######## block 1 ########
block_1/met1.png
Scale: 1 px per µm. Supply wires on this layer in grey.
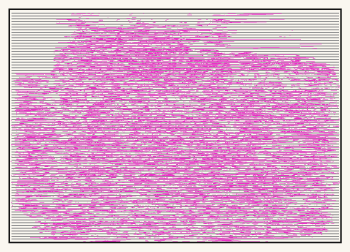

## src/rtl/eq_band_mix_ctrl.sv

```systemverilog
// Equalizer sequencer: strobes band filters, MACs band_y*gain one band per cycle, emits saturated mix.
// Latency: y_valid NBANDS+1 cycles after band_done; strobes arriving while busy are dropped and flagged by overrun.
module eq_band_mix_ctrl #(
  parameter int NBANDS = 8,
  parameter int YW     = 32,
  parameter int GW     = 16,
  parameter int OW     = 32
) (
  input  logic                      clk,
  input  logic                      rst_n,
  input  logic                      sample_in_valid,
  output logic                      band_ena,
  input  logic                      band_done,
  input  logic [NBANDS*YW-1:0]      band_y,
  input  logic                      cfg_we,
  input  logic [$clog2(NBANDS)-1:0] cfg_addr,
  input  logic [GW-1:0]             cfg_gain,
  input  logic                      cfg_commit,
  output logic [OW-1:0]             y_mix,
  output logic                      y_valid,
  output logic                      busy,
  output logic                      overrun
);
  localparam int AW   = $clog2(NBANDS);
  localparam int PW   = YW + GW;
  localparam int ACCW = PW + AW;
  localparam logic [AW-1:0] LAST_K = AW'(NBANDS - 1);
  localparam logic [GW-1:0] UNITY  = GW'(16384);

  typedef enum logic [1:0] {IDLE, FILT, MAC, OUT} state_t;

  state_t                  state_q, state_d;
  logic [AW-1:0]           k_q, k_d;
  logic signed [ACCW-1:0]  acc_q, acc_d;
  logic [OW-1:0]           y_mix_q, y_mix_d;
  logic                    y_valid_q, y_valid_d;
  logic                    band_ena_q, band_ena_d;
  logic                    busy_q, busy_d;
  logic                    overrun_q, overrun_d;
  logic                    pending_q, pending_d;
  logic [GW-1:0]           shadow_q [NBANDS];
  logic [GW-1:0]           shadow_d [NBANDS];
  logic [GW-1:0]           active_q [NBANDS];
  logic [GW-1:0]           active_d [NBANDS];
  logic [YW-1:0]           band_lat_q [NBANDS];
  logic [YW-1:0]           band_lat_d [NBANDS];

  logic signed [YW-1:0]    y_sel;
  logic signed [GW-1:0]    g_sel;
  logic signed [PW-1:0]    prod;
  logic signed [ACCW-1:0]  acc_sum;
  logic signed [ACCW-1:0]  acc_shr;

  always_comb begin
    state_d    = state_q;
    k_d        = k_q;
    acc_d      = acc_q;
    y_mix_d    = y_mix_q;
    y_valid_d  = 1'b0;
    band_ena_d = 1'b0;
    overrun_d  = 1'b0;
    pending_d  = pending_q;
    shadow_d   = shadow_q;
    active_d   = active_q;
    band_lat_d = band_lat_q;

    // Single shared multiplier, addressed by the band index.
    y_sel   = band_lat_q[k_q];
    g_sel   = active_q[k_q];
    prod    = PW'(y_sel) * PW'(g_sel);
    acc_sum = acc_q + ACCW'(prod);
    acc_shr = acc_sum >>> 14;

    if (cfg_we) shadow_d[cfg_addr] = cfg_gain;

    case (state_q)
      IDLE: begin
        if (cfg_commit) active_d = shadow_d;
        if (sample_in_valid) begin
          state_d    = FILT;
          band_ena_d = 1'b1;
          acc_d      = '0;
          k_d        = '0;
        end
      end
      FILT: begin
        if (band_done) begin
          for (int i = 0; i < NBANDS; i++) band_lat_d[i] = band_y[i*YW +: YW];
          state_d = MAC;
        end
      end
      MAC: begin
        acc_d = acc_sum;
        k_d   = k_q + 1'b1;
        if (k_q == LAST_K) begin
          state_d   = OUT;
          y_valid_d = 1'b1;
          if (!acc_shr[ACCW-1] && (|acc_shr[ACCW-2:OW-1]))
            y_mix_d = {1'b0, {(OW-1){1'b1}}};
          else if (acc_shr[ACCW-1] && !(&acc_shr[ACCW-2:OW-1]))
            y_mix_d = {1'b1, {(OW-1){1'b0}}};
          else
            y_mix_d = acc_shr[OW-1:0];
        end
      end
      OUT: begin
        state_d = IDLE;
        // A commit landing in OUT itself is honoured on this same edge.
        if (pending_q || cfg_commit) active_d = shadow_d;
        pending_d = 1'b0;
      end
      default: state_d = IDLE;
    endcase

    if (state_q != IDLE) begin
      if (sample_in_valid) overrun_d = 1'b1;
      if (cfg_commit && state_q != OUT) pending_d = 1'b1;
    end

    busy_d = (state_d != IDLE);
  end

  always_ff @(posedge clk or negedge rst_n) begin
    if (!rst_n) begin
      state_q    <= IDLE;
      k_q        <= '0;
      acc_q      <= '0;
      y_mix_q    <= '0;
      y_valid_q  <= 1'b0;
      band_ena_q <= 1'b0;
      busy_q     <= 1'b0;
      overrun_q  <= 1'b0;
      pending_q  <= 1'b0;
      for (int i = 0; i < NBANDS; i++) begin
        shadow_q[i]   <= UNITY;
        active_q[i]   <= UNITY;
        band_lat_q[i] <= '0;
      end
    end else begin
      state_q    <= state_d;
      k_q        <= k_d;
      acc_q      <= acc_d;
      y_mix_q    <= y_mix_d;
      y_valid_q  <= y_valid_d;
      band_ena_q <= band_ena_d;
      busy_q     <= busy_d;
      overrun_q  <= overrun_d;
      pending_q  <= pending_d;
      shadow_q   <= shadow_d;
      active_q   <= active_d;
      band_lat_q <= band_lat_d;
    end
  end

  assign y_mix    = y_mix_q;
  assign y_valid  = y_valid_q;
  assign band_ena = band_ena_q;
  assign busy     = busy_q;
  assign overrun  = overrun_q;
endmodule

```

## config.mk

```make
export PLATFORM = sky130hd
export DESIGN_NAME = eq_band_mix_ctrl
export DESIGN_NICKNAME = d
export VERILOG_FILES = /design/src/rtl/eq_band_mix_ctrl.sv
export SDC_FILE = /design/constraint.sdc
export NUM_CORES = 2
export LEC_CHECK = 0
export CORE_ASPECT_RATIO = 0.7
export CORE_UTILIZATION = 60
export CTS_CLUSTER_DIAMETER = 120
export DETAILED_ROUTE_END_ITERATION = 16
export PLACE_DENSITY = 0.81
export SETUP_SLACK_MARGIN = 0.02
export SLEW_MARGIN = 20
export SYNTH_ARGS = -nofsm -noshare
export SYNTH_HDL_FRONTEND = slang
export SYNTH_SLANG_ARGS = --single-unit
```

## constraint.sdc

```tcl
create_clock -name clk -period 15.8 [get_ports clk]
set_input_delay 2.37 -clock clk [delete_from_list [all_inputs] [get_ports clk]]
set_output_delay 2.37 -clock clk [all_outputs]
set_load 0.1 [all_outputs]
```

######## block 2 ########
### config.mk
export PLATFORM = sky130hd
export DESIGN_NAME = random_arrow_gen_flat
export DESIGN_NICKNAME = d
export VERILOG_FILES = /design/src/rtl/random_arrow_gen_if.sv /design/src/rtl/random_arrow_gen.sv /design/src/flat_wrapper.sv
export SDC_FILE = /design/constraint.sdc
export NUM_CORES = 1
export LEC_CHECK = 0
export CORE_ASPECT_RATIO = 1.4
export CORE_MARGIN = 5
export CORE_UTILIZATION = 54
export DETAILED_ROUTE_END_ITERATION = 6
export PLACE_DENSITY_LB_ADDON = 0.15
export SYNTH_ARGS = -nofsm -noshare
export SYNTH_HDL_FRONTEND = slang
export SYNTH_SLANG_ARGS = --single-unit
### constraint.sdc
create_clock -name Clock -period 1.8 [get_ports Clock]
set_input_delay 0.18 -clock Clock [delete_from_list [all_inputs] [get_ports Clock]]
set_output_delay 0.18 -clock Clock [all_outputs]
set_load 0.005 [all_outputs]
### src/rtl/random_arrow_gen_if.sv
// rtl/random_arrow_gen_if.sv - control and press-pattern signals of the arrow generator
interface random_arrow_gen_if #(
  parameter int WIDTH = 8,
  parameter int LANES = 4
);
  logic             enable;
  logic             step;
  logic [WIDTH-1:0] threshold;
  logic [LANES-1:0] press;
  logic             press_valid;

  modport master (output enable, output step, output threshold, input press, input press_valid);
  modport slave  (input enable, input step, input threshold, output press, output press_valid);
endinterface

### src/rtl/random_arrow_gen.sv
// rtl/random_arrow_gen.sv - per-lane LFSR arrow pattern generator with cooldown and simultaneity cap
module random_arrow_gen #(
  parameter int WIDTH     = 8,
  parameter int LANES     = 4,
  parameter int GAP       = 2,
  parameter int MAX_SIMUL = 2
) (
  input logic               Clock,
  input logic               Reset,
  random_arrow_gen_if.slave bus
);
  localparam logic [WIDTH-1:0] TAPS = (WIDTH == 8)  ? WIDTH'(32'h00B8) :
                                      (WIDTH == 12) ? WIDTH'(32'h0E08) :
                                                      WIDTH'(32'hB400);

  function automatic logic [WIDTH-1:0] seed(input int i);
    return WIDTH'(2 * i + 1);
  endfunction

  logic [WIDTH-1:0] lfsr_q [LANES];
  logic [WIDTH-1:0] lfsr_d [LANES];
  logic [3:0]       cd_q   [LANES];
  logic [3:0]       cd_d   [LANES];
  logic [LANES-1:0] press_q, press_d;
  logic             press_valid_q, press_valid_d;
  logic [3:0]       grant_cnt;

  always_comb begin
    lfsr_d        = lfsr_q;
    cd_d          = cd_q;
    press_d       = press_q;
    press_valid_d = 1'b0;
    grant_cnt     = 4'd0;
    if (bus.enable) begin
      for (int i = 0; i < LANES; i++) begin
        // an all-zero register would never leave zero, so it restarts from its seed
        lfsr_d[i] = (lfsr_q[i] == '0) ? seed(i)
                                      : {lfsr_q[i][WIDTH-2:0], ^(lfsr_q[i] & TAPS)};
      end
      if (bus.step) begin
        press_valid_d = 1'b1;
        for (int i = 0; i < LANES; i++) begin
          if ((lfsr_q[i] < bus.threshold) && (cd_q[i] == 4'd0) &&
              (grant_cnt < 4'(MAX_SIMUL))) begin
            press_d[i] = 1'b1;
            cd_d[i]    = 4'(GAP);
            grant_cnt  = grant_cnt + 4'd1;
          end else begin
            press_d[i] = 1'b0;
            if (cd_q[i] != 4'd0) cd_d[i] = cd_q[i] - 4'd1;
          end
        end
      end
    end
  end

  always_ff @(posedge Clock or posedge Reset) begin
    if (Reset) begin
      for (int i = 0; i < LANES; i++) begin
        lfsr_q[i] <= seed(i);
        cd_q[i]   <= 4'd0;
      end
      press_q       <= '0;
      press_valid_q <= 1'b0;
    end else begin
      lfsr_q        <= lfsr_d;
      cd_q          <= cd_d;
      press_q       <= press_d;
      press_valid_q <= press_valid_d;
    end
  end

  assign bus.press       = press_q;
  assign bus.press_valid = press_valid_q;
endmodule
### src/flat_wrapper.sv
// flat-port wrapper written by rule: the top's interface ports become plain ports
module random_arrow_gen_flat 
#(
  parameter int WIDTH     = 8,
  parameter int LANES     = 4,
  parameter int GAP       = 2,
  parameter int MAX_SIMUL = 2
)
  (Clock, Reset, bus_enable, bus_step, bus_threshold, bus_press, bus_press_valid);
  random_arrow_gen_if #(.WIDTH(WIDTH), .LANES(LANES)) bus_i ();
  input logic Clock;
  input logic Reset;
  input wire logic [$bits(bus_i.enable)-1:0] bus_enable;
  input wire logic [$bits(bus_i.step)-1:0] bus_step;
  input wire logic [$bits(bus_i.threshold)-1:0] bus_threshold;
  output wire logic [$bits(bus_i.press)-1:0] bus_press;
  output wire logic [$bits(bus_i.press_valid)-1:0] bus_press_valid;
  assign bus_i.enable = bus_enable;
  assign bus_i.step = bus_step;
  assign bus_i.threshold = bus_threshold;
  assign bus_press = bus_i.press;
  assign bus_press_valid = bus_i.press_valid;
  random_arrow_gen #(.WIDTH(WIDTH), .LANES(LANES), .GAP(GAP), .MAX_SIMUL(MAX_SIMUL)) u_core (.Clock(Clock), .Reset(Reset), .bus(bus_i));
endmodule
######## block 3 ########
### src/rtl/cpu_pkg.sv
// rtl/cpu_pkg.sv - shared widths, output-port address and ALU op codes for the cpu datapath
package cpu_pkg;

  localparam int DATA_W    = 8;
  localparam int ADDR_W    = 5;
  localparam int RAM_DEPTH = 1 << ADDR_W;

  // RAM writes to this address are redirected to the output port
  localparam logic [ADDR_W-1:0] OUT_ADDR = 5'h1F;

  typedef enum logic [4:0] {
    ALU_PASS_B = 5'b00000,
    ALU_ADD    = 5'b00001,
    ALU_SUB    = 5'b00010,
    ALU_AND    = 5'b00011,
    ALU_OR     = 5'b00100,
    ALU_XOR    = 5'b00101
  } alu_op_t;

endpackage

### src/rtl/cpu_alu.sv
// rtl/cpu_alu.sv - combinational ALU; unlisted op codes pass operand A through
import cpu_pkg::*;

module cpu_alu (
  input  logic [DATA_W-1:0] a,
  input  logic [DATA_W-1:0] b,
  input  alu_op_t           op,
  output logic [DATA_W-1:0] result,
  output logic              carry
);

  logic [DATA_W:0] sum;

  always_comb begin
    sum    = {1'b0, a} + {1'b0, b};
    result = a;
    carry  = 1'b0;
    case (op)
      ALU_PASS_B: result = b;
      ALU_ADD: begin
        result = sum[DATA_W-1:0];
        carry  = sum[DATA_W];
      end
      // carry on subtract means "no borrow"
      ALU_SUB: begin
        result = a - b;
        carry  = (a >= b);
      end
      ALU_AND: result = a & b;
      ALU_OR:  result = a | b;
      ALU_XOR: result = a ^ b;
      default: result = a;
    endcase
  end

endmodule

### src/rtl/cpu_datapath.sv
// rtl/cpu_datapath.sv - accumulator datapath with PC, flags, 32x8 RAM and handshaked I/O ports
import cpu_pkg::*;

module cpu_datapath (
  input  logic              clock,
  input  logic              ip_clear,
  input  logic              ip_clock_enable,
  input  logic              ip_MUXa,
  input  logic              ip_MUXb,
  input  logic              ip_MUXc,
  input  logic              ip_en_da,
  input  logic              ip_en_pc,
  input  logic              ip_en_in,
  input  logic              ip_RAM_we,
  input  logic              ip_ALU_s0,
  input  logic              ip_ALU_s1,
  input  logic              ip_ALU_s2,
  input  logic              ip_ALU_s3,
  input  logic              ip_ALU_s4,
  input  logic [DATA_W-1:0] ip_operand,
  input  logic [DATA_W-1:0] ip_in_data,
  input  logic              ip_in_valid,
  output logic              op_in_ack,
  output logic [DATA_W-1:0] op_out_data,
  output logic              op_out_valid,
  input  logic              ip_out_ready,
  output logic              op_carry,
  output logic              op_zero,
  output logic [DATA_W-1:0] op_pc,
  output logic [DATA_W-1:0] op_acc,
  output logic              op_stall
);

  logic [DATA_W-1:0] ram [RAM_DEPTH];
  logic [ADDR_W-1:0] addr;
  logic [DATA_W-1:0] alu_b;
  logic [DATA_W-1:0] alu_result;
  logic              alu_carry;
  alu_op_t           alu_op;
  logic              out_write;
  logic              in_load;
  logic              advance;

  assign addr      = ip_operand[ADDR_W-1:0];
  assign alu_b     = ip_MUXa ? ip_operand : ram[addr];
  assign alu_op    = alu_op_t'({ip_ALU_s4, ip_ALU_s3, ip_ALU_s2, ip_ALU_s1, ip_ALU_s0});
  assign out_write = ip_RAM_we && (addr == OUT_ADDR);
  assign in_load   = ip_en_in & ip_en_da & ip_MUXb;

  // A full output register only blocks a new write if it is not draining this edge
  assign op_stall = (in_load & ~ip_in_valid) | (out_write & op_out_valid & ~ip_out_ready);
  assign advance  = ip_clock_enable & ~op_stall;

  cpu_alu u_alu (
    .a      (op_acc),
    .b      (alu_b),
    .op     (alu_op),
    .result (alu_result),
    .carry  (alu_carry)
  );

  always_ff @(posedge clock) begin
    if (ip_clear) begin
      op_acc       <= '0;
      op_pc        <= '0;
      op_carry     <= 1'b0;
      op_zero      <= 1'b0;
      op_out_data  <= '0;
      op_out_valid <= 1'b0;
      op_in_ack    <= 1'b0;
    end else begin
      op_in_ack <= advance & in_load;
      if (advance && ip_en_da) begin
        if (ip_MUXb) begin
          op_acc <= ip_in_data;
        end else begin
          op_acc   <= alu_result;
          op_carry <= alu_carry;
          op_zero  <= (alu_result == '0);
        end
      end
      if (advance && ip_en_pc) begin
        op_pc <= ip_MUXc ? ip_operand : op_pc + 1'b1;
      end
      if (advance && out_write) begin
        op_out_data  <= op_acc;
        op_out_valid <= 1'b1;
      end else if (ip_clock_enable && ip_out_ready) begin
        op_out_valid <= 1'b0;
      end
    end
  end

  // RAM is deliberately left out of reset
  always_ff @(posedge clock) begin
    if (!ip_clear && advance && ip_RAM_we && !out_write) begin
      ram[addr] <= op_acc;
    end
  end

endmodule

### config.mk
export PLATFORM = sky130hd
export DESIGN_NAME = cpu_datapath
export DESIGN_NICKNAME = d
export VERILOG_FILES = /design/src/rtl/cpu_pkg.sv /design/src/rtl/cpu_alu.sv /design/src/rtl/cpu_datapath.sv
export SDC_FILE = /design/constraint.sdc
export NUM_CORES = 1
export LEC_CHECK = 0
export ABC_AREA = 1
export ABC_CLOCK_PERIOD_IN_PS = 10400
export CORE_AREA = 10 10 193 159
export DETAILED_ROUTE_END_ITERATION = 8
export DIE_AREA = 0 0 203 169
export GPL_TIMING_DRIVEN = 0
export PLACE_DENSITY = 0.77
export SETUP_SLACK_MARGIN = 0.1
export SYNTH_ARGS = -nofsm -noshare
export SYNTH_HDL_FRONTEND = slang
export SYNTH_SLANG_ARGS = --single-unit
### constraint.sdc
create_clock -name clock -period 10.4 [get_ports clock]
set_clock_uncertainty 0.1 [all_clocks]
set_input_delay 2.08 -clock clock [delete_from_list [all_inputs] [get_ports clock]]
set_output_delay 2.08 -clock clock [all_outputs]
set_load 0.005 [all_outputs]
######## block 4 ########
[src/rtl/ssp_tx_fifo_pkg.sv]
// ============================================================================
// Module      : ssp_tx_fifo_pkg
// Description : Constants shared by the SSP transmit and receive FIFOs.
//               SSP_DATA_W       - serial word width
//               SSP_TXFIFO_DEPTH - FIFO entries (power of two, >= 2)
//               SSP_TXFIFO_PTR_W - pointer width derived from the depth
// Revision    : 1.0 - initial release
// ============================================================================
`default_nettype none

package ssp_tx_fifo_pkg;

    localparam int SSP_DATA_W       = 8;
    localparam int SSP_TXFIFO_DEPTH = 4;
    localparam int SSP_TXFIFO_PTR_W = $clog2(SSP_TXFIFO_DEPTH);

endpackage : ssp_tx_fifo_pkg

`default_nettype wire

[src/rtl/ssp_fifo_mem.sv]
// ============================================================================
// Module      : ssp_fifo_mem
// Description : Register-array storage for the SSP FIFOs.
//               Synchronous write port, asynchronous read port.
//               Contents are deliberately not reset.
// Ports       : clk   - write clock
//               we    - write enable
//               waddr - write address
//               wdata - write data
//               raddr - read address
//               rdata - read data (combinational)
// Revision    : 1.0 - initial release
// ============================================================================
`default_nettype none

module ssp_fifo_mem
    import ssp_tx_fifo_pkg::*;
#(
    parameter int DATA_W = SSP_DATA_W,
    parameter int DEPTH  = SSP_TXFIFO_DEPTH,
    parameter int ADDR_W = SSP_TXFIFO_PTR_W
) (
    input  logic              clk,
    input  logic              we,
    input  logic [ADDR_W-1:0] waddr,
    input  logic [DATA_W-1:0] wdata,
    input  logic [ADDR_W-1:0] raddr,
    output logic [DATA_W-1:0] rdata
);

    logic [DATA_W-1:0] r_mem [DEPTH];

    always_ff @(posedge clk) begin
        if (we) begin
            r_mem[waddr] <= wdata;
        end
    end

    assign rdata = r_mem[raddr];

endmodule : ssp_fifo_mem

`default_nettype wire

[src/rtl/ssp_tx_fifo.sv]
// ============================================================================
// Module      : ssp_tx_fifo
// Description : SSP transmit FIFO. Accepts words from the APB write side and
//               presents the oldest one to the SSP shifter; a word is retired
//               on the 0->1 edge of transmit_complete (end of frame).
// Ports       : PCLK              - clock
//               CLEAR             - asynchronous active-high reset
//               PSEL, PWRITE      - push request when both high
//               PWDATA            - word to push
//               transmit_complete - low while a frame shifts, rise = frame end
//               TxData            - head word (combinational read)
//               tx_ready          - head valid and may be started
//               TxFull, TxEmpty   - occupancy flags (registered state)
//               TxCount           - occupancy 0..DEPTH
//               TxOverflow        - pulse when a push is dropped (FIFO full)
// Revision    : 1.0 - initial release
// ============================================================================
`default_nettype none

module ssp_tx_fifo
    import ssp_tx_fifo_pkg::*;
#(
    parameter int DATA_W = SSP_DATA_W,
    parameter int DEPTH  = SSP_TXFIFO_DEPTH
) (
    input  logic                       PCLK,
    input  logic                       CLEAR,
    input  logic                       PSEL,
    input  logic                       PWRITE,
    input  logic [DATA_W-1:0]          PWDATA,
    input  logic                       transmit_complete,
    output logic [DATA_W-1:0]          TxData,
    output logic                       tx_ready,
    output logic                       TxFull,
    output logic                       TxEmpty,
    output logic [$clog2(DEPTH):0]     TxCount,
    output logic                       TxOverflow
);

    localparam int PTR_W = $clog2(DEPTH);
    localparam int CNT_W = PTR_W + 1;

    localparam logic [CNT_W-1:0] c_CNT_FULL = CNT_W'(DEPTH);
    localparam logic [CNT_W-1:0] c_CNT_ONE  = CNT_W'(1);
    localparam logic [PTR_W-1:0] c_PTR_ONE  = PTR_W'(1);

    logic [PTR_W-1:0] r_rd_ptr;
    logic [PTR_W-1:0] r_wr_ptr;
    logic [CNT_W-1:0] r_count;
    logic             r_tc_q;

    logic w_rise;
    logic w_req;
    logic w_push;
    logic w_pop;

    // Flags come only from registered state, never from the request inputs.
    assign TxFull  = (r_count == c_CNT_FULL);
    assign TxEmpty = (r_count == '0);
    assign TxCount = r_count;

    // tc_q resets high so a consumer idling with transmit_complete high
    // never produces a spurious frame end after reset.
    assign w_rise = transmit_complete && !r_tc_q;
    assign w_pop  = w_rise && !TxEmpty;
    assign w_req  = PSEL && PWRITE;
    assign w_push = w_req && !TxFull;

    // A full FIFO drops the request even when a pop frees a slot this cycle.
    assign TxOverflow = w_req && TxFull;

    // Masked during the rise cycle so the consumer cannot restart on the
    // head word that is about to be retired.
    assign tx_ready = !TxEmpty && !w_rise;

    always_ff @(posedge PCLK or posedge CLEAR) begin
        if (CLEAR) begin
            r_rd_ptr <= '0;
            r_wr_ptr <= '0;
            r_count  <= '0;
            r_tc_q   <= 1'b1;
        end else begin
            r_tc_q <= transmit_complete;
            if (w_push) begin
                r_wr_ptr <= r_wr_ptr + c_PTR_ONE;
            end
            if (w_pop) begin
                r_rd_ptr <= r_rd_ptr + c_PTR_ONE;
            end
            if (w_push && !w_pop) begin
                r_count <= r_count + c_CNT_ONE;
            end else if (w_pop && !w_push) begin
                r_count <= r_count - c_CNT_ONE;
            end
        end
    end

    // Pushes write at wr_ptr only; the head entry at rd_ptr is never touched
    // while it is occupied, so TxData holds steady for the whole frame.
    ssp_fifo_mem #(
        .DATA_W (DATA_W),
        .DEPTH  (DEPTH),
        .ADDR_W (PTR_W)
    ) u_mem (
        .clk    (PCLK),
        .we     (w_push),
        .waddr  (r_wr_ptr),
        .wdata  (PWDATA),
        .raddr  (r_rd_ptr),
        .rdata  (TxData)
    );

endmodule : ssp_tx_fifo

`default_nettype wire
[config.mk]
export PLATFORM = sky130hd
export DESIGN_NAME = ssp_tx_fifo
export DESIGN_NICKNAME = d
export VERILOG_FILES = /design/src/rtl/ssp_tx_fifo_pkg.sv /design/src/rtl/ssp_fifo_mem.sv /design/src/rtl/ssp_tx_fifo.sv
export SDC_FILE = /design/constraint.sdc
export NUM_CORES = 1
export LEC_CHECK = 0
export ABC_CLOCK_PERIOD_IN_PS = 5900
export CAP_MARGIN = 20
export CELL_PAD_IN_SITES_DETAIL_PLACEMENT = 1
export CELL_PAD_IN_SITES_GLOBAL_PLACEMENT = 2
export CORE_MARGIN = 8
export CORE_UTILIZATION = 41
export CTS_CLUSTER_SIZE = 20
export DETAILED_ROUTE_END_ITERATION = 6
export GPL_TIMING_DRIVEN = 0
export PLACE_DENSITY = 0.83
export SETUP_SLACK_MARGIN = 0.4
export SYNTH_ARGS = -nofsm -noshare
export SYNTH_HDL_FRONTEND = slang
export SYNTH_SLANG_ARGS = --single-unit
[constraint.sdc]
create_clock -name PCLK -period 5.9 [get_ports PCLK]
set_input_delay 1.475 -clock PCLK [delete_from_list [all_inputs] [get_ports PCLK]]
set_output_delay 1.475 -clock PCLK [all_outputs]
set_load 0.02 [all_outputs]
######## block 5 ########
===== config.mk =====
export PLATFORM = sky130hd
export DESIGN_NAME = fetch_byte_sequencer
export DESIGN_NICKNAME = d
export VERILOG_FILES = /design/src/rtl/fetch_byte_sequencer.sv
export SDC_FILE = /design/constraint.sdc
export NUM_CORES = 1
export LEC_CHECK = 0
export ABC_CLOCK_PERIOD_IN_PS = 4400
export CORE_ASPECT_RATIO = 0.5
export CORE_MARGIN = 2
export CORE_UTILIZATION = 56
export DETAILED_ROUTE_END_ITERATION = 16
export PLACE_DENSITY = 0.86
export SLEW_MARGIN = 40
export SYNTH_ARGS = -nofsm -noshare
export SYNTH_HDL_FRONTEND = slang
export SYNTH_SLANG_ARGS = --single-unit

===== constraint.sdc =====
create_clock -name clk -period 4.4 [get_ports clk]
set_clock_uncertainty 0.15 [all_clocks]
set_input_delay 1.1 -clock clk [delete_from_list [all_inputs] [get_ports clk]]
set_output_delay 1.1 -clock clk [all_outputs]
set_load 0.01 [all_outputs]

===== src/rtl/fetch_byte_sequencer.sv =====
// fetch_byte_sequencer: walks x86 instruction bytes through prefix/opcode/ModRM/SIB/disp/imm phases.
// Optional REX capture in PREFIX when FETCH_SEQ_REX_EN is defined.
module fetch_byte_sequencer #(
  parameter int MAX_LEN = 15
) (
  input  logic       clk,
  input  logic       rst,
  input  logic       flush,
  input  logic       byte_valid,
  input  logic [7:0] byte_in,
  output logic       byte_ready,
  input  logic       op_modrm,
  input  logic [3:0] op_imm_size,
  output logic [2:0] phase,
  output logic [3:0] rex,
  output logic [3:0] inst_len,
  output logic       inst_done,
  output logic       inst_err
);
  typedef enum logic [3:0] {
    S_PREFIX, S_OPC1, S_OPC2, S_MODRM, S_SIB, S_DISP, S_IMM, S_DONE, S_ERR
  } state_t;
  state_t state, state_n;
  logic [3:0] rex_r, rex_n, len_n, cnt, cnt_n, imm, imm_n, d;
  logic [1:0] mod_r, mod_n;
  logic accept, is_prefix, is_rex, op_go, tail_go;
  assign byte_ready = !rst && (state < S_DONE);
  assign accept = byte_valid && byte_ready;
  assign is_prefix = byte_in inside {8'h26, 8'h2E, 8'h36, 8'h3E, 8'h64, 8'h65,
                                     8'h66, 8'h67, 8'hF0, 8'hF2, 8'hF3};
`ifdef FETCH_SEQ_REX_EN
  assign is_rex = byte_in[7:4] == 4'h4;
  assign rex = rex_r;
`else
  assign is_rex = 1'b0;
  assign rex = '0;
`endif
  assign phase = (state >= S_DONE) ? 3'd7 : state[2:0];
  assign inst_done = state == S_DONE;
  assign inst_err = state == S_ERR;
  always_comb begin
    state_n = state;
    rex_n = rex_r;
    len_n = inst_len;
    cnt_n = cnt;
    imm_n = imm;
    mod_n = mod_r;
    d = '0;
    op_go = 1'b0;
    tail_go = 1'b0;
    if (flush || state >= S_DONE) begin
      state_n = S_PREFIX;
      rex_n = '0;
      len_n = '0;
      cnt_n = '0;
      imm_n = '0;
      mod_n = '0;
    end else if (accept && inst_len == 4'(MAX_LEN)) begin
      state_n = S_ERR;
    end else if (accept) begin
      len_n = inst_len + 4'd1;
      case (state)
        S_PREFIX, S_OPC1: begin
          if (state == S_PREFIX && is_prefix) rex_n = '0;
          else if (state == S_PREFIX && is_rex) rex_n = byte_in[3:0];
          else if (byte_in == 8'h0F) state_n = S_OPC2;
          else op_go = 1'b1;
        end
        S_OPC2: op_go = 1'b1;
        S_MODRM: begin
          mod_n = byte_in[7:6];
          d = (byte_in[7:6] == 2'b01) ? 4'd1 :
              (byte_in[7:6] == 2'b10 || (byte_in[7:6] == 2'b00 && byte_in[2:0] == 3'b101)) ? 4'd4 : 4'd0;
          if (byte_in[2:0] == 3'b100 && byte_in[7:6] != 2'b11) begin
            state_n = S_SIB;
            cnt_n = d;
          end else tail_go = 1'b1;
        end
        S_SIB: begin
          d = (mod_r == 2'b00 && byte_in[2:0] == 3'b101) ? 4'd4 : cnt;
          tail_go = 1'b1;
        end
        S_DISP: begin
          if (cnt <= 4'd1) tail_go = 1'b1;
          else cnt_n = cnt - 4'd1;
        end
        S_IMM: begin
          state_n = (cnt <= 4'd1) ? S_DONE : S_IMM;
          cnt_n = (cnt <= 4'd1) ? 4'd0 : cnt - 4'd1;
        end
        default: state_n = S_PREFIX;
      endcase
      // Opcode hints are only meaningful on the cycle the opcode byte is accepted.
      if (op_go) begin
        imm_n = op_imm_size;
        state_n = op_modrm ? S_MODRM : (op_imm_size != 4'd0) ? S_IMM : S_DONE;
        cnt_n = op_modrm ? 4'd0 : op_imm_size;
      end
      if (tail_go) begin
        state_n = (d != 4'd0) ? S_DISP : (imm != 4'd0) ? S_IMM : S_DONE;
        cnt_n = (d != 4'd0) ? d : imm;
      end
    end
  end
  always_ff @(posedge clk or posedge rst) begin
    if (rst) begin
      state <= S_PREFIX;
      rex_r <= '0;
      inst_len <= '0;
      cnt <= '0;
      imm <= '0;
      mod_r <= '0;
    end else begin
      state <= state_n;
      rex_r <= rex_n;
      inst_len <= len_n;
      cnt <= cnt_n;
      imm <= imm_n;
      mod_r <= mod_n;
    end
  end
endmodule

block_4/final_congestion.png
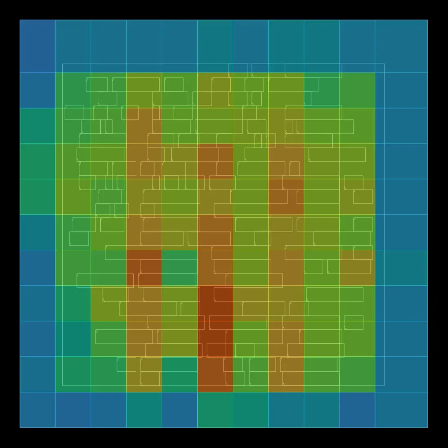
drt wl/cell: 17.72 µm
met1 GRT Util: 0.1264
GRT busiest layer: met2
All-Layer GR Usage: 0.1089

==> CHANGELOG.md, block 4 <==
## Flow update

- GRT Residual Overflow: 0
- Reg2reg start: TxCount[0]
- DR iter-0 viols: 33
- Slowest CP cell: clkdlybuf4s50_1
- Cell Area, Placed: 1972 µm²
- I/O pins: 28
- CP Launch Point: PSEL
- Crit start category: input pin
- # hold bufs at CTS: 0
- Met3 Use GR: 0.04628
- Layout cells sized above 1: 0.2393
- Worst-path fanout max: 2
- Status: complete, no violations
- Max_cap viols: 0
- Postcts setup bufs: 0
- Top Family by Delay on Critical Path: buffers and inverters
[block 4: cell type report]
| cell class | count | area (µm²) | share of cell area |
|---|---|---|---|
| timing repair buffer | 27 | 270.3 | 0.1297 |
| sequential | 40 | 1162 | 0.5580 |
| multi-input combinational | 35 | 449.2 | 0.2156 |
| clock inverter | 3 | 42.54 | 0.02042 |
| clock buffer | 5 | 68.82 | 0.03303 |
| tap | 50 | 62.56 | 0.03003 |
| inverter | 5 | 18.77 | 0.009009 |
| buffer | 2 | 8.758 | 0.004204 |
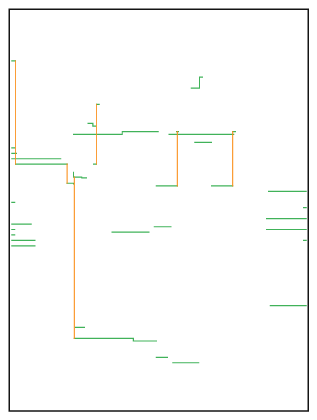
block_2/metal_stack.png
Scale: 4 px per µm. Only two layers are drawn.
Key: met4 = orange [wire length 113 µm]; met3 = green [wire length 201 µm]
vias: 2,427
All-Layer GR Usage: 0.2115
drt wl/cell: 16.17 µm
routed wire length: 6987 µm

==> CHANGELOG.md, block 2 <==
## Flow update

- Status: finished, violations left
- Failing checks: setup timing
- Core area: 5565 µm²
- Worst Tran Pin Value: 0.4159 ns
- Postcts setup bufs: 0
- Fmax: between 0.5 and 0.6 GHz
- MI comb area: 1917 µm²
- Antenna violations before repair: 0
- Reg clk slew, reported paths: 0.10 ns
- Cell Area, Placed: 3672 µm²
- R2R depth: 8
- RSZ-0062 raised after global routing: yes
- Slowest stage delay, CP: 0.40 ns
- Hpwl dp: between 4000 and 5000 µm
- Final non-filler cell total: 432
- Share of the yosys chip area belonging to registers: 0.4269
- Syn nets: 352
- Vias in the first global route: 2,637
- Total stage count of the critical path: 8
- Largest class: logic gates
- Sequential cell area share: 0.3292
- Num CTS Buffers: 5
- Die Ht: between 100 and 150 µm
- Crit start category: register
- Most frequent cells in the layout: dfrtp_1, buf_4, ha_1
- TritonCTS Sinks: 53
- Top area cell types: dfrtp_1, ha_1, dfstp_2
- Final number of setup-violating endpoints: 8
- Slowest CP cell: dfrtp_1
- Most common cell in the netlist: dfrtp_1
- Max_cap viols: 0
- Critical Path Sink Type: register
- TAP cells: just under 70
- Comb_multi_in: approximately 210
- Setup WS post-layout: -0.1315 ns
==> block 2: cells by family (layout without fill, tap and decap cells) <==
| kind of cell | Yosys count | in the layout | synth area share |
|---|---|---|---|
| AND-OR/OR-AND | 70 | 70 | 0.1683 |
| XOR/XNOR | 13 | 13 | 0.03637 |
| adder cells (fa/ha/maj) | 38 | 38 | 0.1519 |
| buffers and inverters | 36 | 98 | 0.04356 |
| flip-flops | 53 | 53 | 0.4269 |
| multiplexers | 11 | 11 | 0.03957 |
| AND/OR/NAND/NOR | 81 | 81 | 0.1335 |
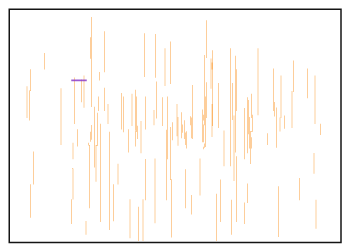
block_1/metal_stack.png
Scale: 1 px per µm. Only two layers are drawn.
Key: met5 = purple [wire length 13.8 µm]; met4 = orange [wire length 4,300 µm]
vias: 30,670
routed wire length: 120,600 µm
All-Layer GR Usage: 0.3308

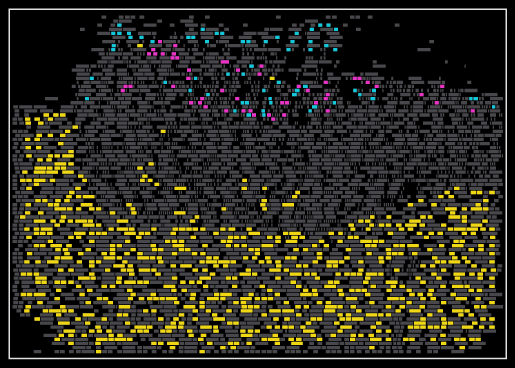
block_1/gate_families.png
Scale: 1.5 px per µm.
Key: XOR/XNOR gates = magenta [cells 49]; multiplexers = yellow [cells 685]; AND-OR and OR-AND gates = cyan [cells 62]
Top cell excl fill/tap: inv_1
final non-filler cell total: 5,133
Comb/total area: 0.5273

About block_1/met1.png:
The layer carries 48.9 mm of wire. The wires run mostly horizontal. The layer holds 41% of the routed length.
met1 GRT Util: 0.4576

==> CHANGELOG.md, block 1 <==
## Flow update

- MI comb area: 27,150 µm²
- # hold bufs at CTS: 0
- Tool warnings: 35
- Final instance area: 51,500 µm²
- Repair and plain buffers: 360
- Total stage count of the critical path: 23
- Antenna fix cells: 3
- Flip-flops: approximately 610
- Status: complete, no violations
- CP Launch Point: k_q[0]
- Final Hold Viols: 0
- Worst Tran Pin Value: 1.193 ns
- Largest class: logic gates
- Via density: 5.974
- Crit path kind: register to register
- Area fraction in mux cells: 0.1937
- Syn nets: just under 5,000
- Beginning of the worst hold path: shadow_q[113]
- Met2 Use GR: 0.5110
- Reg clk slew, reported paths: 0.07 ns
- Core area: 73,940 µm²
- Drt wl/cell: roughly 23 µm
- Sequential cell area: approximately 15,000 µm²
- Critical Path End: y_mix[5]
- Cycle use final: 0.6767
- Comb_multi_in: approximately 2,500
- WHS Path Cells: 1
- Yosys warning count: 0
block 1: state kept, by name, indices dropped and copies added (netlist names):
signal      count
overrun         1
k_q             3
busy            1
acc_q          51
band_ena        1
y_mix          32
state_q         2
active_q      128
pending_q       1
y_valid         1
band_lat_q    256
shadow_q      128
block 1: metrics by stage:
stage | util | worst slack (ns)
after detailed placement | 0.6678 | 5.224
after global routing | 0.6965 | 4.387
after floorplan | - | 7.580
after CTS | 0.6962 | 5.175
after global placement | 0.6674 | 5.336
final | 0.6965 | 5.108
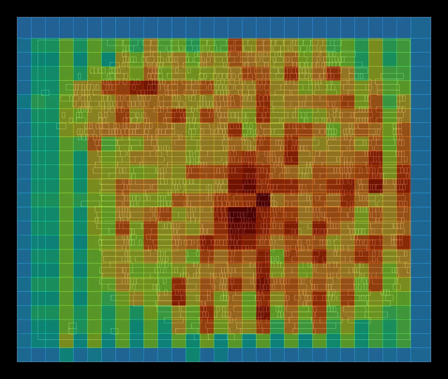
block_3/final_congestion.png
fin util: 0.5654
met2 Use GR: 0.3382
met1 GRT Util: 0.2972

==> CHANGELOG.md, block 3 <==
## Flow update

- Status: complete, no violations
- Non-clock inverters: just under 90
- Final instance area: 15,170 µm²
- MI comb area: 4335 µm²
- Reg2Reg Setup Slack: around 6.7 ns
- Sequential cell area: 8257 µm²
- Slowest stage delay, CP: 0.71 ns
- Xor/xnor share of the synthesized area: 0.001996
- Reg clk slew, reported paths: 0.06 ns
- Slew HR: 0.3639
- Initial Util: 0.4908
- Most frequent cells in the layout: nand2_1, edfxtp_1, nor2_1
- Repair and plain buffers: 107
- Crit start category: input pin
- Critical Path Sink Type: output port
- Critical Path End: op_stall
- Cell variety after synth: 44
- Final number of setup-violating endpoints: 0
- Clk Latency, worst-skew pair: ~0.55 ns
- Type of the worst min-delay path: register to register
- Adder share: 0.02680
- H-tree levels: 1
- Number of buffers added on ports: 56
- Max reg flops: 256
- Setup Total Neg Slack: 0 ns
- RR Endpoint: op_zero
- First-pass GRT wire length: 57,120 µm
- Hpwl dp: 25,530 µm
- Worst-path fanout max: 9
- Yosys cell count: 1,395
- Period minus WS final: about 6.4 ns
- Post-Synth Simple-Gate Area: 0.2469
- CP Launch Point: ip_operand[3]
- CTS tree: built
- Die Width: 203 µm
- Avg Cell Area, Syn: 9.436 µm²
- Slew Limit Fails: 0
- Yosys warning count: 0
- Nets@finish: ~1,600
- Top cell excl fill/tap: nand2_1
- Most common cell in the netlist: nand2_1
- Hold EP: op_out_data[2]
- Routed wire length: 38,140 µm
- Cell Area, Placed: 14,240 µm²
- Root Driver: clkbuf_16
- Drt pass-1 iters: 7
- Max-area cell share: 0.5840
- Crit path required time: 8.22 ns
- AO/OA Area Share: 0.05133
- Largest net degree at the start of global routing: approximately 40
- Crit path kind: input pin to output port
- Layout cells sized above 1: 0.07081
- TAP cells: 364
- Number of enable flip-flop cells: 256
- Gpl congestion: 1.042
- Flip-flops: approximately 280
- All-Layer GR Usage: 0.2155
- Cycle use final: 0.6160
- Tool warnings: ~42
- Tightest hold margin: just under 0.4 ns
- Dpl ws: 4.013 ns
==> block 3: metal layers <==
layer / global-route usage / vias up / wire length (µm)
met4: 0.06509 / 0 / 1126
met2: 0.3382 / 552 / 17310
met3: 0.04217 / 90 / 3891
li1: - / 4793 / -
met5: 0 / - / 0
met1: 0.2972 / 4917 / 15810
==> block 3: worst max-delay path: cells and delay by family <==
kind                   cells  cell delay [ns]
AND-OR/OR-AND              1             0.11
buffers and inverters      4             1.59
AND/OR/NAND/NOR            3             0.45
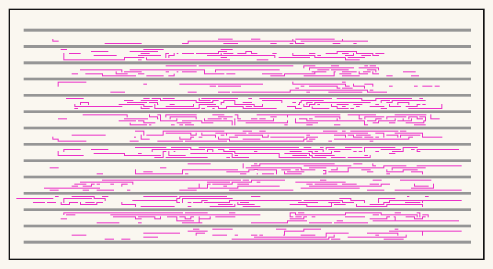
block_5/met1.png
Scale: 6 px per µm. Supply wires on this layer in grey.
The layer holds 46% of the routed length. The layer carries 1,830 µm of wire.
met1 GRT Util: 0.3931
routed wire length: 4005 µm
vias: 1,515

==> CHANGELOG.md, block 5 <==
## Flow update

- Xor/xnor share of the synthesized area: 0.03349
- CP most frequent cell: clkdlybuf4s50_1
- Final instance area: 1863 µm²
- Main logic family: AND-OR/OR-AND gates
- Die ar.: 3267 µm²
- Registers, synthesis: 18
- Fmax: roughly 0.26 GHz
- Crit path required time: roughly 3.2 ns
- H-tree levels: 1
- Crit path kind: input pin to output port
- Post-Synth Simple-Gate Area: 0.2440
- Tool warnings: 27
- Crit start category: input pin
- Ys flop type: dfrtp_1
- Avg Cell Area, Syn: between 8 and 9 µm²
- Antenna violations before repair: 0
- Clk Latency, worst-skew pair: 0.25 ns
- MI comb area: roughly 1000 µm²
- Final non-filler cell total: around 240
- Die Width: approximately 79 µm
- Setup Total Neg Slack: 0 ns
- Final non-clock buffer share: 0.1397
- Buf/Inv on CP: 2
- Status: complete, no violations
- Top cell excl fill/tap: clkdlybuf4s50_1
- Fill cells: 220
- Reg clk slew, reported paths: 0.07 ns
- Core area: 2635 µm²
- Hpwl dp: between 3000 and 4000 µm
- Clock tree buffer depth: 2
- Reg2Reg Setup Slack: approximately 1.8 ns
- Reg2reg start: cnt[0]
- Chip Area, Yosys: 1569 µm²
- Slew HR: 0.5371
- Sequential cell area: 450.4 µm²
- Inst Count DP: 236
- Adder share: 0.02392
- Total stage count of the critical path: 3
- Hold EP: mod_r[1]
- TritonCTS Sinks: 18
- Setup WS post-layout: 0.5700 ns
- Postcts setup bufs: 0
==> block 5: per-layer routing <==
metal | track usage | vias up | wire (µm)
li1 | - | 716 | -
met1 | 0.3931 | 709 | 1825
met2 | 0.3829 | 81 | 1688
met3 | 0.04565 | 9 | 436
met4 | 0.06207 | 0 | 56
met5 | 0 | - | 0
==> block 5: state kept, by name, indices dropped and copies added, names as in the netlist <==
signal,count
state,4
mod_r,2
imm,4
inst_len,4
cnt,4

######## block 6 ########
block_6/zoom.png
Window x 12 to 42, y 23 to 53 µm. Cells in grey, sequential cells in the stronger grey; small squares are vias.
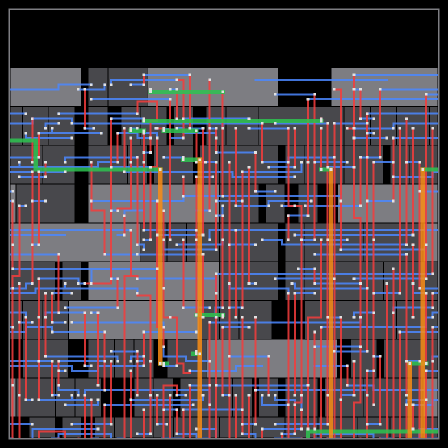

$ cat config.mk
export PLATFORM = sky130hd
export DESIGN_NAME = serial_frame_tx_flat
export DESIGN_NICKNAME = d
export VERILOG_FILES = /design/src/rtl/serial_frame_tx_if.sv /design/src/rtl/serial_frame_tx.sv /design/src/flat_wrapper.sv
export SDC_FILE = /design/constraint.sdc
export NUM_CORES = 1
export LEC_CHECK = 0
export ABC_AREA = 1
export CAP_MARGIN = 10
export CORE_MARGIN = 3
export CORE_UTILIZATION = 48
export DETAILED_ROUTE_END_ITERATION = 7
export PLACE_DENSITY_LB_ADDON = 0.1
export SYNTH_ARGS = -nofsm -noshare
export SYNTH_HDL_FRONTEND = slang
export SYNTH_SLANG_ARGS = --single-unit
export TNS_END_PERCENT = 100
$ cat constraint.sdc
create_clock -name clk_2 -period 1.29 [get_ports clk_2]
set_input_delay 0.258 -clock clk_2 [delete_from_list [all_inputs] [get_ports clk_2]]
set_output_delay 0.258 -clock clk_2 [all_outputs]
set_load 0.01 [all_outputs]
$ cat src/rtl/serial_frame_tx_if.sv
`default_nettype none
// ============================================================================
// Module   : serial_frame_tx_if
// Brief    : Word handshake between a producer and serial_frame_tx.
// Revision : 1.0 - initial release
// ============================================================================
interface serial_frame_tx_if #(
   parameter int NBITS_DATA = 4
);
   logic [NBITS_DATA-1:0] data_in;
   logic                  valid;
   logic                  ready;

   modport master (output data_in, output valid, input ready);
   modport slave  (input data_in, input valid, output ready);
endinterface
`default_nettype wire

$ cat src/rtl/serial_frame_tx.sv
`default_nettype none
// ============================================================================
// Module   : serial_frame_tx
// Brief    : Framed LSB-first serial transmitter (start, data, even parity, stop).
// Revision : 1.0 - initial release
// ============================================================================
module serial_frame_tx #(
   parameter int NBITS_DATA = 4,
   parameter int BIT_CYCLES = 1,
   parameter int PARITY_EN  = 1
) (
   input  wire              clk_2,
   input  wire              reset_n,
   serial_frame_tx_if.slave tx_if,
   output logic             serial_out,
   output logic             busy,
   output logic             frame_done,
   output logic [3:0]       bit_index
);

   typedef enum logic [2:0] {
      S_IDLE   = 3'd0,
      S_START  = 3'd1,
      S_DATA   = 3'd2,
      S_PARITY = 3'd3,
      S_STOP   = 3'd4
   } state_t;

   localparam logic [7:0] C_LAST_CYC = 8'(BIT_CYCLES - 1);
   localparam logic [3:0] C_LAST_BIT = 4'(NBITS_DATA - 1);

   state_t                r_state;
   state_t                w_state_nxt;
   logic [7:0]            r_cnt;
   logic [7:0]            w_cnt_nxt;
   logic [3:0]            r_idx;
   logic [3:0]            w_idx_nxt;
   logic [NBITS_DATA-1:0] r_word;
   logic                  w_load;
   logic                  r_serial;
   logic                  w_serial_nxt;
   logic                  r_done;
   logic                  w_done_nxt;
   logic                  w_last;
   logic                  w_ready;
   logic                  w_parity;
   logic [NBITS_DATA-1:0] w_word_sh;

   assign w_last    = (r_cnt == C_LAST_CYC);
   assign w_ready   = (r_state == S_IDLE);
   assign w_parity  = ^r_word;
   // Bit that goes on the line when the data index advances by one.
   assign w_word_sh = r_word >> (r_idx + 4'd1);

   always_comb begin
      w_state_nxt  = r_state;
      w_cnt_nxt    = w_last ? 8'd0 : (r_cnt + 8'd1);
      w_idx_nxt    = r_idx;
      w_serial_nxt = r_serial;
      w_done_nxt   = 1'b0;
      w_load       = 1'b0;
      case (r_state)
         S_IDLE: begin
            w_cnt_nxt    = 8'd0;
            w_idx_nxt    = 4'd0;
            w_serial_nxt = 1'b1;
            if (tx_if.valid) begin
               w_state_nxt  = S_START;
               w_serial_nxt = 1'b0;
               w_load       = 1'b1;
            end
         end
         S_START: begin
            if (w_last) begin
               w_state_nxt  = S_DATA;
               w_idx_nxt    = 4'd0;
               w_serial_nxt = r_word[0];
            end
         end
         S_DATA: begin
            if (w_last) begin
               if (r_idx == C_LAST_BIT) begin
                  w_idx_nxt = 4'd0;
                  if (PARITY_EN != 0) begin
                     w_state_nxt  = S_PARITY;
                     w_serial_nxt = w_parity;
                  end else begin
                     w_state_nxt  = S_STOP;
                     w_serial_nxt = 1'b1;
                  end
               end else begin
                  w_idx_nxt    = r_idx + 4'd1;
                  w_serial_nxt = w_word_sh[0];
               end
            end
         end
         S_PARITY: begin
            if (w_last) begin
               w_state_nxt  = S_STOP;
               w_serial_nxt = 1'b1;
            end
         end
         S_STOP: begin
            if (w_last) begin
               w_state_nxt  = S_IDLE;
               w_serial_nxt = 1'b1;
               w_done_nxt   = 1'b1;
            end
         end
         default: begin
            w_state_nxt  = S_IDLE;
            w_cnt_nxt    = 8'd0;
            w_idx_nxt    = 4'd0;
            w_serial_nxt = 1'b1;
         end
      endcase
   end

   always_ff @(posedge clk_2 or negedge reset_n) begin
      if (!reset_n) begin
         r_state  <= S_IDLE;
         r_cnt    <= 8'd0;
         r_idx    <= 4'd0;
         r_word   <= '0;
         r_serial <= 1'b1;
         r_done   <= 1'b0;
      end else begin
         r_state  <= w_state_nxt;
         r_cnt    <= w_cnt_nxt;
         r_idx    <= w_idx_nxt;
         r_serial <= w_serial_nxt;
         r_done   <= w_done_nxt;
         if (w_load) begin
            r_word <= tx_if.data_in;
         end
      end
   end

   assign tx_if.ready = w_ready;
   assign busy        = ~w_ready;
   assign serial_out  = r_serial;
   assign frame_done  = r_done;
   assign bit_index   = r_idx;

endmodule
`default_nettype wire
$ cat src/flat_wrapper.sv
// flat-port wrapper written by rule: the top's interface ports become plain ports
module serial_frame_tx_flat 
#(
   parameter int NBITS_DATA = 4,
   parameter int BIT_CYCLES = 1,
   parameter int PARITY_EN  = 1
)
  (clk_2, reset_n, serial_out, busy, frame_done, bit_index, tx_if_data_in, tx_if_valid, tx_if_ready);
  serial_frame_tx_if #(.NBITS_DATA(NBITS_DATA)) tx_if_i ();
  input  wire clk_2;
  input  wire reset_n;
  output logic serial_out;
  output logic busy;
  output logic frame_done;
  output logic [3:0] bit_index;
  input wire logic [$bits(tx_if_i.data_in)-1:0] tx_if_data_in;
  input wire logic [$bits(tx_if_i.valid)-1:0] tx_if_valid;
  output wire logic [$bits(tx_if_i.ready)-1:0] tx_if_ready;
  assign tx_if_i.data_in = tx_if_data_in;
  assign tx_if_i.valid = tx_if_valid;
  assign tx_if_ready = tx_if_i.ready;
  serial_frame_tx #(.NBITS_DATA(NBITS_DATA), .BIT_CYCLES(BIT_CYCLES), .PARITY_EN(PARITY_EN)) u_core (.clk_2(clk_2), .reset_n(reset_n), .tx_if(tx_if_i), .serial_out(serial_out), .busy(busy), .frame_done(frame_done), .bit_index(bit_index));
endmodule
######## block 7 ########
--- src/rtl/integral_window_buffer_pkg.sv ---
// Shared definitions for the integral window buffer.
// Holds the FSM state encoding, a constant clog2 used to size counters and
// integral elements, and the element-index helper that fixes the layout of
// the packed integral output (element (r,c) at index r*n+c, r=0 top row).
package integral_window_buffer_pkg;

  typedef enum logic [1:0] {
    ACCEPT  = 2'd0,
    COMPUTE = 2'd1,
    PRESENT = 2'd2
  } state_t;

  function automatic int clog2(input int value);
    int result = 0;
    for (int i = 0; i < 31; i++)
      if ((1 << i) < value) result = i + 1;
    return result;
  endfunction

  // Bits needed for one integral element: n*n*(2^p-1) is the largest sum.
  function automatic int integral_width(input int n, input int p);
    return clog2(n * n * ((1 << p) - 1) + 1);
  endfunction

  function automatic int elem_idx(input int r, input int c, input int n);
    return r * n + c;
  endfunction

endpackage

--- src/rtl/integral_window_buffer_if.sv ---
// Pixel-in / window-out handshake bundle for integral_window_buffer.
// Signals:
//   pixel_valid, pixel_data   producer -> block, raster-order pixels
//   pixel_ready               block -> producer
//   window_valid, window_x, window_y, integral_packed, frame_done
//                             block -> consumer
//   window_ready              consumer -> block
// Modports: master = producer/consumer side, slave = the block.
interface integral_window_buffer_if #(
  parameter int IMAGE_WIDTH  = 7,
  parameter int IMAGE_HEIGHT = 5,
  parameter int WINDOW_SIZE  = 4,
  parameter int PIXEL_WIDTH  = 1
);
  import integral_window_buffer_pkg::*;

  localparam int WD  = clog2(IMAGE_WIDTH + 1);
  localparam int HD  = clog2(IMAGE_HEIGHT + 1);
  localparam int WDI = integral_width(WINDOW_SIZE, PIXEL_WIDTH);

  logic                                     pixel_valid;
  logic                                     pixel_ready;
  logic [PIXEL_WIDTH-1:0]                   pixel_data;
  logic                                     window_valid;
  logic                                     window_ready;
  logic [WD-1:0]                            window_x;
  logic [HD-1:0]                            window_y;
  logic [WDI*WINDOW_SIZE*WINDOW_SIZE-1:0]   integral_packed;
  logic                                     frame_done;

  modport master (
    output pixel_valid, pixel_data, window_ready,
    input  pixel_ready, window_valid, window_x, window_y, integral_packed, frame_done
  );

  modport slave (
    input  pixel_valid, pixel_data, window_ready,
    output pixel_ready, window_valid, window_x, window_y, integral_packed, frame_done
  );

endinterface

--- src/rtl/integral_window_buffer_line_store.sv ---
// Line store holding the last n image rows (one slot per row, slot = row mod n).
// Ports:
//   clk                      rising-edge clock
//   wr_en/wr_slot/wr_col/wr_data   single pixel write port
//   rd_slot/rd_col           row segment address: slot and leftmost column
//   seg                      registered n-pixel segment, pixel j at [j*P +: P]
// Contents are not reset; only the segment read during COMPUTE matters.
module integral_line_store
  import integral_window_buffer_pkg::*;
#(
  parameter int N           = 4,
  parameter int IMAGE_WIDTH = 7,
  parameter int PIXEL_WIDTH = 1,
  parameter int SW          = 2,
  parameter int WD          = 3
) (
  input  logic                     clk,
  input  logic                     wr_en,
  input  logic [SW-1:0]            wr_slot,
  input  logic [WD-1:0]            wr_col,
  input  logic [PIXEL_WIDTH-1:0]   wr_data,
  input  logic [SW-1:0]            rd_slot,
  input  logic [WD-1:0]            rd_col,
  output logic [N*PIXEL_WIDTH-1:0] seg
);

  localparam int DEPTH = N * IMAGE_WIDTH * PIXEL_WIDTH;
  localparam int AW    = clog2(DEPTH);

  // Flat bit vector: pixel (slot, col) at bit offset (slot*IMAGE_WIDTH+col)*P.
  logic [DEPTH-1:0] mem;
  logic [AW-1:0]    wr_base;

  assign wr_base = AW'((int'(wr_slot) * IMAGE_WIDTH + int'(wr_col)) * PIXEL_WIDTH);

  always_ff @(posedge clk)
    if (wr_en) mem[wr_base +: PIXEL_WIDTH] <= wr_data;

  for (genvar j = 0; j < N; j++) begin : g_read
    logic [AW-1:0] rd_base;
    assign rd_base = AW'((int'(rd_slot) * IMAGE_WIDTH + int'(rd_col) + j) * PIXEL_WIDTH);
    always_ff @(posedge clk)
      seg[j*PIXEL_WIDTH +: PIXEL_WIDTH] <= mem[rd_base +: PIXEL_WIDTH];
  end

endmodule

--- src/rtl/integral_window_buffer.sv ---
// Streaming window-local integral image generator.
// Accepts raster-order pixels, keeps the last n rows, and for every complete
// n x n window emits its integral image tagged with the bottom-right (x,y).
// Ports:
//   clk   rising-edge clock
//   rst   asynchronous active-high reset
//   bus   integral_window_buffer_if.slave (pixel and window handshakes)
//
// state   | meaning
// ACCEPT  | pixel_ready=1, write pixels, detect window-completing pixel
// COMPUTE | n+1 cycles: segment read for row k, accumulate row k one cycle later
// PRESENT | window_valid=1, outputs held until window_ready
module integral_window_buffer
  import integral_window_buffer_pkg::*;
#(
  parameter int IMAGE_WIDTH  = 7,
  parameter int IMAGE_HEIGHT = 5,
  parameter int WINDOW_SIZE  = 4,
  parameter int PIXEL_WIDTH  = 1
) (
  input logic clk,
  input logic rst,
  integral_window_buffer_if.slave bus
);

  localparam int N   = WINDOW_SIZE;
  localparam int P   = PIXEL_WIDTH;
  localparam int WD  = clog2(IMAGE_WIDTH + 1);
  localparam int HD  = clog2(IMAGE_HEIGHT + 1);
  localparam int WDI = integral_width(N, P);
  localparam int SW  = clog2(N);
  localparam int CW  = clog2(N + 1);

  state_t          state;
  logic [WD-1:0]   col;
  logic [HD-1:0]   row;
  logic [SW-1:0]   row_slot;
  logic [SW-1:0]   rd_slot;
  logic [CW-1:0]   cnt;
  logic [N*P-1:0]  seg;
  logic            accept;
  logic            in_window;
  logic [WDI-1:0]  prefix [N];
  logic [WDI-1:0]  elem [N*N];

  function automatic logic [SW-1:0] slot_inc(input logic [SW-1:0] s);
    return (s == SW'(N - 1)) ? '0 : s + 1'b1;
  endfunction

  assign accept    = bus.pixel_valid & bus.pixel_ready;
  assign in_window = (col >= WD'(N - 1)) && (row >= HD'(N - 1));

  integral_line_store #(
    .N(N), .IMAGE_WIDTH(IMAGE_WIDTH), .PIXEL_WIDTH(P), .SW(SW), .WD(WD)
  ) u_line_store (
    .clk     (clk),
    .wr_en   (accept),
    .wr_slot (row_slot),
    .wr_col  (col),
    .wr_data (bus.pixel_data),
    .rd_slot (rd_slot),
    .rd_col  (bus.window_x - WD'(N - 1)),
    .seg     (seg)
  );

  always_ff @(posedge clk or posedge rst) begin
    if (rst) begin
      state            <= ACCEPT;
      col              <= '0;
      row              <= '0;
      row_slot         <= '0;
      rd_slot          <= '0;
      cnt              <= '0;
      bus.pixel_ready  <= 1'b0;
      bus.window_valid <= 1'b0;
      bus.frame_done   <= 1'b0;
      bus.window_x     <= '0;
      bus.window_y     <= '0;
    end else begin
      case (state)
        ACCEPT: begin
          bus.frame_done  <= 1'b0;
          bus.pixel_ready <= 1'b1;
          if (accept) begin
            if (col == WD'(IMAGE_WIDTH - 1)) begin
              col <= '0;
              if (row == HD'(IMAGE_HEIGHT - 1)) begin
                row      <= '0;
                row_slot <= '0;
              end else begin
                row      <= row + 1'b1;
                row_slot <= slot_inc(row_slot);
              end
            end else begin
              col <= col + 1'b1;
            end
            if (in_window) begin
              bus.window_x    <= col;
              bus.window_y    <= row;
              // Oldest window row lives in the slot after the current one.
              rd_slot         <= slot_inc(row_slot);
              cnt             <= '0;
              bus.pixel_ready <= 1'b0;
              state           <= COMPUTE;
            end
          end
        end
        COMPUTE: begin
          rd_slot <= slot_inc(rd_slot);
          cnt     <= cnt + 1'b1;
          if (cnt == CW'(N)) begin
            bus.window_valid <= 1'b1;
            state            <= PRESENT;
          end
        end
        PRESENT: begin
          if (bus.window_ready) begin
            bus.window_valid <= 1'b0;
            bus.pixel_ready  <= 1'b1;
            bus.frame_done   <= (bus.window_x == WD'(IMAGE_WIDTH - 1)) &&
                                (bus.window_y == HD'(IMAGE_HEIGHT - 1));
            state            <= ACCEPT;
          end
        end
        default: state <= ACCEPT;
      endcase
    end
  end

  // Running row prefix sum over the segment read in the previous cycle.
  for (genvar c = 0; c < N; c++) begin : g_prefix
    if (c == 0) begin : g_first
      assign prefix[c] = WDI'(seg[P-1:0]);
    end else begin : g_next
      assign prefix[c] = prefix[c-1] + WDI'(seg[c*P +: P]);
    end
  end

  // Row r is accumulated when cnt==r+1, since the segment register lags the read by one cycle.
  for (genvar r = 0; r < N; r++) begin : g_row
    for (genvar c = 0; c < N; c++) begin : g_col
      localparam int IDX = elem_idx(r, c, N);
      logic [WDI-1:0] above;
      if (r == 0) begin : g_top
        assign above = '0;
      end else begin : g_below
        assign above = elem[IDX-N];
      end
      always_ff @(posedge clk or posedge rst) begin
        if (rst)
          elem[IDX] <= '0;
        else if (state == COMPUTE && cnt == CW'(r + 1))
          elem[IDX] <= above + prefix[c];
      end
      assign bus.integral_packed[IDX*WDI +: WDI] = elem[IDX];
    end
  end

endmodule

--- src/flat_wrapper.sv ---
// flat-port wrapper written by rule: the top's interface ports become plain ports
module integral_window_buffer_flat import integral_window_buffer_pkg::*;
#(
  parameter int IMAGE_WIDTH  = 7,
  parameter int IMAGE_HEIGHT = 5,
  parameter int WINDOW_SIZE  = 4,
  parameter int PIXEL_WIDTH  = 1
)
  (clk, rst, bus_pixel_valid, bus_pixel_data, bus_window_ready, bus_pixel_ready, bus_window_valid, bus_window_x, bus_window_y, bus_integral_packed, bus_frame_done);
  integral_window_buffer_if #(.IMAGE_WIDTH(IMAGE_WIDTH), .IMAGE_HEIGHT(IMAGE_HEIGHT), .WINDOW_SIZE(WINDOW_SIZE), .PIXEL_WIDTH(PIXEL_WIDTH)) bus_i ();
  input logic clk;
  input logic rst;
  input wire logic [$bits(bus_i.pixel_valid)-1:0] bus_pixel_valid;
  input wire logic [$bits(bus_i.pixel_data)-1:0] bus_pixel_data;
  input wire logic [$bits(bus_i.window_ready)-1:0] bus_window_ready;
  output wire logic [$bits(bus_i.pixel_ready)-1:0] bus_pixel_ready;
  output wire logic [$bits(bus_i.window_valid)-1:0] bus_window_valid;
  output wire logic [$bits(bus_i.window_x)-1:0] bus_window_x;
  output wire logic [$bits(bus_i.window_y)-1:0] bus_window_y;
  output wire logic [$bits(bus_i.integral_packed)-1:0] bus_integral_packed;
  output wire logic [$bits(bus_i.frame_done)-1:0] bus_frame_done;
  assign bus_i.pixel_valid = bus_pixel_valid;
  assign bus_i.pixel_data = bus_pixel_data;
  assign bus_i.window_ready = bus_window_ready;
  assign bus_pixel_ready = bus_i.pixel_ready;
  assign bus_window_valid = bus_i.window_valid;
  assign bus_window_x = bus_i.window_x;
  assign bus_window_y = bus_i.window_y;
  assign bus_integral_packed = bus_i.integral_packed;
  assign bus_frame_done = bus_i.frame_done;
  integral_window_buffer #(.IMAGE_WIDTH(IMAGE_WIDTH), .IMAGE_HEIGHT(IMAGE_HEIGHT), .WINDOW_SIZE(WINDOW_SIZE), .PIXEL_WIDTH(PIXEL_WIDTH)) u_core (.clk(clk), .rst(rst), .bus(bus_i));
endmodule
--- config.mk ---
export PLATFORM = sky130hd
export DESIGN_NAME = integral_window_buffer_flat
export DESIGN_NICKNAME = d
export VERILOG_FILES = /design/src/rtl/integral_window_buffer_pkg.sv /design/src/rtl/integral_window_buffer_if.sv /design/src/rtl/integral_window_buffer_line_store.sv /design/src/rtl/integral_window_buffer.sv /design/src/flat_wrapper.sv
export SDC_FILE = /design/constraint.sdc
export NUM_CORES = 1
export LEC_CHECK = 0
export CORE_UTILIZATION = 34
export DETAILED_ROUTE_END_ITERATION = 10
export GPL_ROUTABILITY_DRIVEN = 0
export PLACE_DENSITY_LB_ADDON = 0.25
export SLEW_MARGIN = 20
export SYNTH_ARGS = -nofsm -noshare
export SYNTH_HDL_FRONTEND = slang
export SYNTH_SLANG_ARGS = --single-unit
--- constraint.sdc ---
create_clock -name clk -period 4.3 [get_ports clk]
set_input_delay 0.86 -clock clk [delete_from_list [all_inputs] [get_ports clk]]
set_output_delay 0.86 -clock clk [all_outputs]
set_load 0.01 [all_outputs]
######## block 8 ########
`src/rtl/sc_pkg.sv`:
```
// Shared definitions for the stochastic-computing blocks: decoder FSM states,
// count-width helper and the LFSR seed shared with the stochastic number generator.
package sc_pkg;

  typedef enum logic [1:0] {
    IDLE  = 2'd0,
    COUNT = 2'd1,
    HOLD  = 2'd2
  } dec_state_t;

  // Seed of the generator's 8-bit LFSR, kept here so loopback benches can rebuild its stream.
  localparam logic [7:0] SC_LFSR_SEED = 8'hA5;

  // Bits needed to hold a ones count of 0..bsl inclusive.
  function automatic int dec_out_w(input int bsl);
    return $clog2(bsl + 1);
  endfunction

endpackage

```
`src/rtl/sbs_decoder_if.sv`:
```
// Request/response bundle between an SC datapath (master) and the sbs_decoder (slave).
interface sbs_decoder_if #(
  parameter int BSL   = 255,
  parameter int OUT_W = 8
) ();

  // start is a one-cycle request, honoured only while busy is low; sbs_in is sampled on that cycle.
  // count transfers on every edge with out_valid && out_ready; out_valid and count hold until then.
  logic             start;
  logic [BSL-1:0]   sbs_in;
  logic             busy;
  logic             out_valid;
  logic             out_ready;
  logic [OUT_W-1:0] count;

  modport master (
    output start, sbs_in, out_ready,
    input  busy, out_valid, count
  );

  modport slave (
    input  start, sbs_in, out_ready,
    output busy, out_valid, count
  );

endinterface

```
`src/rtl/sbs_decoder_popcount.sv`:
```
// Combinational ones counter over a W-bit vector.
module popcount #(
  parameter int W    = 8,
  parameter int PC_W = $clog2(W + 1)
) (
  input  logic [W-1:0]    bits,
  output logic [PC_W-1:0] ones
);

  always_comb begin
    ones = '0;
    for (int i = 0; i < W; i++) begin
      ones = ones + PC_W'(bits[i]);
    end
  end

endmodule

```
`src/rtl/sbs_decoder.sv`:
```
// Stochastic-to-binary converter: counts the ones of a BSL-bit stream CHUNK bits per
// cycle and returns the total through a valid/ready handshake.
module sbs_decoder
  import sc_pkg::*;
#(
  parameter int BSL   = 255,
  parameter int CHUNK = 8,
  parameter int OUT_W = dec_out_w(BSL)
) (
  input  logic       clk,
  input  logic       rst,
  sbs_decoder_if.slave bus,
  output dec_state_t state_dbg
);

  localparam int N_STEPS = (BSL + CHUNK - 1) / CHUNK;
  // Padding the register to whole chunks keeps the top partial chunk zero-filled.
  localparam int SREG_W  = N_STEPS * CHUNK;
  localparam int STEP_W  = (N_STEPS > 1) ? $clog2(N_STEPS) : 1;
  localparam int PC_W    = $clog2(CHUNK + 1);

  dec_state_t        state;
  dec_state_t        state_next;
  logic [SREG_W-1:0] sreg;
  logic [STEP_W-1:0] step;
  logic [OUT_W-1:0]  acc;
  logic [OUT_W-1:0]  count_q;
  logic              out_valid_q;
  logic              busy_q;
  logic [PC_W-1:0]   chunk_ones;
  logic [OUT_W-1:0]  acc_sum;

  logic last_step;
  logic do_load;
  logic do_step;
  logic do_done;
  logic do_ack;

  popcount #(
    .W    (CHUNK),
    .PC_W (PC_W)
  ) u_popcount (
    .bits (sreg[CHUNK-1:0]),
    .ones (chunk_ones)
  );

  assign acc_sum   = acc + OUT_W'(chunk_ones);
  assign last_step = (step == STEP_W'(N_STEPS - 1));

  always_ff @(posedge clk) begin
    if (!rst) begin
      state <= IDLE;
    end else begin
      state <= state_next;
    end
  end

  always_comb begin
    state_next = state;
    case (state)
      IDLE:    if (bus.start)     state_next = COUNT;
      COUNT:   if (last_step)     state_next = HOLD;
      HOLD:    if (bus.out_ready) state_next = IDLE;
      default:                    state_next = IDLE;
    endcase
  end

  // Start is only looked at in IDLE, so a start during COUNT/HOLD (even on the ack edge) is dropped.
  always_comb begin
    do_load = 1'b0;
    do_step = 1'b0;
    do_done = 1'b0;
    do_ack  = 1'b0;
    case (state)
      IDLE:  do_load = bus.start;
      COUNT: begin
        do_step = 1'b1;
        do_done = last_step;
      end
      HOLD:  do_ack = bus.out_ready;
      default: ;
    endcase
  end

  always_ff @(posedge clk) begin
    if (!rst) begin
      sreg        <= '0;
      step        <= '0;
      acc         <= '0;
      count_q     <= '0;
      out_valid_q <= 1'b0;
      busy_q      <= 1'b0;
    end else begin
      busy_q <= (state_next != IDLE);
      if (do_load) begin
        sreg <= SREG_W'(bus.sbs_in);
        acc  <= '0;
        step <= '0;
      end
      if (do_step) begin
        sreg <= sreg >> CHUNK;
        acc  <= acc_sum;
        step <= step + STEP_W'(1);
      end
      if (do_done) begin
        count_q     <= acc_sum;
        out_valid_q <= 1'b1;
      end
      if (do_ack) begin
        out_valid_q <= 1'b0;
      end
    end
  end

  assign bus.busy      = busy_q;
  assign bus.out_valid = out_valid_q;
  assign bus.count     = count_q;
  assign state_dbg     = state;

endmodule
```
`src/flat_wrapper.sv`:
```
// flat-port wrapper written by rule: the top's interface ports become plain ports
module sbs_decoder_flat import sc_pkg::*;
#(
  parameter int BSL   = 255,
  parameter int CHUNK = 8,
  parameter int OUT_W = dec_out_w(BSL)
)
  (clk, rst, state_dbg, bus_start, bus_sbs_in, bus_out_ready, bus_busy, bus_out_valid, bus_count);
  sbs_decoder_if #(.BSL(BSL), .OUT_W(OUT_W)) bus_i ();
  input  logic clk;
  input  logic rst;
  output dec_state_t state_dbg;
  input wire logic [$bits(bus_i.start)-1:0] bus_start;
  input wire logic [$bits(bus_i.sbs_in)-1:0] bus_sbs_in;
  input wire logic [$bits(bus_i.out_ready)-1:0] bus_out_ready;
  output wire logic [$bits(bus_i.busy)-1:0] bus_busy;
  output wire logic [$bits(bus_i.out_valid)-1:0] bus_out_valid;
  output wire logic [$bits(bus_i.count)-1:0] bus_count;
  assign bus_i.start = bus_start;
  assign bus_i.sbs_in = bus_sbs_in;
  assign bus_i.out_ready = bus_out_ready;
  assign bus_busy = bus_i.busy;
  assign bus_out_valid = bus_i.out_valid;
  assign bus_count = bus_i.count;
  sbs_decoder #(.BSL(BSL), .CHUNK(CHUNK), .OUT_W(OUT_W)) u_core (.clk(clk), .rst(rst), .bus(bus_i), .state_dbg(state_dbg));
endmodule
```
`config.mk`:
```
export PLATFORM = sky130hd
export DESIGN_NAME = sbs_decoder_flat
export DESIGN_NICKNAME = d
export VERILOG_FILES = /design/src/rtl/sc_pkg.sv /design/src/rtl/sbs_decoder_if.sv /design/src/rtl/sbs_decoder_popcount.sv /design/src/rtl/sbs_decoder.sv /design/src/flat_wrapper.sv
export SDC_FILE = /design/constraint.sdc
export NUM_CORES = 1
export LEC_CHECK = 0
export ABC_CLOCK_PERIOD_IN_PS = 8100
export CORE_ASPECT_RATIO = 0.75
export CORE_MARGIN = 4
export CORE_UTILIZATION = 50
export CTS_CLUSTER_SIZE = 28
export DETAILED_ROUTE_END_ITERATION = 8
export GPL_ROUTABILITY_DRIVEN = 0
export GPL_TIMING_DRIVEN = 0
export PLACE_DENSITY = 0.81
export SLEW_MARGIN = 20
export SYNTH_ARGS = -nofsm -noshare
export SYNTH_HDL_FRONTEND = slang
export SYNTH_SLANG_ARGS = --single-unit
```
`constraint.sdc`:
```
create_clock -name clk -period 8.1 [get_ports clk]
set_input_delay 1.215 -clock clk [delete_from_list [all_inputs] [get_ports clk]]
set_output_delay 1.215 -clock clk [all_outputs]
set_load 0.01 [all_outputs]
```
block_8/gate_families.png
Scale: 2 px per µm.
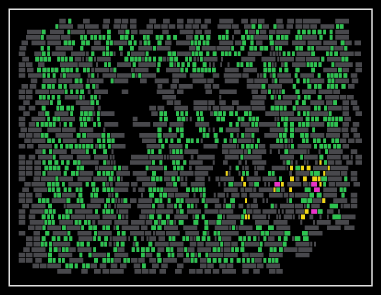
Key: NAND gates = yellow [cells 23, where middle right]; XOR/XNOR gates = magenta [cells 4]; inverting AOI/OAI gates = green [cells 776, where widely spread]
final non-filler cell total: 1,911
Top cell excl fill/tap: dfxtp_1
Comb/total area: 0.3226

==> CHANGELOG.md, block 8 <==
## Flow update

- Status: complete, no violations
- Syn nets: 1,572
- Most frequent cells in the layout: dfxtp_1, clkdlybuf4s50_1, a21oi_1
- Root Driver: clkbuf_16
- Row cnt: roughly 47
- RR Endpoint: u_core.acc[6]
- Slew Limit Fails: 0
- First-pass GRT wire length: 57,070 µm
- Yosys warning count: 0
- Core area: 21,990 µm²
- Die Ht: 137.5 µm
- Initial Util: 0.5080
- GRT Residual Overflow: 0
- Yosys top cell by area: dfxtp_1
- Top area cell types: dfxtp_1, o22ai_1, a21oi_1
- I/O pins: 271
- Fin util: 0.6871
- CP most frequent cell: fa_1
- Clk Latency, worst-skew pair: 0.54 ns
- Hpwl dp: approximately 27,000 µm
- PostCTS Resize Cnt: 0
- Largest class: registers
- Critical-path cell list: fa_1 > inv_1 > fa_1 > fa_1 > fa_1 > fa_1 > nor2b_1 > o21a_1 > o211ai_1 > xor2_1 > o21ai_0
- Area Growth Syn to Fin: 35.24%
- # hold bufs at CTS: 0
- Antenna violations before repair: 5
- Vias in the first global route: approximately 11,000
- H-tree levels: 1
- Total stage count of the critical path: 11
- AO/OA Area Share: 0.3853
- Routed wire length: ~37,000 µm
- Drt pass-1 iters: 7
- Setup Total Neg Slack: 0 ns
- DR iter-0 viols: around 1,400
- Clock buffer count: between 40 and 50
- Async SR Flop Fraction: 0
- Reg2reg start: u_core.acc[0]
- Fill cells: 1,781
- Clk tree area frac: 0.05804
- Worst-path fanout max: 2
- MI comb area: roughly 4900 µm²
- Slowest CP cell: fa_1
[block 8: state kept, by name (all words and copies together), names as in the netlist]
signal	flops
u_core.acc	8
u_core.state_dbg	2
u_core.sreg	255
u_core.bus.out_valid	1
u_core.step	5
u_core.bus.busy	1
u_core.bus.count	8
[block 8: routing by layer]
| metal | up-vias | track usage | share of wire |
|---|---|---|---|
| met5 | - | 0 | 0.0016 |
| met4 | 10 | 0.07095 | 0.027 |
| met3 | 81 | 0.05437 | 0.090 |
| met2 | 581 | 0.4293 | 0.44 |
| met1 | 5603 | 0.3993 | 0.44 |
| li1 | 5516 | - | - |
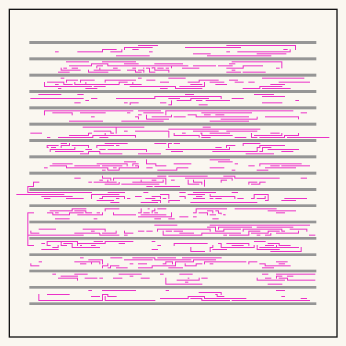
block_6/met1.png
Scale: 6 px per µm. Supply wires on this layer in grey.
The longest straight run is 21.2 µm. The wires run mostly horizontal. The layer holds 40% of the routed length. 201 nets have wire on it.
routed wire length: 3622 µm
met1 GRT Util: 0.3069

Notes on block_6/zoom.png above:
Key: met1 = blue; met4 = orange; met2 = red; met3 = green
Netlist names of flops here include u_core.r_cnt (6), u_core.bit_index (2). 89 logic cells have their middle in the window. Most frequent: nand2_1 (15), nor2_1 (9), buf_4 (9). Sequential cells in the window: 9.

==> CHANGELOG.md, block 6 <==
## Flow update

- Setup WS post-layout: -0.1571 ns
- Buf/Inv on CP: 2
- Share of the yosys chip area belonging to registers: 0.4688
- Clk Latency, worst-skew pair: 0.31 ns
- Row cnt: 16
- Drt pass-1 iters: 4
- Avg Cell Area, Syn: ~7.4 µm²
- Sequential cell area share: 0.2918
- Area Growth Syn to Fin: 61.02%
- Worst-path fanout max: 6
- Number of buffers added on ports: 14
- Status: finished, violations left
- Clock buffer count: 4
- Final number of setup-violating endpoints: 16
- Largest class: logic gates
- Failing checks: setup timing
- Top area cell types: dfrtp_1, nand2_1, inv_1
- Crit start category: register
block 6: state kept, by name, indices dropped and copies added (netlist names):
name               cells
u_core.frame_done      1
u_core.r_state         3
u_core.r_word          4
u_core.r_cnt           8
u_core.bit_index       4
u_core.serial_out      1
block 6: worst min path at each step:
stage,start,to
final,reset_n,u_core.r_word[0]
after global routing,reset_n,u_core.r_word[0]
after CTS,reset_n,u_core.r_state[2]
after detailed placement,u_core.serial_out,u_core.serial_out
after global placement,u_core.serial_out,u_core.serial_out
after floorplan,reset_n,u_core.bit_index[0]
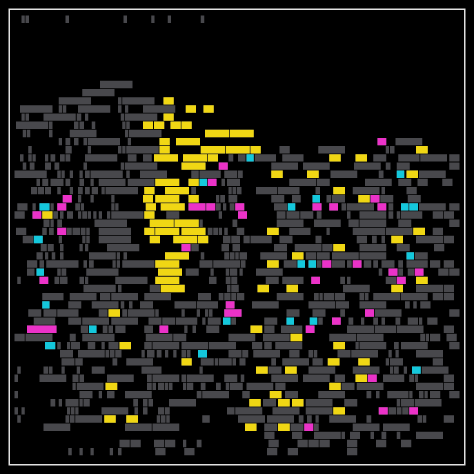
block_7/gate_families.png
Scale: 3 px per µm.
Key: XOR/XNOR gates = magenta [cells 34]; multiplexers = yellow [cells 84]; AND-OR and OR-AND gates = cyan [cells 21]
Comb/total area: 0.4661
Top cell excl fill/tap: dfrtp_1
final non-filler cell total: 1,063

==> CHANGELOG.md, block 7 <==
## Flow update

- Async SR Flop Fraction: 0.7241
- Clock tree buffer depth: 2
- Yosys cell count: 694
- Core area: 21,820 µm²
- Syn Inst Count: 694
- Final number of setup-violating endpoints: 0
- Slew Limit Fails: 0
- CP Launch Point: u_core.bus.window_x[0]
- Status: complete, no violations
- Antenna fix cells: 0
- Fmax: between 0.2 and 0.3 GHz
- Postcts setup bufs: 0
- RSZ-0062 raised after global routing: no
- Type of the worst min-delay path: register to register
- Critical-path cell list: inv_1 > ha_1 > fa_1 > inv_1 > ha_1 > inv_1 > fa_1 > inv_1 > ha_1 > xnor2_1 > mux4_2 > mux2i_1 > o21a_1
- Routed wire length: about 17,000 µm
- All-Layer GR Usage: 0.1554
- Tightest hold margin: 0.4787 ns
- Drt wl/cell: 15.64 µm
- Top area cell types: dfrtp_1, edfxtp_1, ha_1
- First-pass GRT wire length: 27,100 µm
- Final Hold Viols: 0
- Met3 Use GR: 0.03735
- Layout cells sized above 1: 0.1379
- Cycle use final: 0.8932
- Met1 GRT Util: 0.2014
- Vias in the first global route: 5,136
- CTS tree: built
- CP arrival: about 4.2 ns
- Period minus WS final: 3.841 ns
- Setup WS post-layout: ~0.46 ns
- Fin util: 0.4166
- Worst-path fanout max: 10
==> block 7: kinds of logic (layout without fill, tap and decap cells) <==
group           after synthesis  after routing  share of synthesized area
other cells                   1             20                  0.0004947
xor+xnor                     34             34                    0.04375
flops                       116            116                     0.3988
mux                          84             84                     0.1537
fa+ha+maj                    79             79                     0.1472
simple gates                196            196                     0.1157
buf+inv                      73            143                    0.05150
compound gates              111            111                    0.08881
==> block 7: area by class of cell <==
cell class,instances,area (µm²)
fill,2127,12730
multi-input combinational,524,4238
sequential,116,3023
timing repair buffer,80,783.3
clock buffer,18,429.2
tap,280,350.3
clock inverter,14,151.4
inverter,31,117.6

######## block 9 ########
block_9/gate_families.png
Scale: 6 px per µm.
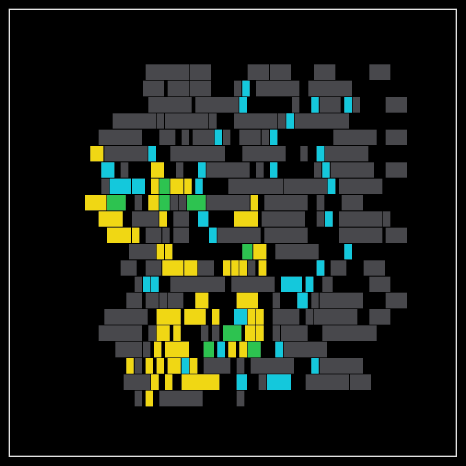

**src/rtl/fft_pkg.sv**
```systemverilog
// Shared types and width helpers for the radix-2 DIT FFT butterfly sequencer.
package fft_pkg;

    // Sequencer states.
    typedef enum logic [1:0] {
        IDLE  = 2'd0,
        ISSUE = 2'd1,
        GAP   = 2'd2,
        DONE  = 2'd3
    } fft_state_t;

    // Address width for an n-point transform.
    function automatic int unsigned fn_aw(input int unsigned n);
        return $clog2(n);
    endfunction

    // Stage-number width: enough for 0..AW-1, never narrower than one bit.
    function automatic int unsigned fn_sw(input int unsigned n);
        int unsigned w;
        w = $clog2($clog2(n));
        return (w > 1) ? w : 1;
    endfunction

    // Butterflies per stage.
    function automatic int unsigned fn_nbf(input int unsigned n);
        return n / 2;
    endfunction

    // Counter width able to hold 0..x-1, never narrower than one bit.
    function automatic int unsigned fn_cnt_w(input int unsigned x);
        int unsigned w;
        w = $clog2(x);
        return (w > 1) ? w : 1;
    endfunction

endpackage

```
**src/rtl/fft_addr_delay.sv**
```systemverilog
// Fixed-depth shift register replaying issued butterfly address pairs as write-back strobes.
module fft_addr_delay #(
    parameter int unsigned DEPTH = 2,
    parameter int unsigned AW    = 3
) (
    input  logic          i_clk,
    input  logic          i_clr,
    input  logic          i_en,
    input  logic [AW-1:0] i_addr_a,
    input  logic [AW-1:0] i_addr_b,
    output logic          o_en,
    output logic [AW-1:0] o_addr_a,
    output logic [AW-1:0] o_addr_b
);

    logic          r_en     [DEPTH];
    logic [AW-1:0] r_addr_a [DEPTH];
    logic [AW-1:0] r_addr_b [DEPTH];

    // Shift one stage per cycle; clear wipes every stage so nothing in flight survives.
    always_ff @(posedge i_clk) begin
        if (i_clr) begin
            for (int i = 0; i < int'(DEPTH); i++) begin
                r_en[i]     <= 1'b0;
                r_addr_a[i] <= '0;
                r_addr_b[i] <= '0;
            end
        end else begin
            r_en[0]     <= i_en;
            r_addr_a[0] <= i_addr_a;
            r_addr_b[0] <= i_addr_b;
            for (int i = 1; i < int'(DEPTH); i++) begin
                r_en[i]     <= r_en[i-1];
                r_addr_a[i] <= r_addr_a[i-1];
                r_addr_b[i] <= r_addr_b[i-1];
            end
        end
    end

    assign o_en     = r_en[DEPTH-1];
    assign o_addr_a = r_addr_a[DEPTH-1];
    assign o_addr_b = r_addr_b[DEPTH-1];

endmodule

```
**src/rtl/fft_ctrl_seq.sv**
```systemverilog
// Butterfly-schedule sequencer: issues every butterfly of an N-point radix-2 DIT FFT,
// replays its address pair as a write-back after the pipeline latency, and drains between stages.
module fft_ctrl_seq
    import fft_pkg::*;
#(
    parameter  int unsigned N_POINT    = 8,
    parameter  int unsigned BF_LATENCY = 2,
    localparam int unsigned AW         = fn_aw(N_POINT),
    localparam int unsigned SW         = fn_sw(N_POINT),
    localparam int unsigned BW         = AW - 1
) (
    input  logic          i_clk,
    input  logic          i_rst,
    input  logic          i_start,
    output logic          o_busy,
    output logic          o_done,
    output logic          o_rd_en,
    output logic [AW-1:0] o_rd_addr_a,
    output logic [AW-1:0] o_rd_addr_b,
    output logic [BW-1:0] o_tw_idx,
    output logic [SW-1:0] o_stage,
    output logic          o_wr_en,
    output logic [AW-1:0] o_wr_addr_a,
    output logic [AW-1:0] o_wr_addr_b
);

    localparam int unsigned NBF = fn_nbf(N_POINT);
    localparam int unsigned GW  = fn_cnt_w(BF_LATENCY);

    fft_state_t    r_state;
    fft_state_t    w_state_nxt;
    logic [SW-1:0] r_stage;
    logic [SW-1:0] w_stage_nxt;
    logic [BW-1:0] r_bf;
    logic [BW-1:0] w_bf_nxt;
    logic [GW-1:0] r_gap;
    logic [GW-1:0] w_gap_nxt;

    logic          w_issue;
    logic          w_busy;
    logic          w_done;

    logic [AW-1:0] w_bf_ext;
    logic [AW-1:0] w_half;
    logic [AW-1:0] w_mask;
    logic [AW-1:0] w_a;
    logic [AW-1:0] w_b;
    logic [SW-1:0] w_tw_sh;
    logic [BW-1:0] w_tw;

    logic          r_busy;
    logic          r_done;
    logic          r_rd_en;
    logic [AW-1:0] r_rd_addr_a;
    logic [AW-1:0] r_rd_addr_b;
    logic [BW-1:0] r_tw_idx;
    logic [SW-1:0] r_stage_out;

    // State and schedule counters.
    always_ff @(posedge i_clk) begin
        if (i_rst) begin
            r_state <= IDLE;
            r_stage <= '0;
            r_bf    <= '0;
            r_gap   <= '0;
        end else begin
            r_state <= w_state_nxt;
            r_stage <= w_stage_nxt;
            r_bf    <= w_bf_nxt;
            r_gap   <= w_gap_nxt;
        end
    end

    // Next-state and counter update; a stage ends after its last butterfly plus a full drain gap.
    always_comb begin
        w_state_nxt = r_state;
        w_stage_nxt = r_stage;
        w_bf_nxt    = r_bf;
        w_gap_nxt   = r_gap;
        unique case (r_state)
            IDLE: begin
                if (i_start) begin
                    w_state_nxt = ISSUE;
                    w_stage_nxt = '0;
                    w_bf_nxt    = '0;
                end
            end
            ISSUE: begin
                if (r_bf == BW'(NBF - 1)) begin
                    w_state_nxt = GAP;
                    w_gap_nxt   = '0;
                end else begin
                    w_bf_nxt = r_bf + BW'(1);
                end
            end
            GAP: begin
                if (r_gap == GW'(BF_LATENCY - 1)) begin
                    if (r_stage == SW'(AW - 1)) begin
                        w_state_nxt = DONE;
                    end else begin
                        w_state_nxt = ISSUE;
                        w_stage_nxt = r_stage + SW'(1);
                        w_bf_nxt    = '0;
                    end
                end else begin
                    w_gap_nxt = r_gap + GW'(1);
                end
            end
            DONE: begin
                w_state_nxt = IDLE;
            end
            default: begin
                w_state_nxt = IDLE;
            end
        endcase
    end

    // Output decode from the next state so registered outputs line up with the state they describe.
    always_comb begin
        w_issue = (w_state_nxt == ISSUE);
        w_busy  = (w_state_nxt == ISSUE) || (w_state_nxt == GAP);
        w_done  = (w_state_nxt == DONE);
    end

    // Butterfly operand pair and twiddle index for the butterfly about to be issued.
    always_comb begin
        w_bf_ext = AW'(w_bf_nxt);
        w_half   = AW'(1) << w_stage_nxt;
        w_mask   = w_half - AW'(1);
        w_a      = (((w_bf_ext >> w_stage_nxt) << 1) << w_stage_nxt) | (w_bf_ext & w_mask);
        w_b      = w_a + w_half;
        w_tw_sh  = SW'(AW - 1) - w_stage_nxt;
        w_tw     = (w_bf_nxt & BW'(w_mask)) << w_tw_sh;
    end

    // Registered issue-side outputs; address fields read zero outside issue cycles.
    always_ff @(posedge i_clk) begin
        if (i_rst) begin
            r_busy      <= 1'b0;
            r_done      <= 1'b0;
            r_rd_en     <= 1'b0;
            r_rd_addr_a <= '0;
            r_rd_addr_b <= '0;
            r_tw_idx    <= '0;
            r_stage_out <= '0;
        end else begin
            r_busy      <= w_busy;
            r_done      <= w_done;
            r_rd_en     <= w_issue;
            r_rd_addr_a <= w_issue ? w_a : '0;
            r_rd_addr_b <= w_issue ? w_b : '0;
            r_tw_idx    <= w_issue ? w_tw : '0;
            r_stage_out <= w_busy ? w_stage_nxt : '0;
        end
    end

    // Write-back replay of each issued pair, BF_LATENCY cycles later.
    fft_addr_delay #(
        .DEPTH (BF_LATENCY),
        .AW    (AW)
    ) u_wb_delay (
        .i_clk    (i_clk),
        .i_clr    (i_rst),
        .i_en     (r_rd_en),
        .i_addr_a (r_rd_addr_a),
        .i_addr_b (r_rd_addr_b),
        .o_en     (o_wr_en),
        .o_addr_a (o_wr_addr_a),
        .o_addr_b (o_wr_addr_b)
    );

    assign o_busy      = r_busy;
    assign o_done      = r_done;
    assign o_rd_en     = r_rd_en;
    assign o_rd_addr_a = r_rd_addr_a;
    assign o_rd_addr_b = r_rd_addr_b;
    assign o_tw_idx    = r_tw_idx;
    assign o_stage     = r_stage_out;

endmodule

```
**config.mk**
```make
export PLATFORM = sky130hd
export DESIGN_NAME = fft_ctrl_seq
export DESIGN_NICKNAME = d
export VERILOG_FILES = /design/src/rtl/fft_pkg.sv /design/src/rtl/fft_addr_delay.sv /design/src/rtl/fft_ctrl_seq.sv
export SDC_FILE = /design/constraint.sdc
export NUM_CORES = 1
export LEC_CHECK = 0
export ABC_AREA = 1
export CORE_MARGIN = 8
export CORE_UTILIZATION = 43
export CTS_BUF_LIST = sky130_fd_sc_hd__clkbuf_16
export DETAILED_ROUTE_END_ITERATION = 7
export HOLD_SLACK_MARGIN = 0.05
export PLACE_DENSITY = 0.66
export SETUP_SLACK_MARGIN = 0.1
export SLEW_MARGIN = 20
export SYNTH_ARGS = -nofsm -noshare
export SYNTH_HDL_FRONTEND = slang
export SYNTH_SLANG_ARGS = --single-unit
```
**constraint.sdc**
```tcl
create_clock -name i_clk -period 2.8 [get_ports i_clk]
set_input_delay 0.7 -clock i_clk [delete_from_list [all_inputs] [get_ports i_clk]]
set_output_delay 0.7 -clock i_clk [all_outputs]
set_load 0.01 [all_outputs]
```
######## block 10 ########
**src/rtl/lsu_controller.sv**
```systemverilog
// Load/store sequencer: turns decoded memory intent from execute into a single
// word-aligned, byte-enabled request on the handshaked data-memory port, waits
// for the response, extracts/extends load data and stalls the pipeline meanwhile.
//
// state   | meaning
// --------+-----------------------------------------------------------
// IDLE    | no access outstanding; new op sampled and alignment-checked
// REQ     | memReq held high until memory accepts the request
// WAIT_RD | load accepted, waiting for memRvalid
// DONE    | one-cycle completion: accessDone (and loadValid for loads)
module lsu_controller #(
    parameter int TIMEOUT_CYCLES = 64,
    parameter int ADDR_WIDTH     = 32
) (
    input  logic                  clk,
    input  logic                  rst_n,
    input  logic                  memRead,
    input  logic                  memWrite,
    input  logic [2:0]            sizeSrc,
    input  logic [ADDR_WIDTH-1:0] addr,
    input  logic [31:0]           writeData,
    output logic                  stall,
    output logic [31:0]           readData,
    output logic                  loadValid,
    output logic                  accessDone,
    output logic                  misaligned,
    output logic                  timeoutErr,
    output logic                  memReq,
    output logic                  memWe,
    output logic [ADDR_WIDTH-1:0] memAddr,
    output logic [31:0]           memWdata,
    output logic [3:0]            memBe,
    input  logic                  memReady,
    input  logic                  memRvalid,
    input  logic [31:0]           memRdata
);

    typedef enum logic [1:0] {IDLE, REQ, WAIT_RD, DONE} state_t;

    // Timeout fires on the edge that completes the TIMEOUT_CYCLES-th busy cycle.
    localparam logic [7:0] TC_LAST = 8'(TIMEOUT_CYCLES - 1);

    state_t      state;
    logic        is_load;
    logic [2:0]  size_q;
    logic [1:0]  off_q;
    logic [7:0]  tcnt;

    logic [2:0]  eff_size;
    logic        op_any;
    logic        mis;
    logic        start;
    logic        timeout_hit;
    logic [3:0]  be_n;
    logic [31:0] wd_n;
    logic [7:0]  byte_sel;
    logic [15:0] half_sel;
    logic [31:0] ld_val;

    // Effective access size: stores see only the width bits, loads fold undefined codes to signed byte.
    always_comb begin
        eff_size = 3'b000;
        if (memWrite) begin
            eff_size = {1'b0, (sizeSrc[1:0] == 2'b11) ? 2'b00 : sizeSrc[1:0]};
        end else begin
            case (sizeSrc)
                3'b000, 3'b001, 3'b010, 3'b100, 3'b101: eff_size = sizeSrc;
                default:                                eff_size = 3'b000;
            endcase
        end
    end

    // Alignment check, request shaping and the combinational IDLE-cycle outputs.
    always_comb begin
        op_any = memRead | memWrite;
        mis    = ((eff_size[1:0] == 2'b01) && addr[0]) ||
                 ((eff_size[1:0] == 2'b10) && (addr[1:0] != 2'b00));
        start       = (state == IDLE) && op_any && !mis;
        misaligned  = (state == IDLE) && op_any && mis;
        stall       = start || (state == REQ) || (state == WAIT_RD);
        timeout_hit = (tcnt >= TC_LAST);
        case (eff_size[1:0])
            2'b00: begin
                be_n = 4'b0001 << addr[1:0];
                wd_n = {4{writeData[7:0]}};
            end
            2'b01: begin
                be_n = 4'b0011 << addr[1:0];
                wd_n = {2{writeData[15:0]}};
            end
            default: begin
                be_n = 4'b1111;
                wd_n = writeData;
            end
        endcase
    end

    // Lane extraction and sign/zero extension of the returned word.
    always_comb begin
        byte_sel = memRdata[{off_q, 3'b000} +: 8];
        half_sel = memRdata[{off_q[1], 4'b0000} +: 16];
        case (size_q)
            3'b000:  ld_val = {{24{byte_sel[7]}}, byte_sel};
            3'b100:  ld_val = {24'h0, byte_sel};
            3'b001:  ld_val = {{16{half_sel[15]}}, half_sel};
            3'b101:  ld_val = {16'h0, half_sel};
            default: ld_val = memRdata;
        endcase
    end

    // Access sequencer with registered request signals and completion pulses.
    always_ff @(posedge clk or negedge rst_n) begin
        if (!rst_n) begin
            state      <= IDLE;
            is_load    <= 1'b0;
            size_q     <= 3'b000;
            off_q      <= 2'b00;
            tcnt       <= 8'h00;
            readData   <= 32'h0;
            loadValid  <= 1'b0;
            accessDone <= 1'b0;
            timeoutErr <= 1'b0;
            memReq     <= 1'b0;
            memWe      <= 1'b0;
            memAddr    <= '0;
            memWdata   <= 32'h0;
            memBe      <= 4'h0;
        end else begin
            loadValid  <= 1'b0;
            accessDone <= 1'b0;
            timeoutErr <= 1'b0;
            case (state)
                IDLE: begin
                    if (start) begin
                        state    <= REQ;
                        is_load  <= !memWrite;
                        size_q   <= eff_size;
                        off_q    <= addr[1:0];
                        memAddr  <= {addr[ADDR_WIDTH-1:2], 2'b00};
                        memBe    <= be_n;
                        memWdata <= wd_n;
                        memWe    <= memWrite;
                        memReq   <= 1'b1;
                        tcnt     <= 8'h00;
                    end
                end
                REQ: begin
                    tcnt <= tcnt + 8'h01;
                    if (memReady) begin
                        memReq <= 1'b0;
                        if (!is_load) begin
                            state      <= DONE;
                            accessDone <= 1'b1;
                        end else if (memRvalid) begin
                            state      <= DONE;
                            readData   <= ld_val;
                            loadValid  <= 1'b1;
                            accessDone <= 1'b1;
                        end else begin
                            state <= WAIT_RD;
                        end
                    end else if (timeout_hit) begin
                        memReq     <= 1'b0;
                        state      <= DONE;
                        accessDone <= 1'b1;
                        timeoutErr <= 1'b1;
                        if (is_load) begin
                            readData  <= 32'h0;
                            loadValid <= 1'b1;
                        end
                    end
                end
                WAIT_RD: begin
                    tcnt <= tcnt + 8'h01;
                    if (memRvalid) begin
                        state      <= DONE;
                        readData   <= ld_val;
                        loadValid  <= 1'b1;
                        accessDone <= 1'b1;
                    end else if (timeout_hit) begin
                        state      <= DONE;
                        readData   <= 32'h0;
                        loadValid  <= 1'b1;
                        accessDone <= 1'b1;
                        timeoutErr <= 1'b1;
                    end
                end
                default: state <= IDLE;
            endcase
        end
    end

endmodule

```
**config.mk**
```make
export PLATFORM = sky130hd
export DESIGN_NAME = lsu_controller
export DESIGN_NICKNAME = d
export VERILOG_FILES = /design/src/rtl/lsu_controller.sv
export SDC_FILE = /design/constraint.sdc
export NUM_CORES = 1
export LEC_CHECK = 0
export CAP_MARGIN = 20
export CORE_ASPECT_RATIO = 1.75
export CORE_UTILIZATION = 49
export DETAILED_ROUTE_END_ITERATION = 8
export MAX_ROUTING_LAYER = met4
export PLACE_DENSITY = 0.89
export REMOVE_ABC_BUFFERS = 1
export SLEW_MARGIN = 20
export SYNTH_ARGS = -nofsm -noshare
export SYNTH_HDL_FRONTEND = slang
export SYNTH_SLANG_ARGS = --single-unit
```
**constraint.sdc**
```tcl
create_clock -name clk -period 3.9 [get_ports clk]
set_input_delay 0.39 -clock clk [delete_from_list [all_inputs] [get_ports clk]]
set_output_delay 0.39 -clock clk [all_outputs]
set_load 0.05 [all_outputs]
```
######## block 11 ########
## config.mk

```make
export PLATFORM = sky130hd
export DESIGN_NAME = commit_flush_ctrl_flat
export DESIGN_NICKNAME = d
export VERILOG_FILES = /design/src/rtl/commit_flush_ctrl_pkg.sv /design/src/rtl/commit_flush_ctrl_if.sv /design/src/rtl/flush_cause_sel.sv /design/src/rtl/commit_flush_ctrl.sv /design/src/flat_wrapper.sv
export SDC_FILE = /design/constraint.sdc
export NUM_CORES = 1
export LEC_CHECK = 0
export ABC_AREA = 0
export CORE_MARGIN = 5
export CORE_UTILIZATION = 47
export CTS_CLUSTER_DIAMETER = 60
export DETAILED_ROUTE_END_ITERATION = 10
export GPL_ROUTABILITY_DRIVEN = 0
export PLACE_DENSITY = 0.93
export SLEW_MARGIN = 20
export SYNTH_ARGS = -nofsm -noshare
export SYNTH_HDL_FRONTEND = slang
export SYNTH_SLANG_ARGS = --single-unit
```

## constraint.sdc

```tcl
create_clock -name clk -period 3 [get_ports clk]
set_input_delay 0.45 -clock clk [delete_from_list [all_inputs] [get_ports clk]]
set_output_delay 0.45 -clock clk [all_outputs]
set_load 0.05 [all_outputs]
```

## src/rtl/commit_flush_ctrl_pkg.sv

```systemverilog
// Shared types and constants for the commit-flush recovery sequencer.
// Holds the FSM state codes, the flush cause encoding and the PC step.
package commit_flush_ctrl_pkg;

  localparam logic [1:0] ST_RUN       = 2'd0;
  localparam logic [1:0] ST_FLUSH     = 2'd1;
  localparam logic [1:0] ST_IDLE_WAIT = 2'd2;
  localparam logic [1:0] ST_REDIRECT  = 2'd3;

  typedef enum logic [2:0] {
    CAUSE_NONE,
    CAUSE_EXCP,
    CAUSE_ERTN,
    CAUSE_BR,
    CAUSE_FLUSH,
    CAUSE_IDLE
  } cause_e;

  localparam int unsigned PC_INC = 4;

endpackage

```

## src/rtl/commit_flush_ctrl_if.sv

```systemverilog
// Bundle of ROB commit, CSR and frontend redirect signals around the flush sequencer.
// The master side drives the commit/CSR/ready inputs; the slave side is the sequencer.
interface commit_flush_ctrl_if #(
  parameter int COMMIT_WIDTH = 2,
  parameter int PC_WIDTH     = 32
);
  logic [COMMIT_WIDTH-1:0]               cmt_valid_i;
  logic [COMMIT_WIDTH-1:0]               cmt_excp_i;
  logic [COMMIT_WIDTH-1:0]               cmt_ertn_i;
  logic [COMMIT_WIDTH-1:0]               cmt_redirect_i;
  logic [COMMIT_WIDTH-1:0]               cmt_flush_i;
  logic [COMMIT_WIDTH-1:0]               cmt_idle_i;
  logic [COMMIT_WIDTH-1:0][PC_WIDTH-1:0] cmt_pc_i;
  logic [COMMIT_WIDTH-1:0][PC_WIDTH-1:0] cmt_br_target_i;
  logic [PC_WIDTH-1:0]                   excp_entry_i;
  logic [PC_WIDTH-1:0]                   era_i;
  logic                                  int_pending_i;
  logic                                  redirect_ready_i;
  logic                                  flush_o;
  logic                                  commit_block_o;
  logic                                  excp_commit_o;
  logic [PC_WIDTH-1:0]                   excp_pc_o;
  logic                                  ertn_commit_o;
  logic                                  redirect_valid_o;
  logic [PC_WIDTH-1:0]                   redirect_pc_o;
  logic                                  busy_o;

  modport master (
    output cmt_valid_i, cmt_excp_i, cmt_ertn_i, cmt_redirect_i, cmt_flush_i, cmt_idle_i,
    output cmt_pc_i, cmt_br_target_i, excp_entry_i, era_i, int_pending_i, redirect_ready_i,
    input  flush_o, commit_block_o, excp_commit_o, excp_pc_o, ertn_commit_o,
    input  redirect_valid_o, redirect_pc_o, busy_o
  );

  modport slave (
    input  cmt_valid_i, cmt_excp_i, cmt_ertn_i, cmt_redirect_i, cmt_flush_i, cmt_idle_i,
    input  cmt_pc_i, cmt_br_target_i, excp_entry_i, era_i, int_pending_i, redirect_ready_i,
    output flush_o, commit_block_o, excp_commit_o, excp_pc_o, ertn_commit_o,
    output redirect_valid_o, redirect_pc_o, busy_o
  );
endinterface

```

## src/rtl/flush_cause_sel.sv

```systemverilog
// Combinational slot scan: picks the lowest-index committing slot with a flush cause,
// priority-encodes its cause and computes the redirect target.
module flush_cause_sel
  import commit_flush_ctrl_pkg::*;
#(
  parameter int COMMIT_WIDTH = 2,
  parameter int PC_WIDTH     = 32,
  localparam int SLOT_W      = (COMMIT_WIDTH > 1) ? $clog2(COMMIT_WIDTH) : 1
) (
  input  logic [COMMIT_WIDTH-1:0]               cmt_valid_i,
  input  logic [COMMIT_WIDTH-1:0]               cmt_excp_i,
  input  logic [COMMIT_WIDTH-1:0]               cmt_ertn_i,
  input  logic [COMMIT_WIDTH-1:0]               cmt_redirect_i,
  input  logic [COMMIT_WIDTH-1:0]               cmt_flush_i,
  input  logic [COMMIT_WIDTH-1:0]               cmt_idle_i,
  input  logic [COMMIT_WIDTH-1:0][PC_WIDTH-1:0] cmt_pc_i,
  input  logic [COMMIT_WIDTH-1:0][PC_WIDTH-1:0] cmt_br_target_i,
  input  logic [PC_WIDTH-1:0]                   excp_entry_i,
  input  logic [PC_WIDTH-1:0]                   era_i,
  output cause_e                                cause_o,
  output logic [SLOT_W-1:0]                     slot_o,
  output logic [PC_WIDTH-1:0]                   target_o
);

  // Scan from the top slot down so the lowest qualifying index is written last and wins.
  always_comb begin
    cause_o  = CAUSE_NONE;
    slot_o   = '0;
    target_o = '0;
    for (int i = COMMIT_WIDTH - 1; i >= 0; i--) begin
      if (cmt_valid_i[i] && (cmt_excp_i[i] || cmt_ertn_i[i] || cmt_redirect_i[i] ||
                             cmt_flush_i[i] || cmt_idle_i[i])) begin
        slot_o = SLOT_W'(i);
        if (cmt_excp_i[i]) begin
          cause_o  = CAUSE_EXCP;
          target_o = excp_entry_i;
        end else if (cmt_ertn_i[i]) begin
          cause_o  = CAUSE_ERTN;
          target_o = era_i;
        end else if (cmt_redirect_i[i]) begin
          cause_o  = CAUSE_BR;
          target_o = cmt_br_target_i[i];
        end else if (cmt_flush_i[i]) begin
          cause_o  = CAUSE_FLUSH;
          target_o = cmt_pc_i[i] + PC_WIDTH'(PC_INC);
        end else begin
          cause_o  = CAUSE_IDLE;
          target_o = cmt_pc_i[i] + PC_WIDTH'(PC_INC);
        end
      end
    end
  end

endmodule

```

## src/rtl/commit_flush_ctrl.sv

```systemverilog
// Pipeline recovery sequencer: on a flush-causing commit, drains the pipeline for a
// fixed window, optionally parks until an interrupt wakes an idle, then redirects the frontend.
module commit_flush_ctrl
  import commit_flush_ctrl_pkg::*;
#(
  parameter int COMMIT_WIDTH = 2,
  parameter int PC_WIDTH     = 32,
  parameter int FLUSH_CYCLES = 2
) (
  input  logic               clk,
  input  logic               rst_n,
  commit_flush_ctrl_if.slave bus
);

  localparam int SLOT_W = (COMMIT_WIDTH > 1) ? $clog2(COMMIT_WIDTH) : 1;
  localparam int CNT_W  = (FLUSH_CYCLES > 1) ? $clog2(FLUSH_CYCLES) : 1;
  localparam logic [CNT_W-1:0] CNT_INIT = CNT_W'(FLUSH_CYCLES - 1);

  cause_e                sel_cause;
  logic [SLOT_W-1:0]     sel_slot;
  logic [PC_WIDTH-1:0]   sel_target;

  logic [1:0]            state_q, state_d;
  logic [CNT_W-1:0]      cnt_q, cnt_d;
  cause_e                cause_q, cause_d;
  logic [PC_WIDTH-1:0]   target_q, target_d;
  logic                  excp_commit_q, excp_commit_d;
  logic                  ertn_commit_q, ertn_commit_d;
  logic [PC_WIDTH-1:0]   excp_pc_q, excp_pc_d;

  flush_cause_sel #(
    .COMMIT_WIDTH (COMMIT_WIDTH),
    .PC_WIDTH     (PC_WIDTH)
  ) u_sel (
    .cmt_valid_i     (bus.cmt_valid_i),
    .cmt_excp_i      (bus.cmt_excp_i),
    .cmt_ertn_i      (bus.cmt_ertn_i),
    .cmt_redirect_i  (bus.cmt_redirect_i),
    .cmt_flush_i     (bus.cmt_flush_i),
    .cmt_idle_i      (bus.cmt_idle_i),
    .cmt_pc_i        (bus.cmt_pc_i),
    .cmt_br_target_i (bus.cmt_br_target_i),
    .excp_entry_i    (bus.excp_entry_i),
    .era_i           (bus.era_i),
    .cause_o         (sel_cause),
    .slot_o          (sel_slot),
    .target_o        (sel_target)
  );

  always_comb begin
    state_d       = state_q;
    cnt_d         = cnt_q;
    cause_d       = cause_q;
    target_d      = target_q;
    excp_commit_d = 1'b0;
    ertn_commit_d = 1'b0;
    excp_pc_d     = '0;
    case (state_q)
      ST_RUN: begin
        if (sel_cause != CAUSE_NONE) begin
          state_d       = ST_FLUSH;
          cnt_d         = CNT_INIT;
          cause_d       = sel_cause;
          target_d      = sel_target;
          excp_commit_d = (sel_cause == CAUSE_EXCP);
          ertn_commit_d = (sel_cause == CAUSE_ERTN);
          if (sel_cause == CAUSE_EXCP) excp_pc_d = bus.cmt_pc_i[sel_slot];
        end
      end
      ST_FLUSH: begin
        if (cnt_q == '0) begin
          state_d = (cause_q == CAUSE_IDLE) ? ST_IDLE_WAIT : ST_REDIRECT;
        end else begin
          cnt_d = cnt_q - CNT_W'(1);
        end
      end
      ST_IDLE_WAIT: begin
        if (bus.int_pending_i) state_d = ST_REDIRECT;
      end
      ST_REDIRECT: begin
        if (bus.redirect_ready_i) state_d = ST_RUN;
      end
      default: state_d = ST_RUN;
    endcase
  end

  always_ff @(posedge clk or negedge rst_n) begin
    if (!rst_n) begin
      state_q       <= ST_RUN;
      cnt_q         <= '0;
      cause_q       <= CAUSE_NONE;
      target_q      <= '0;
      excp_commit_q <= 1'b0;
      ertn_commit_q <= 1'b0;
      excp_pc_q     <= '0;
    end else begin
      state_q       <= state_d;
      cnt_q         <= cnt_d;
      cause_q       <= cause_d;
      target_q      <= target_d;
      excp_commit_q <= excp_commit_d;
      ertn_commit_q <= ertn_commit_d;
      excp_pc_q     <= excp_pc_d;
    end
  end

  // Redirect address is gated so the frontend sees zero whenever no request is up.
  assign bus.flush_o          = (state_q == ST_FLUSH);
  assign bus.commit_block_o   = (state_q != ST_RUN);
  assign bus.busy_o           = (state_q != ST_RUN);
  assign bus.redirect_valid_o = (state_q == ST_REDIRECT);
  assign bus.redirect_pc_o    = (state_q == ST_REDIRECT) ? target_q : '0;
  assign bus.excp_commit_o    = excp_commit_q;
  assign bus.ertn_commit_o    = ertn_commit_q;
  assign bus.excp_pc_o        = excp_pc_q;

endmodule
```

## src/flat_wrapper.sv

```systemverilog
// flat-port wrapper written by rule: the top's interface ports become plain ports
module commit_flush_ctrl_flat import commit_flush_ctrl_pkg::*;
#(
  parameter int COMMIT_WIDTH = 2,
  parameter int PC_WIDTH     = 32,
  parameter int FLUSH_CYCLES = 2
)
  (clk, rst_n, bus_cmt_valid_i, bus_cmt_excp_i, bus_cmt_ertn_i, bus_cmt_redirect_i, bus_cmt_flush_i, bus_cmt_idle_i, bus_cmt_pc_i, bus_cmt_br_target_i, bus_excp_entry_i, bus_era_i, bus_int_pending_i, bus_redirect_ready_i, bus_flush_o, bus_commit_block_o, bus_excp_commit_o, bus_excp_pc_o, bus_ertn_commit_o, bus_redirect_valid_o, bus_redirect_pc_o, bus_busy_o);
  commit_flush_ctrl_if #(.COMMIT_WIDTH(COMMIT_WIDTH), .PC_WIDTH(PC_WIDTH)) bus_i ();
  input  logic clk;
  input  logic rst_n;
  input wire logic [$bits(bus_i.cmt_valid_i)-1:0] bus_cmt_valid_i;
  input wire logic [$bits(bus_i.cmt_excp_i)-1:0] bus_cmt_excp_i;
  input wire logic [$bits(bus_i.cmt_ertn_i)-1:0] bus_cmt_ertn_i;
  input wire logic [$bits(bus_i.cmt_redirect_i)-1:0] bus_cmt_redirect_i;
  input wire logic [$bits(bus_i.cmt_flush_i)-1:0] bus_cmt_flush_i;
  input wire logic [$bits(bus_i.cmt_idle_i)-1:0] bus_cmt_idle_i;
  input wire logic [$bits(bus_i.cmt_pc_i)-1:0] bus_cmt_pc_i;
  input wire logic [$bits(bus_i.cmt_br_target_i)-1:0] bus_cmt_br_target_i;
  input wire logic [$bits(bus_i.excp_entry_i)-1:0] bus_excp_entry_i;
  input wire logic [$bits(bus_i.era_i)-1:0] bus_era_i;
  input wire logic [$bits(bus_i.int_pending_i)-1:0] bus_int_pending_i;
  input wire logic [$bits(bus_i.redirect_ready_i)-1:0] bus_redirect_ready_i;
  output wire logic [$bits(bus_i.flush_o)-1:0] bus_flush_o;
  output wire logic [$bits(bus_i.commit_block_o)-1:0] bus_commit_block_o;
  output wire logic [$bits(bus_i.excp_commit_o)-1:0] bus_excp_commit_o;
  output wire logic [$bits(bus_i.excp_pc_o)-1:0] bus_excp_pc_o;
  output wire logic [$bits(bus_i.ertn_commit_o)-1:0] bus_ertn_commit_o;
  output wire logic [$bits(bus_i.redirect_valid_o)-1:0] bus_redirect_valid_o;
  output wire logic [$bits(bus_i.redirect_pc_o)-1:0] bus_redirect_pc_o;
  output wire logic [$bits(bus_i.busy_o)-1:0] bus_busy_o;
  assign bus_i.cmt_valid_i = bus_cmt_valid_i;
  assign bus_i.cmt_excp_i = bus_cmt_excp_i;
  assign bus_i.cmt_ertn_i = bus_cmt_ertn_i;
  assign bus_i.cmt_redirect_i = bus_cmt_redirect_i;
  assign bus_i.cmt_flush_i = bus_cmt_flush_i;
  assign bus_i.cmt_idle_i = bus_cmt_idle_i;
  assign bus_i.cmt_pc_i = bus_cmt_pc_i;
  assign bus_i.cmt_br_target_i = bus_cmt_br_target_i;
  assign bus_i.excp_entry_i = bus_excp_entry_i;
  assign bus_i.era_i = bus_era_i;
  assign bus_i.int_pending_i = bus_int_pending_i;
  assign bus_i.redirect_ready_i = bus_redirect_ready_i;
  assign bus_flush_o = bus_i.flush_o;
  assign bus_commit_block_o = bus_i.commit_block_o;
  assign bus_excp_commit_o = bus_i.excp_commit_o;
  assign bus_excp_pc_o = bus_i.excp_pc_o;
  assign bus_ertn_commit_o = bus_i.ertn_commit_o;
  assign bus_redirect_valid_o = bus_i.redirect_valid_o;
  assign bus_redirect_pc_o = bus_i.redirect_pc_o;
  assign bus_busy_o = bus_i.busy_o;
  commit_flush_ctrl #(.COMMIT_WIDTH(COMMIT_WIDTH), .PC_WIDTH(PC_WIDTH), .FLUSH_CYCLES(FLUSH_CYCLES)) u_core (.clk(clk), .rst_n(rst_n), .bus(bus_i));
endmodule
```

block_11/met1.png
Scale: 3 px per µm. Supply wires on this layer in grey.
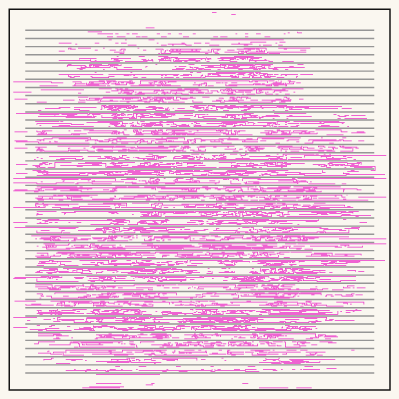
The wires run mostly horizontal. The layer holds 37% of the routed length. The longest straight run is 42.3 µm.
met1 GRT Util: 0.4640
routed wire length: 29,270 µm

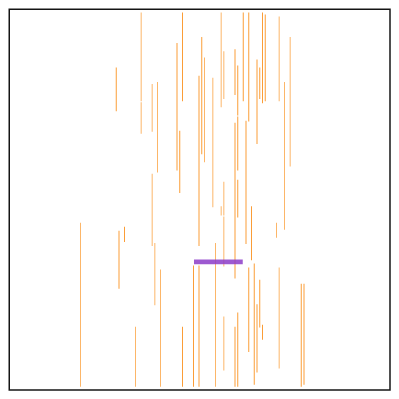
block_11/metal_stack.png
Scale: 3 px per µm. Only two layers are drawn.
Key: met5 = purple [wire length 14.7 µm]; met4 = orange [wire length 1,500 µm]
vias: 8,311
All-Layer GR Usage: 0.3524
drt wl/cell: 22.26 µm

==> CHANGELOG.md, block 11 <==
## Flow update

- Comb pwr: 3120 µW
- Postcts setup bufs: 0
- Setup WS post-layout: between 0.3 and 0.4 ns
- Clock buffer count: 11
- Repair and plain buffers: 335
- Setup Total Neg Slack: 0 ns
- Comb_multi_in: 692
- TAP cells: 176
- Tot Pwr: 5707 µW
- R2R depth: 6
- Sequential cell area share: 0.1845
- Reg2reg start: u_core.state_q[0]
- Peak VDD IR: 0.3263 mV
- Flip-flops: 72
- Final ANT Viol Nets: 0
- Top area cell types: dfrtp_1, nand2_1, o21ai_0
- Non-clock inverters: 24
- Cell leakage power: 0.003858 µW
- Ys flop type: dfrtp_1
- Xor/xnor share of the synthesized area: 0.06184
- Die ar.: 15,990 µm²
- Drc violations: 0
- Cell variety after synth: 64
- CP arrival: around 3 ns
- Critical Path Sink Type: register
- Main logic family: AND-OR/OR-AND gates
- Largest power group: combinational logic
- Clk tree area frac: 0.03062
- Comb/total area: 0.4272
- MI comb area: 4173 µm²
- TritonCTS Sinks: 72
- Crit path kind: input pin to register
- Cycle use final: 0.8900
- Pwr Density: 584.4 nW/µm²
- Chip Area, Yosys: 6374 µm²
- P_int: 3114 µW
- Die Width: 126.5 µm
- Status: complete, no violations
- Met2 Use GR: 0.5330
- Antenna violations before repair: 1
- Fmax: around 0.37 GHz
- Top cells by count: nand2_1, dfrtp_1, nor2_1
- Drt pass-1 iters: 6
- First-pass GRT wire length: between 40,000 and 50,000 µm
- Hpwl dp: 22,610 µm
- Crit path required time: between 3 and 4 ns
- Dpl ws: 0.08680 ns
- Final number of setup-violating endpoints: 0
- Crit start category: input pin
- Yosys top cell by area: dfrtp_1
- Async SR Flop Fraction: 1.000
- Slew HR: 0.3611
- Highest metal used: met5
## block 11: critical path: stages
cell and delay [ns]:
clkdlybuf4s50_1 0.52, nand3_1 0.23, buf_4 0.23, or4_4 0.57, or3_1 0.39, a21oi_1 0.20, o221ai_1 0.15, a31oi_1 0.20
## block 11: metrics by stage
stage               utilization  hold WS (ns)  std cells
detailed placement       0.7121        0.4542       1299
global route             0.7346        0.3285       1315
global placement         0.7121        0.4540       1299
floorplan                     -        0.1544        857
finish                   0.7346        0.2312       1315
CTS                      0.7346        0.2874       1315
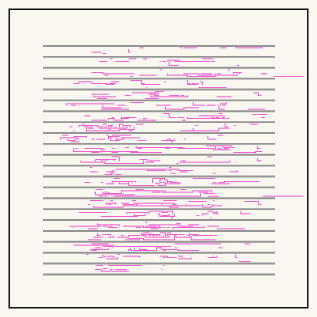
block_9/met1.png
Scale: 4 px per µm. Supply wires on this layer in grey.
196 nets have wire on it. The layer carries 1,130 µm of wire. The layer holds 42% of the routed length. The wires run mostly horizontal.
met1 GRT Util: 0.1113
routed wire length: 2687 µm

About block_9/gate_families.png:
Key: inverting AOI/OAI gates = green [cells 8, where centre]; NAND gates = yellow [cells 46]; NOR gates = cyan [cells 34]
Top cell excl fill/tap: dfxtp_1
final non-filler cell total: 252
Comb/total area: 0.3073

==> CHANGELOG.md, block 9 <==
## Flow update

- Status: complete, no violations
- Crit path kind: register to register
- Yosys top cell by area: dfxtp_1
- Chip Area, Yosys: 1460 µm²
- Fill cells: 323
- TritonCTS Sinks: 34
- Most common cell in the netlist: dfxtp_1
- Post-Synth Simple-Gate Area: 0.2948
- Tool warnings: 29
- Core area: 3311 µm²
- RSZ-0062 raised after global routing: no
- Flip-flops: 34
- Reg2reg start: r_stage[0]
- Main logic family: simple AND/OR/NAND/NOR gates
- Cycle use final: 0.8792
- Beginning of the worst hold path: u_wb_delay.r_addr_b[0][0]
- Area Growth Syn to Fin: 29.65%
- Antenna violations before repair: 0
- Avg Cell Area, Syn: 8.296 µm²
- Via density: 4.175
- Final non-clock buffer share: 0.1533
- Antenna fix cells: 0
- Comb_multi_in: around 96
- Comb pwr share: 0.074
- Async SR Flop Fraction: 0
- Setup WS post-layout: approximately 0.34 ns
- Cell variety after synth: 26
- Met3 Use GR: 0.04313
- Clock tree buffer depth: 2
- Root Driver: clkbuf_16
- Slowest CP cell: dfxtp_1
- Reg clk slew, reported paths: 0.05 ns
- Drt pass-1 iters: 4
- Drt wl/cell: 10.66 µm
- GRT busiest layer: met2
- Final ANT Viol Nets: 0
- Setup Total Neg Slack: 0 ns
-- block 9: repair_timing --
item,in CTS,in global routing
endpoints found under the setup margin,0,2
resized,0,3
hold buffers,0,0
-- block 9: per-stage QoR --
stage | std cells | hold slack (ns) | util
4_1_cts | 252 | 0.4003 | 0.5699
2_1_floorplan | 176 | 0.3883 | -
5_1_grt | 252 | 0.4188 | 0.5718
3_5_place_dp | 244 | 0.3955 | 0.5272
3_3_place_gp | 244 | 0.3913 | 0.5272
6_report | 252 | 0.3967 | 0.5718
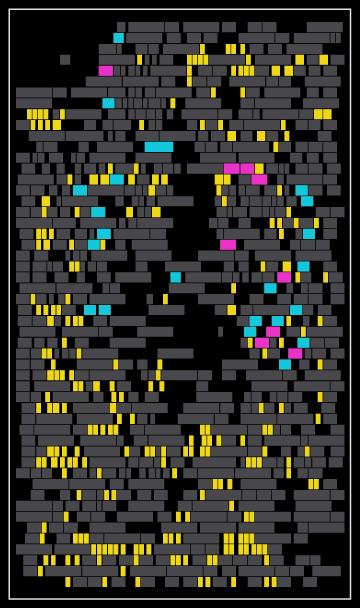
block_10/gate_families.png
Scale: 4 px per µm.
Key: NAND gates = yellow [cells 243, where widely spread]; AND-OR and OR-AND gates = cyan [cells 22]; multiplexers = magenta [cells 9]
Comb/total area: 0.3091
Top cell excl fill/tap: nand2_1
final non-filler cell total: 993

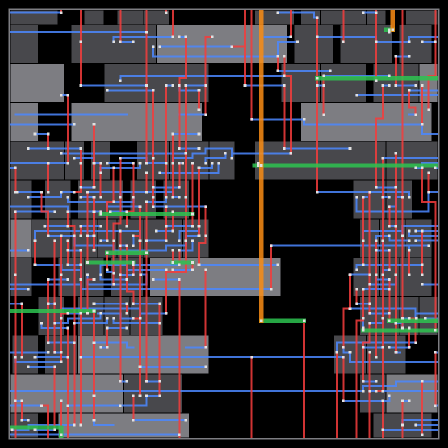
block_10/zoom.png
Window x 27 to 57, y 88 to 118 µm. Cells in grey, sequential cells in the stronger grey; small squares are vias.
Key: met2 = red; met4 = orange; met1 = blue; met3 = green
60 logic cells have their middle in the window. Sequential cells in the window: 7. Netlist names of flops here include tcnt (6), readData (1). Most frequent: o21ai_0 (9), dfrtp_1 (7), nand3_1 (6).

==> CHANGELOG.md, block 10 <==
## Flow update

- Status: finished, violations left
- Failing checks: DRC
- Fill cells: approximately 840
- Fmax: 0.3468 GHz
- P_int: 4225 µW
- Cell variety after synth: 59
- Flip-flops: roughly 120
- Worst Tran Pin Value: 1.055 ns
- Largest net degree at the start of global routing: 120
- Row cnt: 52
- Critical-path cell list: inv_1 > ha_1 > nor2b_1 > nand2_2 > nand2_1 > buf_4
- Cell leakage power: 0.003864 µW
- Cycle use final: 0.7394
- Most common cell in the netlist: nand2_1
- Comb pwr share: 0.569
- Async SR Flop Fraction: 1.000
- Clk tree area frac: 0.06519
- Top flop regs: memWdata x32, readData x32, memAddr x30
- Via density: roughly 5.8
- Crit path required time: 3.51 ns
- CP arrival: 2.49 ns
- Sw Pwr: 4238 µW
- Share of the yosys chip area belonging to registers: 0.5052
- Sequential cell area: 2978 µm²
- Inst Count DP: 961
- Period minus WS final: 2.884 ns
- PostCTS Resize Cnt: 0
- Chip Area, Yosys: between 5000 and 6000 µm²
- Slew HR: 0.2950
- Die ar.: 12,490 µm²
- Drc violations: 15
- Ys flop type: dfrtp_1
- Fin util: 0.7333
- Registers, synthesis: 119
- Layout cells sized above 1: 0.09324
- Yosys cell count: 650
- Syn Inst Count: 650
- Slowest stage delay, CP: about 0.46 ns
- GRT Residual Overflow: 0
- Final Hold Viols: 0
- Largest power group: combinational logic
- Post-Synth Simple-Gate Area: 0.2065
- CTS tree: built
- Reg2Reg Setup Slack: 1.33 ns
- Drt wl/cell: 18.66 µm
- Buf/Inv on CP: 2
- Met3 wire len: 1050 µm
- Xor/xnor share of the synthesized area: 0.001486
- Mapped Area: slightly below 6000 µm²
- Clock group: 1460 µW
- Max_cap viols: 0
[block 10: how the worst max path moves through the flow]
stage	start	endpoint	slack, ns
5_1_grt	state[0]	stall	0.80
2_1_floorplan	sizeSrc[0]	stall	1.08
3_5_place_dp	addr[0]	memWdata[26]	1.01
6_report	state[1]	stall	1.02
3_3_place_gp	addr[0]	memWdata[27]	1.16
4_1_cts	state[0]	stall	1.01
[block 10: through the flow]
step	power, µW	cell area, µm²	setup WS, ns
floorplan	5279	5653	1.083
detailed placement	6975	7981	1.006
CTS	8480	8538	1.012
global route	8879	8541	0.8035
finish	8464	8541	1.016
global placement	6825	7981	1.162


## Gallery

Track usage over the die.
(a)
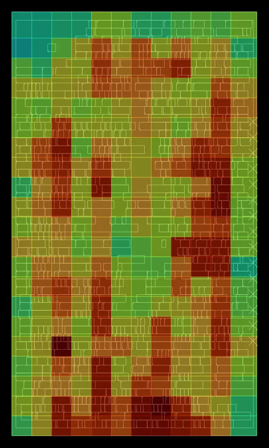
(b)
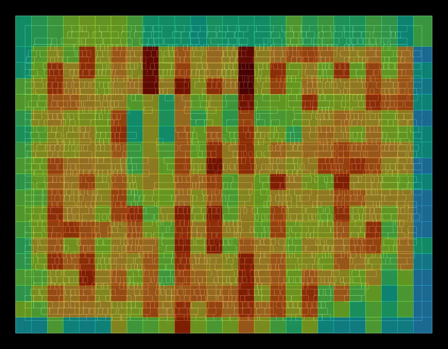
(c)
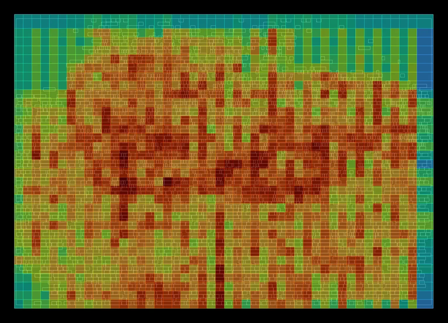
(d)
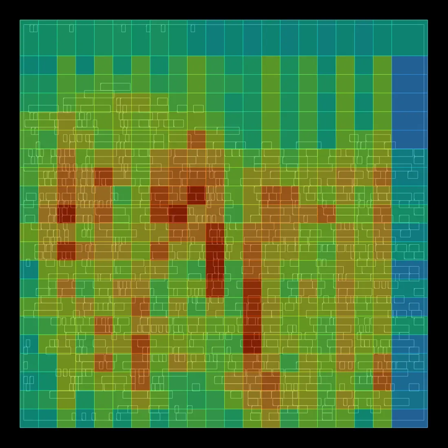
(e)
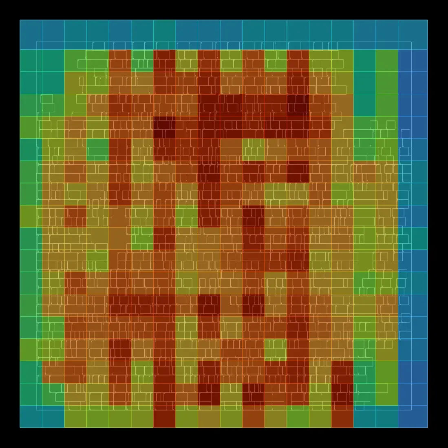
(f)
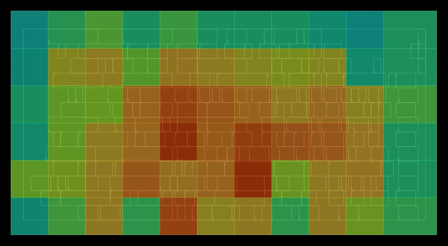
(f): block 5
(e): block 11
(d): block 7
(a): block 10
(c): block 1
(b): block 8


==> layout pictures side by side <==
The metal 1 layer.
picture 1
Scale: 2 px per µm. Supply wires on this layer in grey.
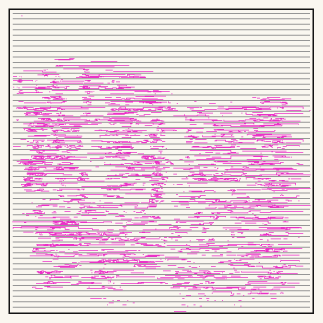
picture 2
Scale: 2 px per µm. Supply wires on this layer in grey.
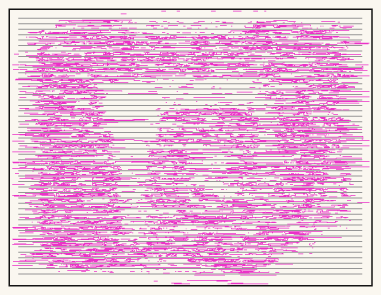
picture 3
Scale: 2 px per µm. Supply wires on this layer in grey.
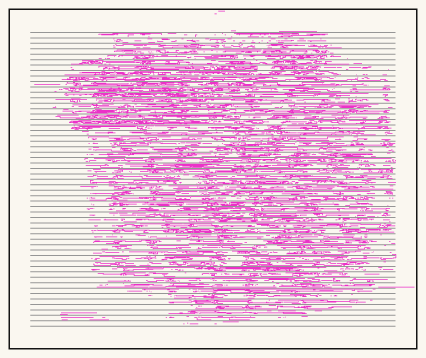
picture 4
Scale: 4 px per µm. Supply wires on this layer in grey.
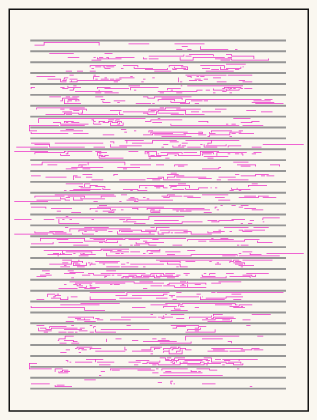
picture 5
Scale: 3 px per µm. Supply wires on this layer in grey.
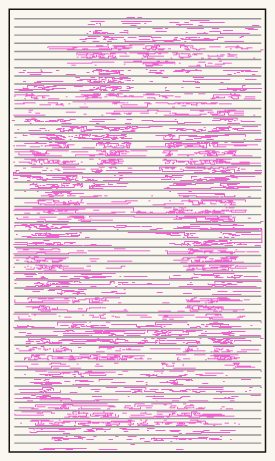
picture 6
Scale: 4 px per µm. Supply wires on this layer in grey.
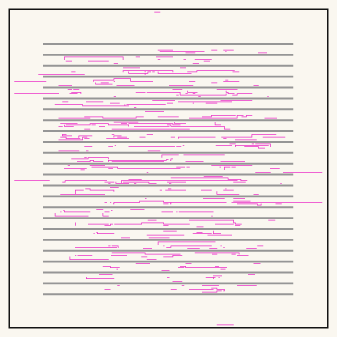
- smallest die: picture 6
- largest die: picture 3
Block 10 is picture 5.
Block 3 is picture 3.
Block 4 is picture 6.
Block 8 is picture 2.
Block 7 is picture 1.
Block 2 is picture 4.

Key to picture 6:
The layer holds 43% of the routed length. The longest straight run is 29.0 µm. The layer carries 1,260 µm of wire.

Power is estimated from default activity; no workload was simulated.
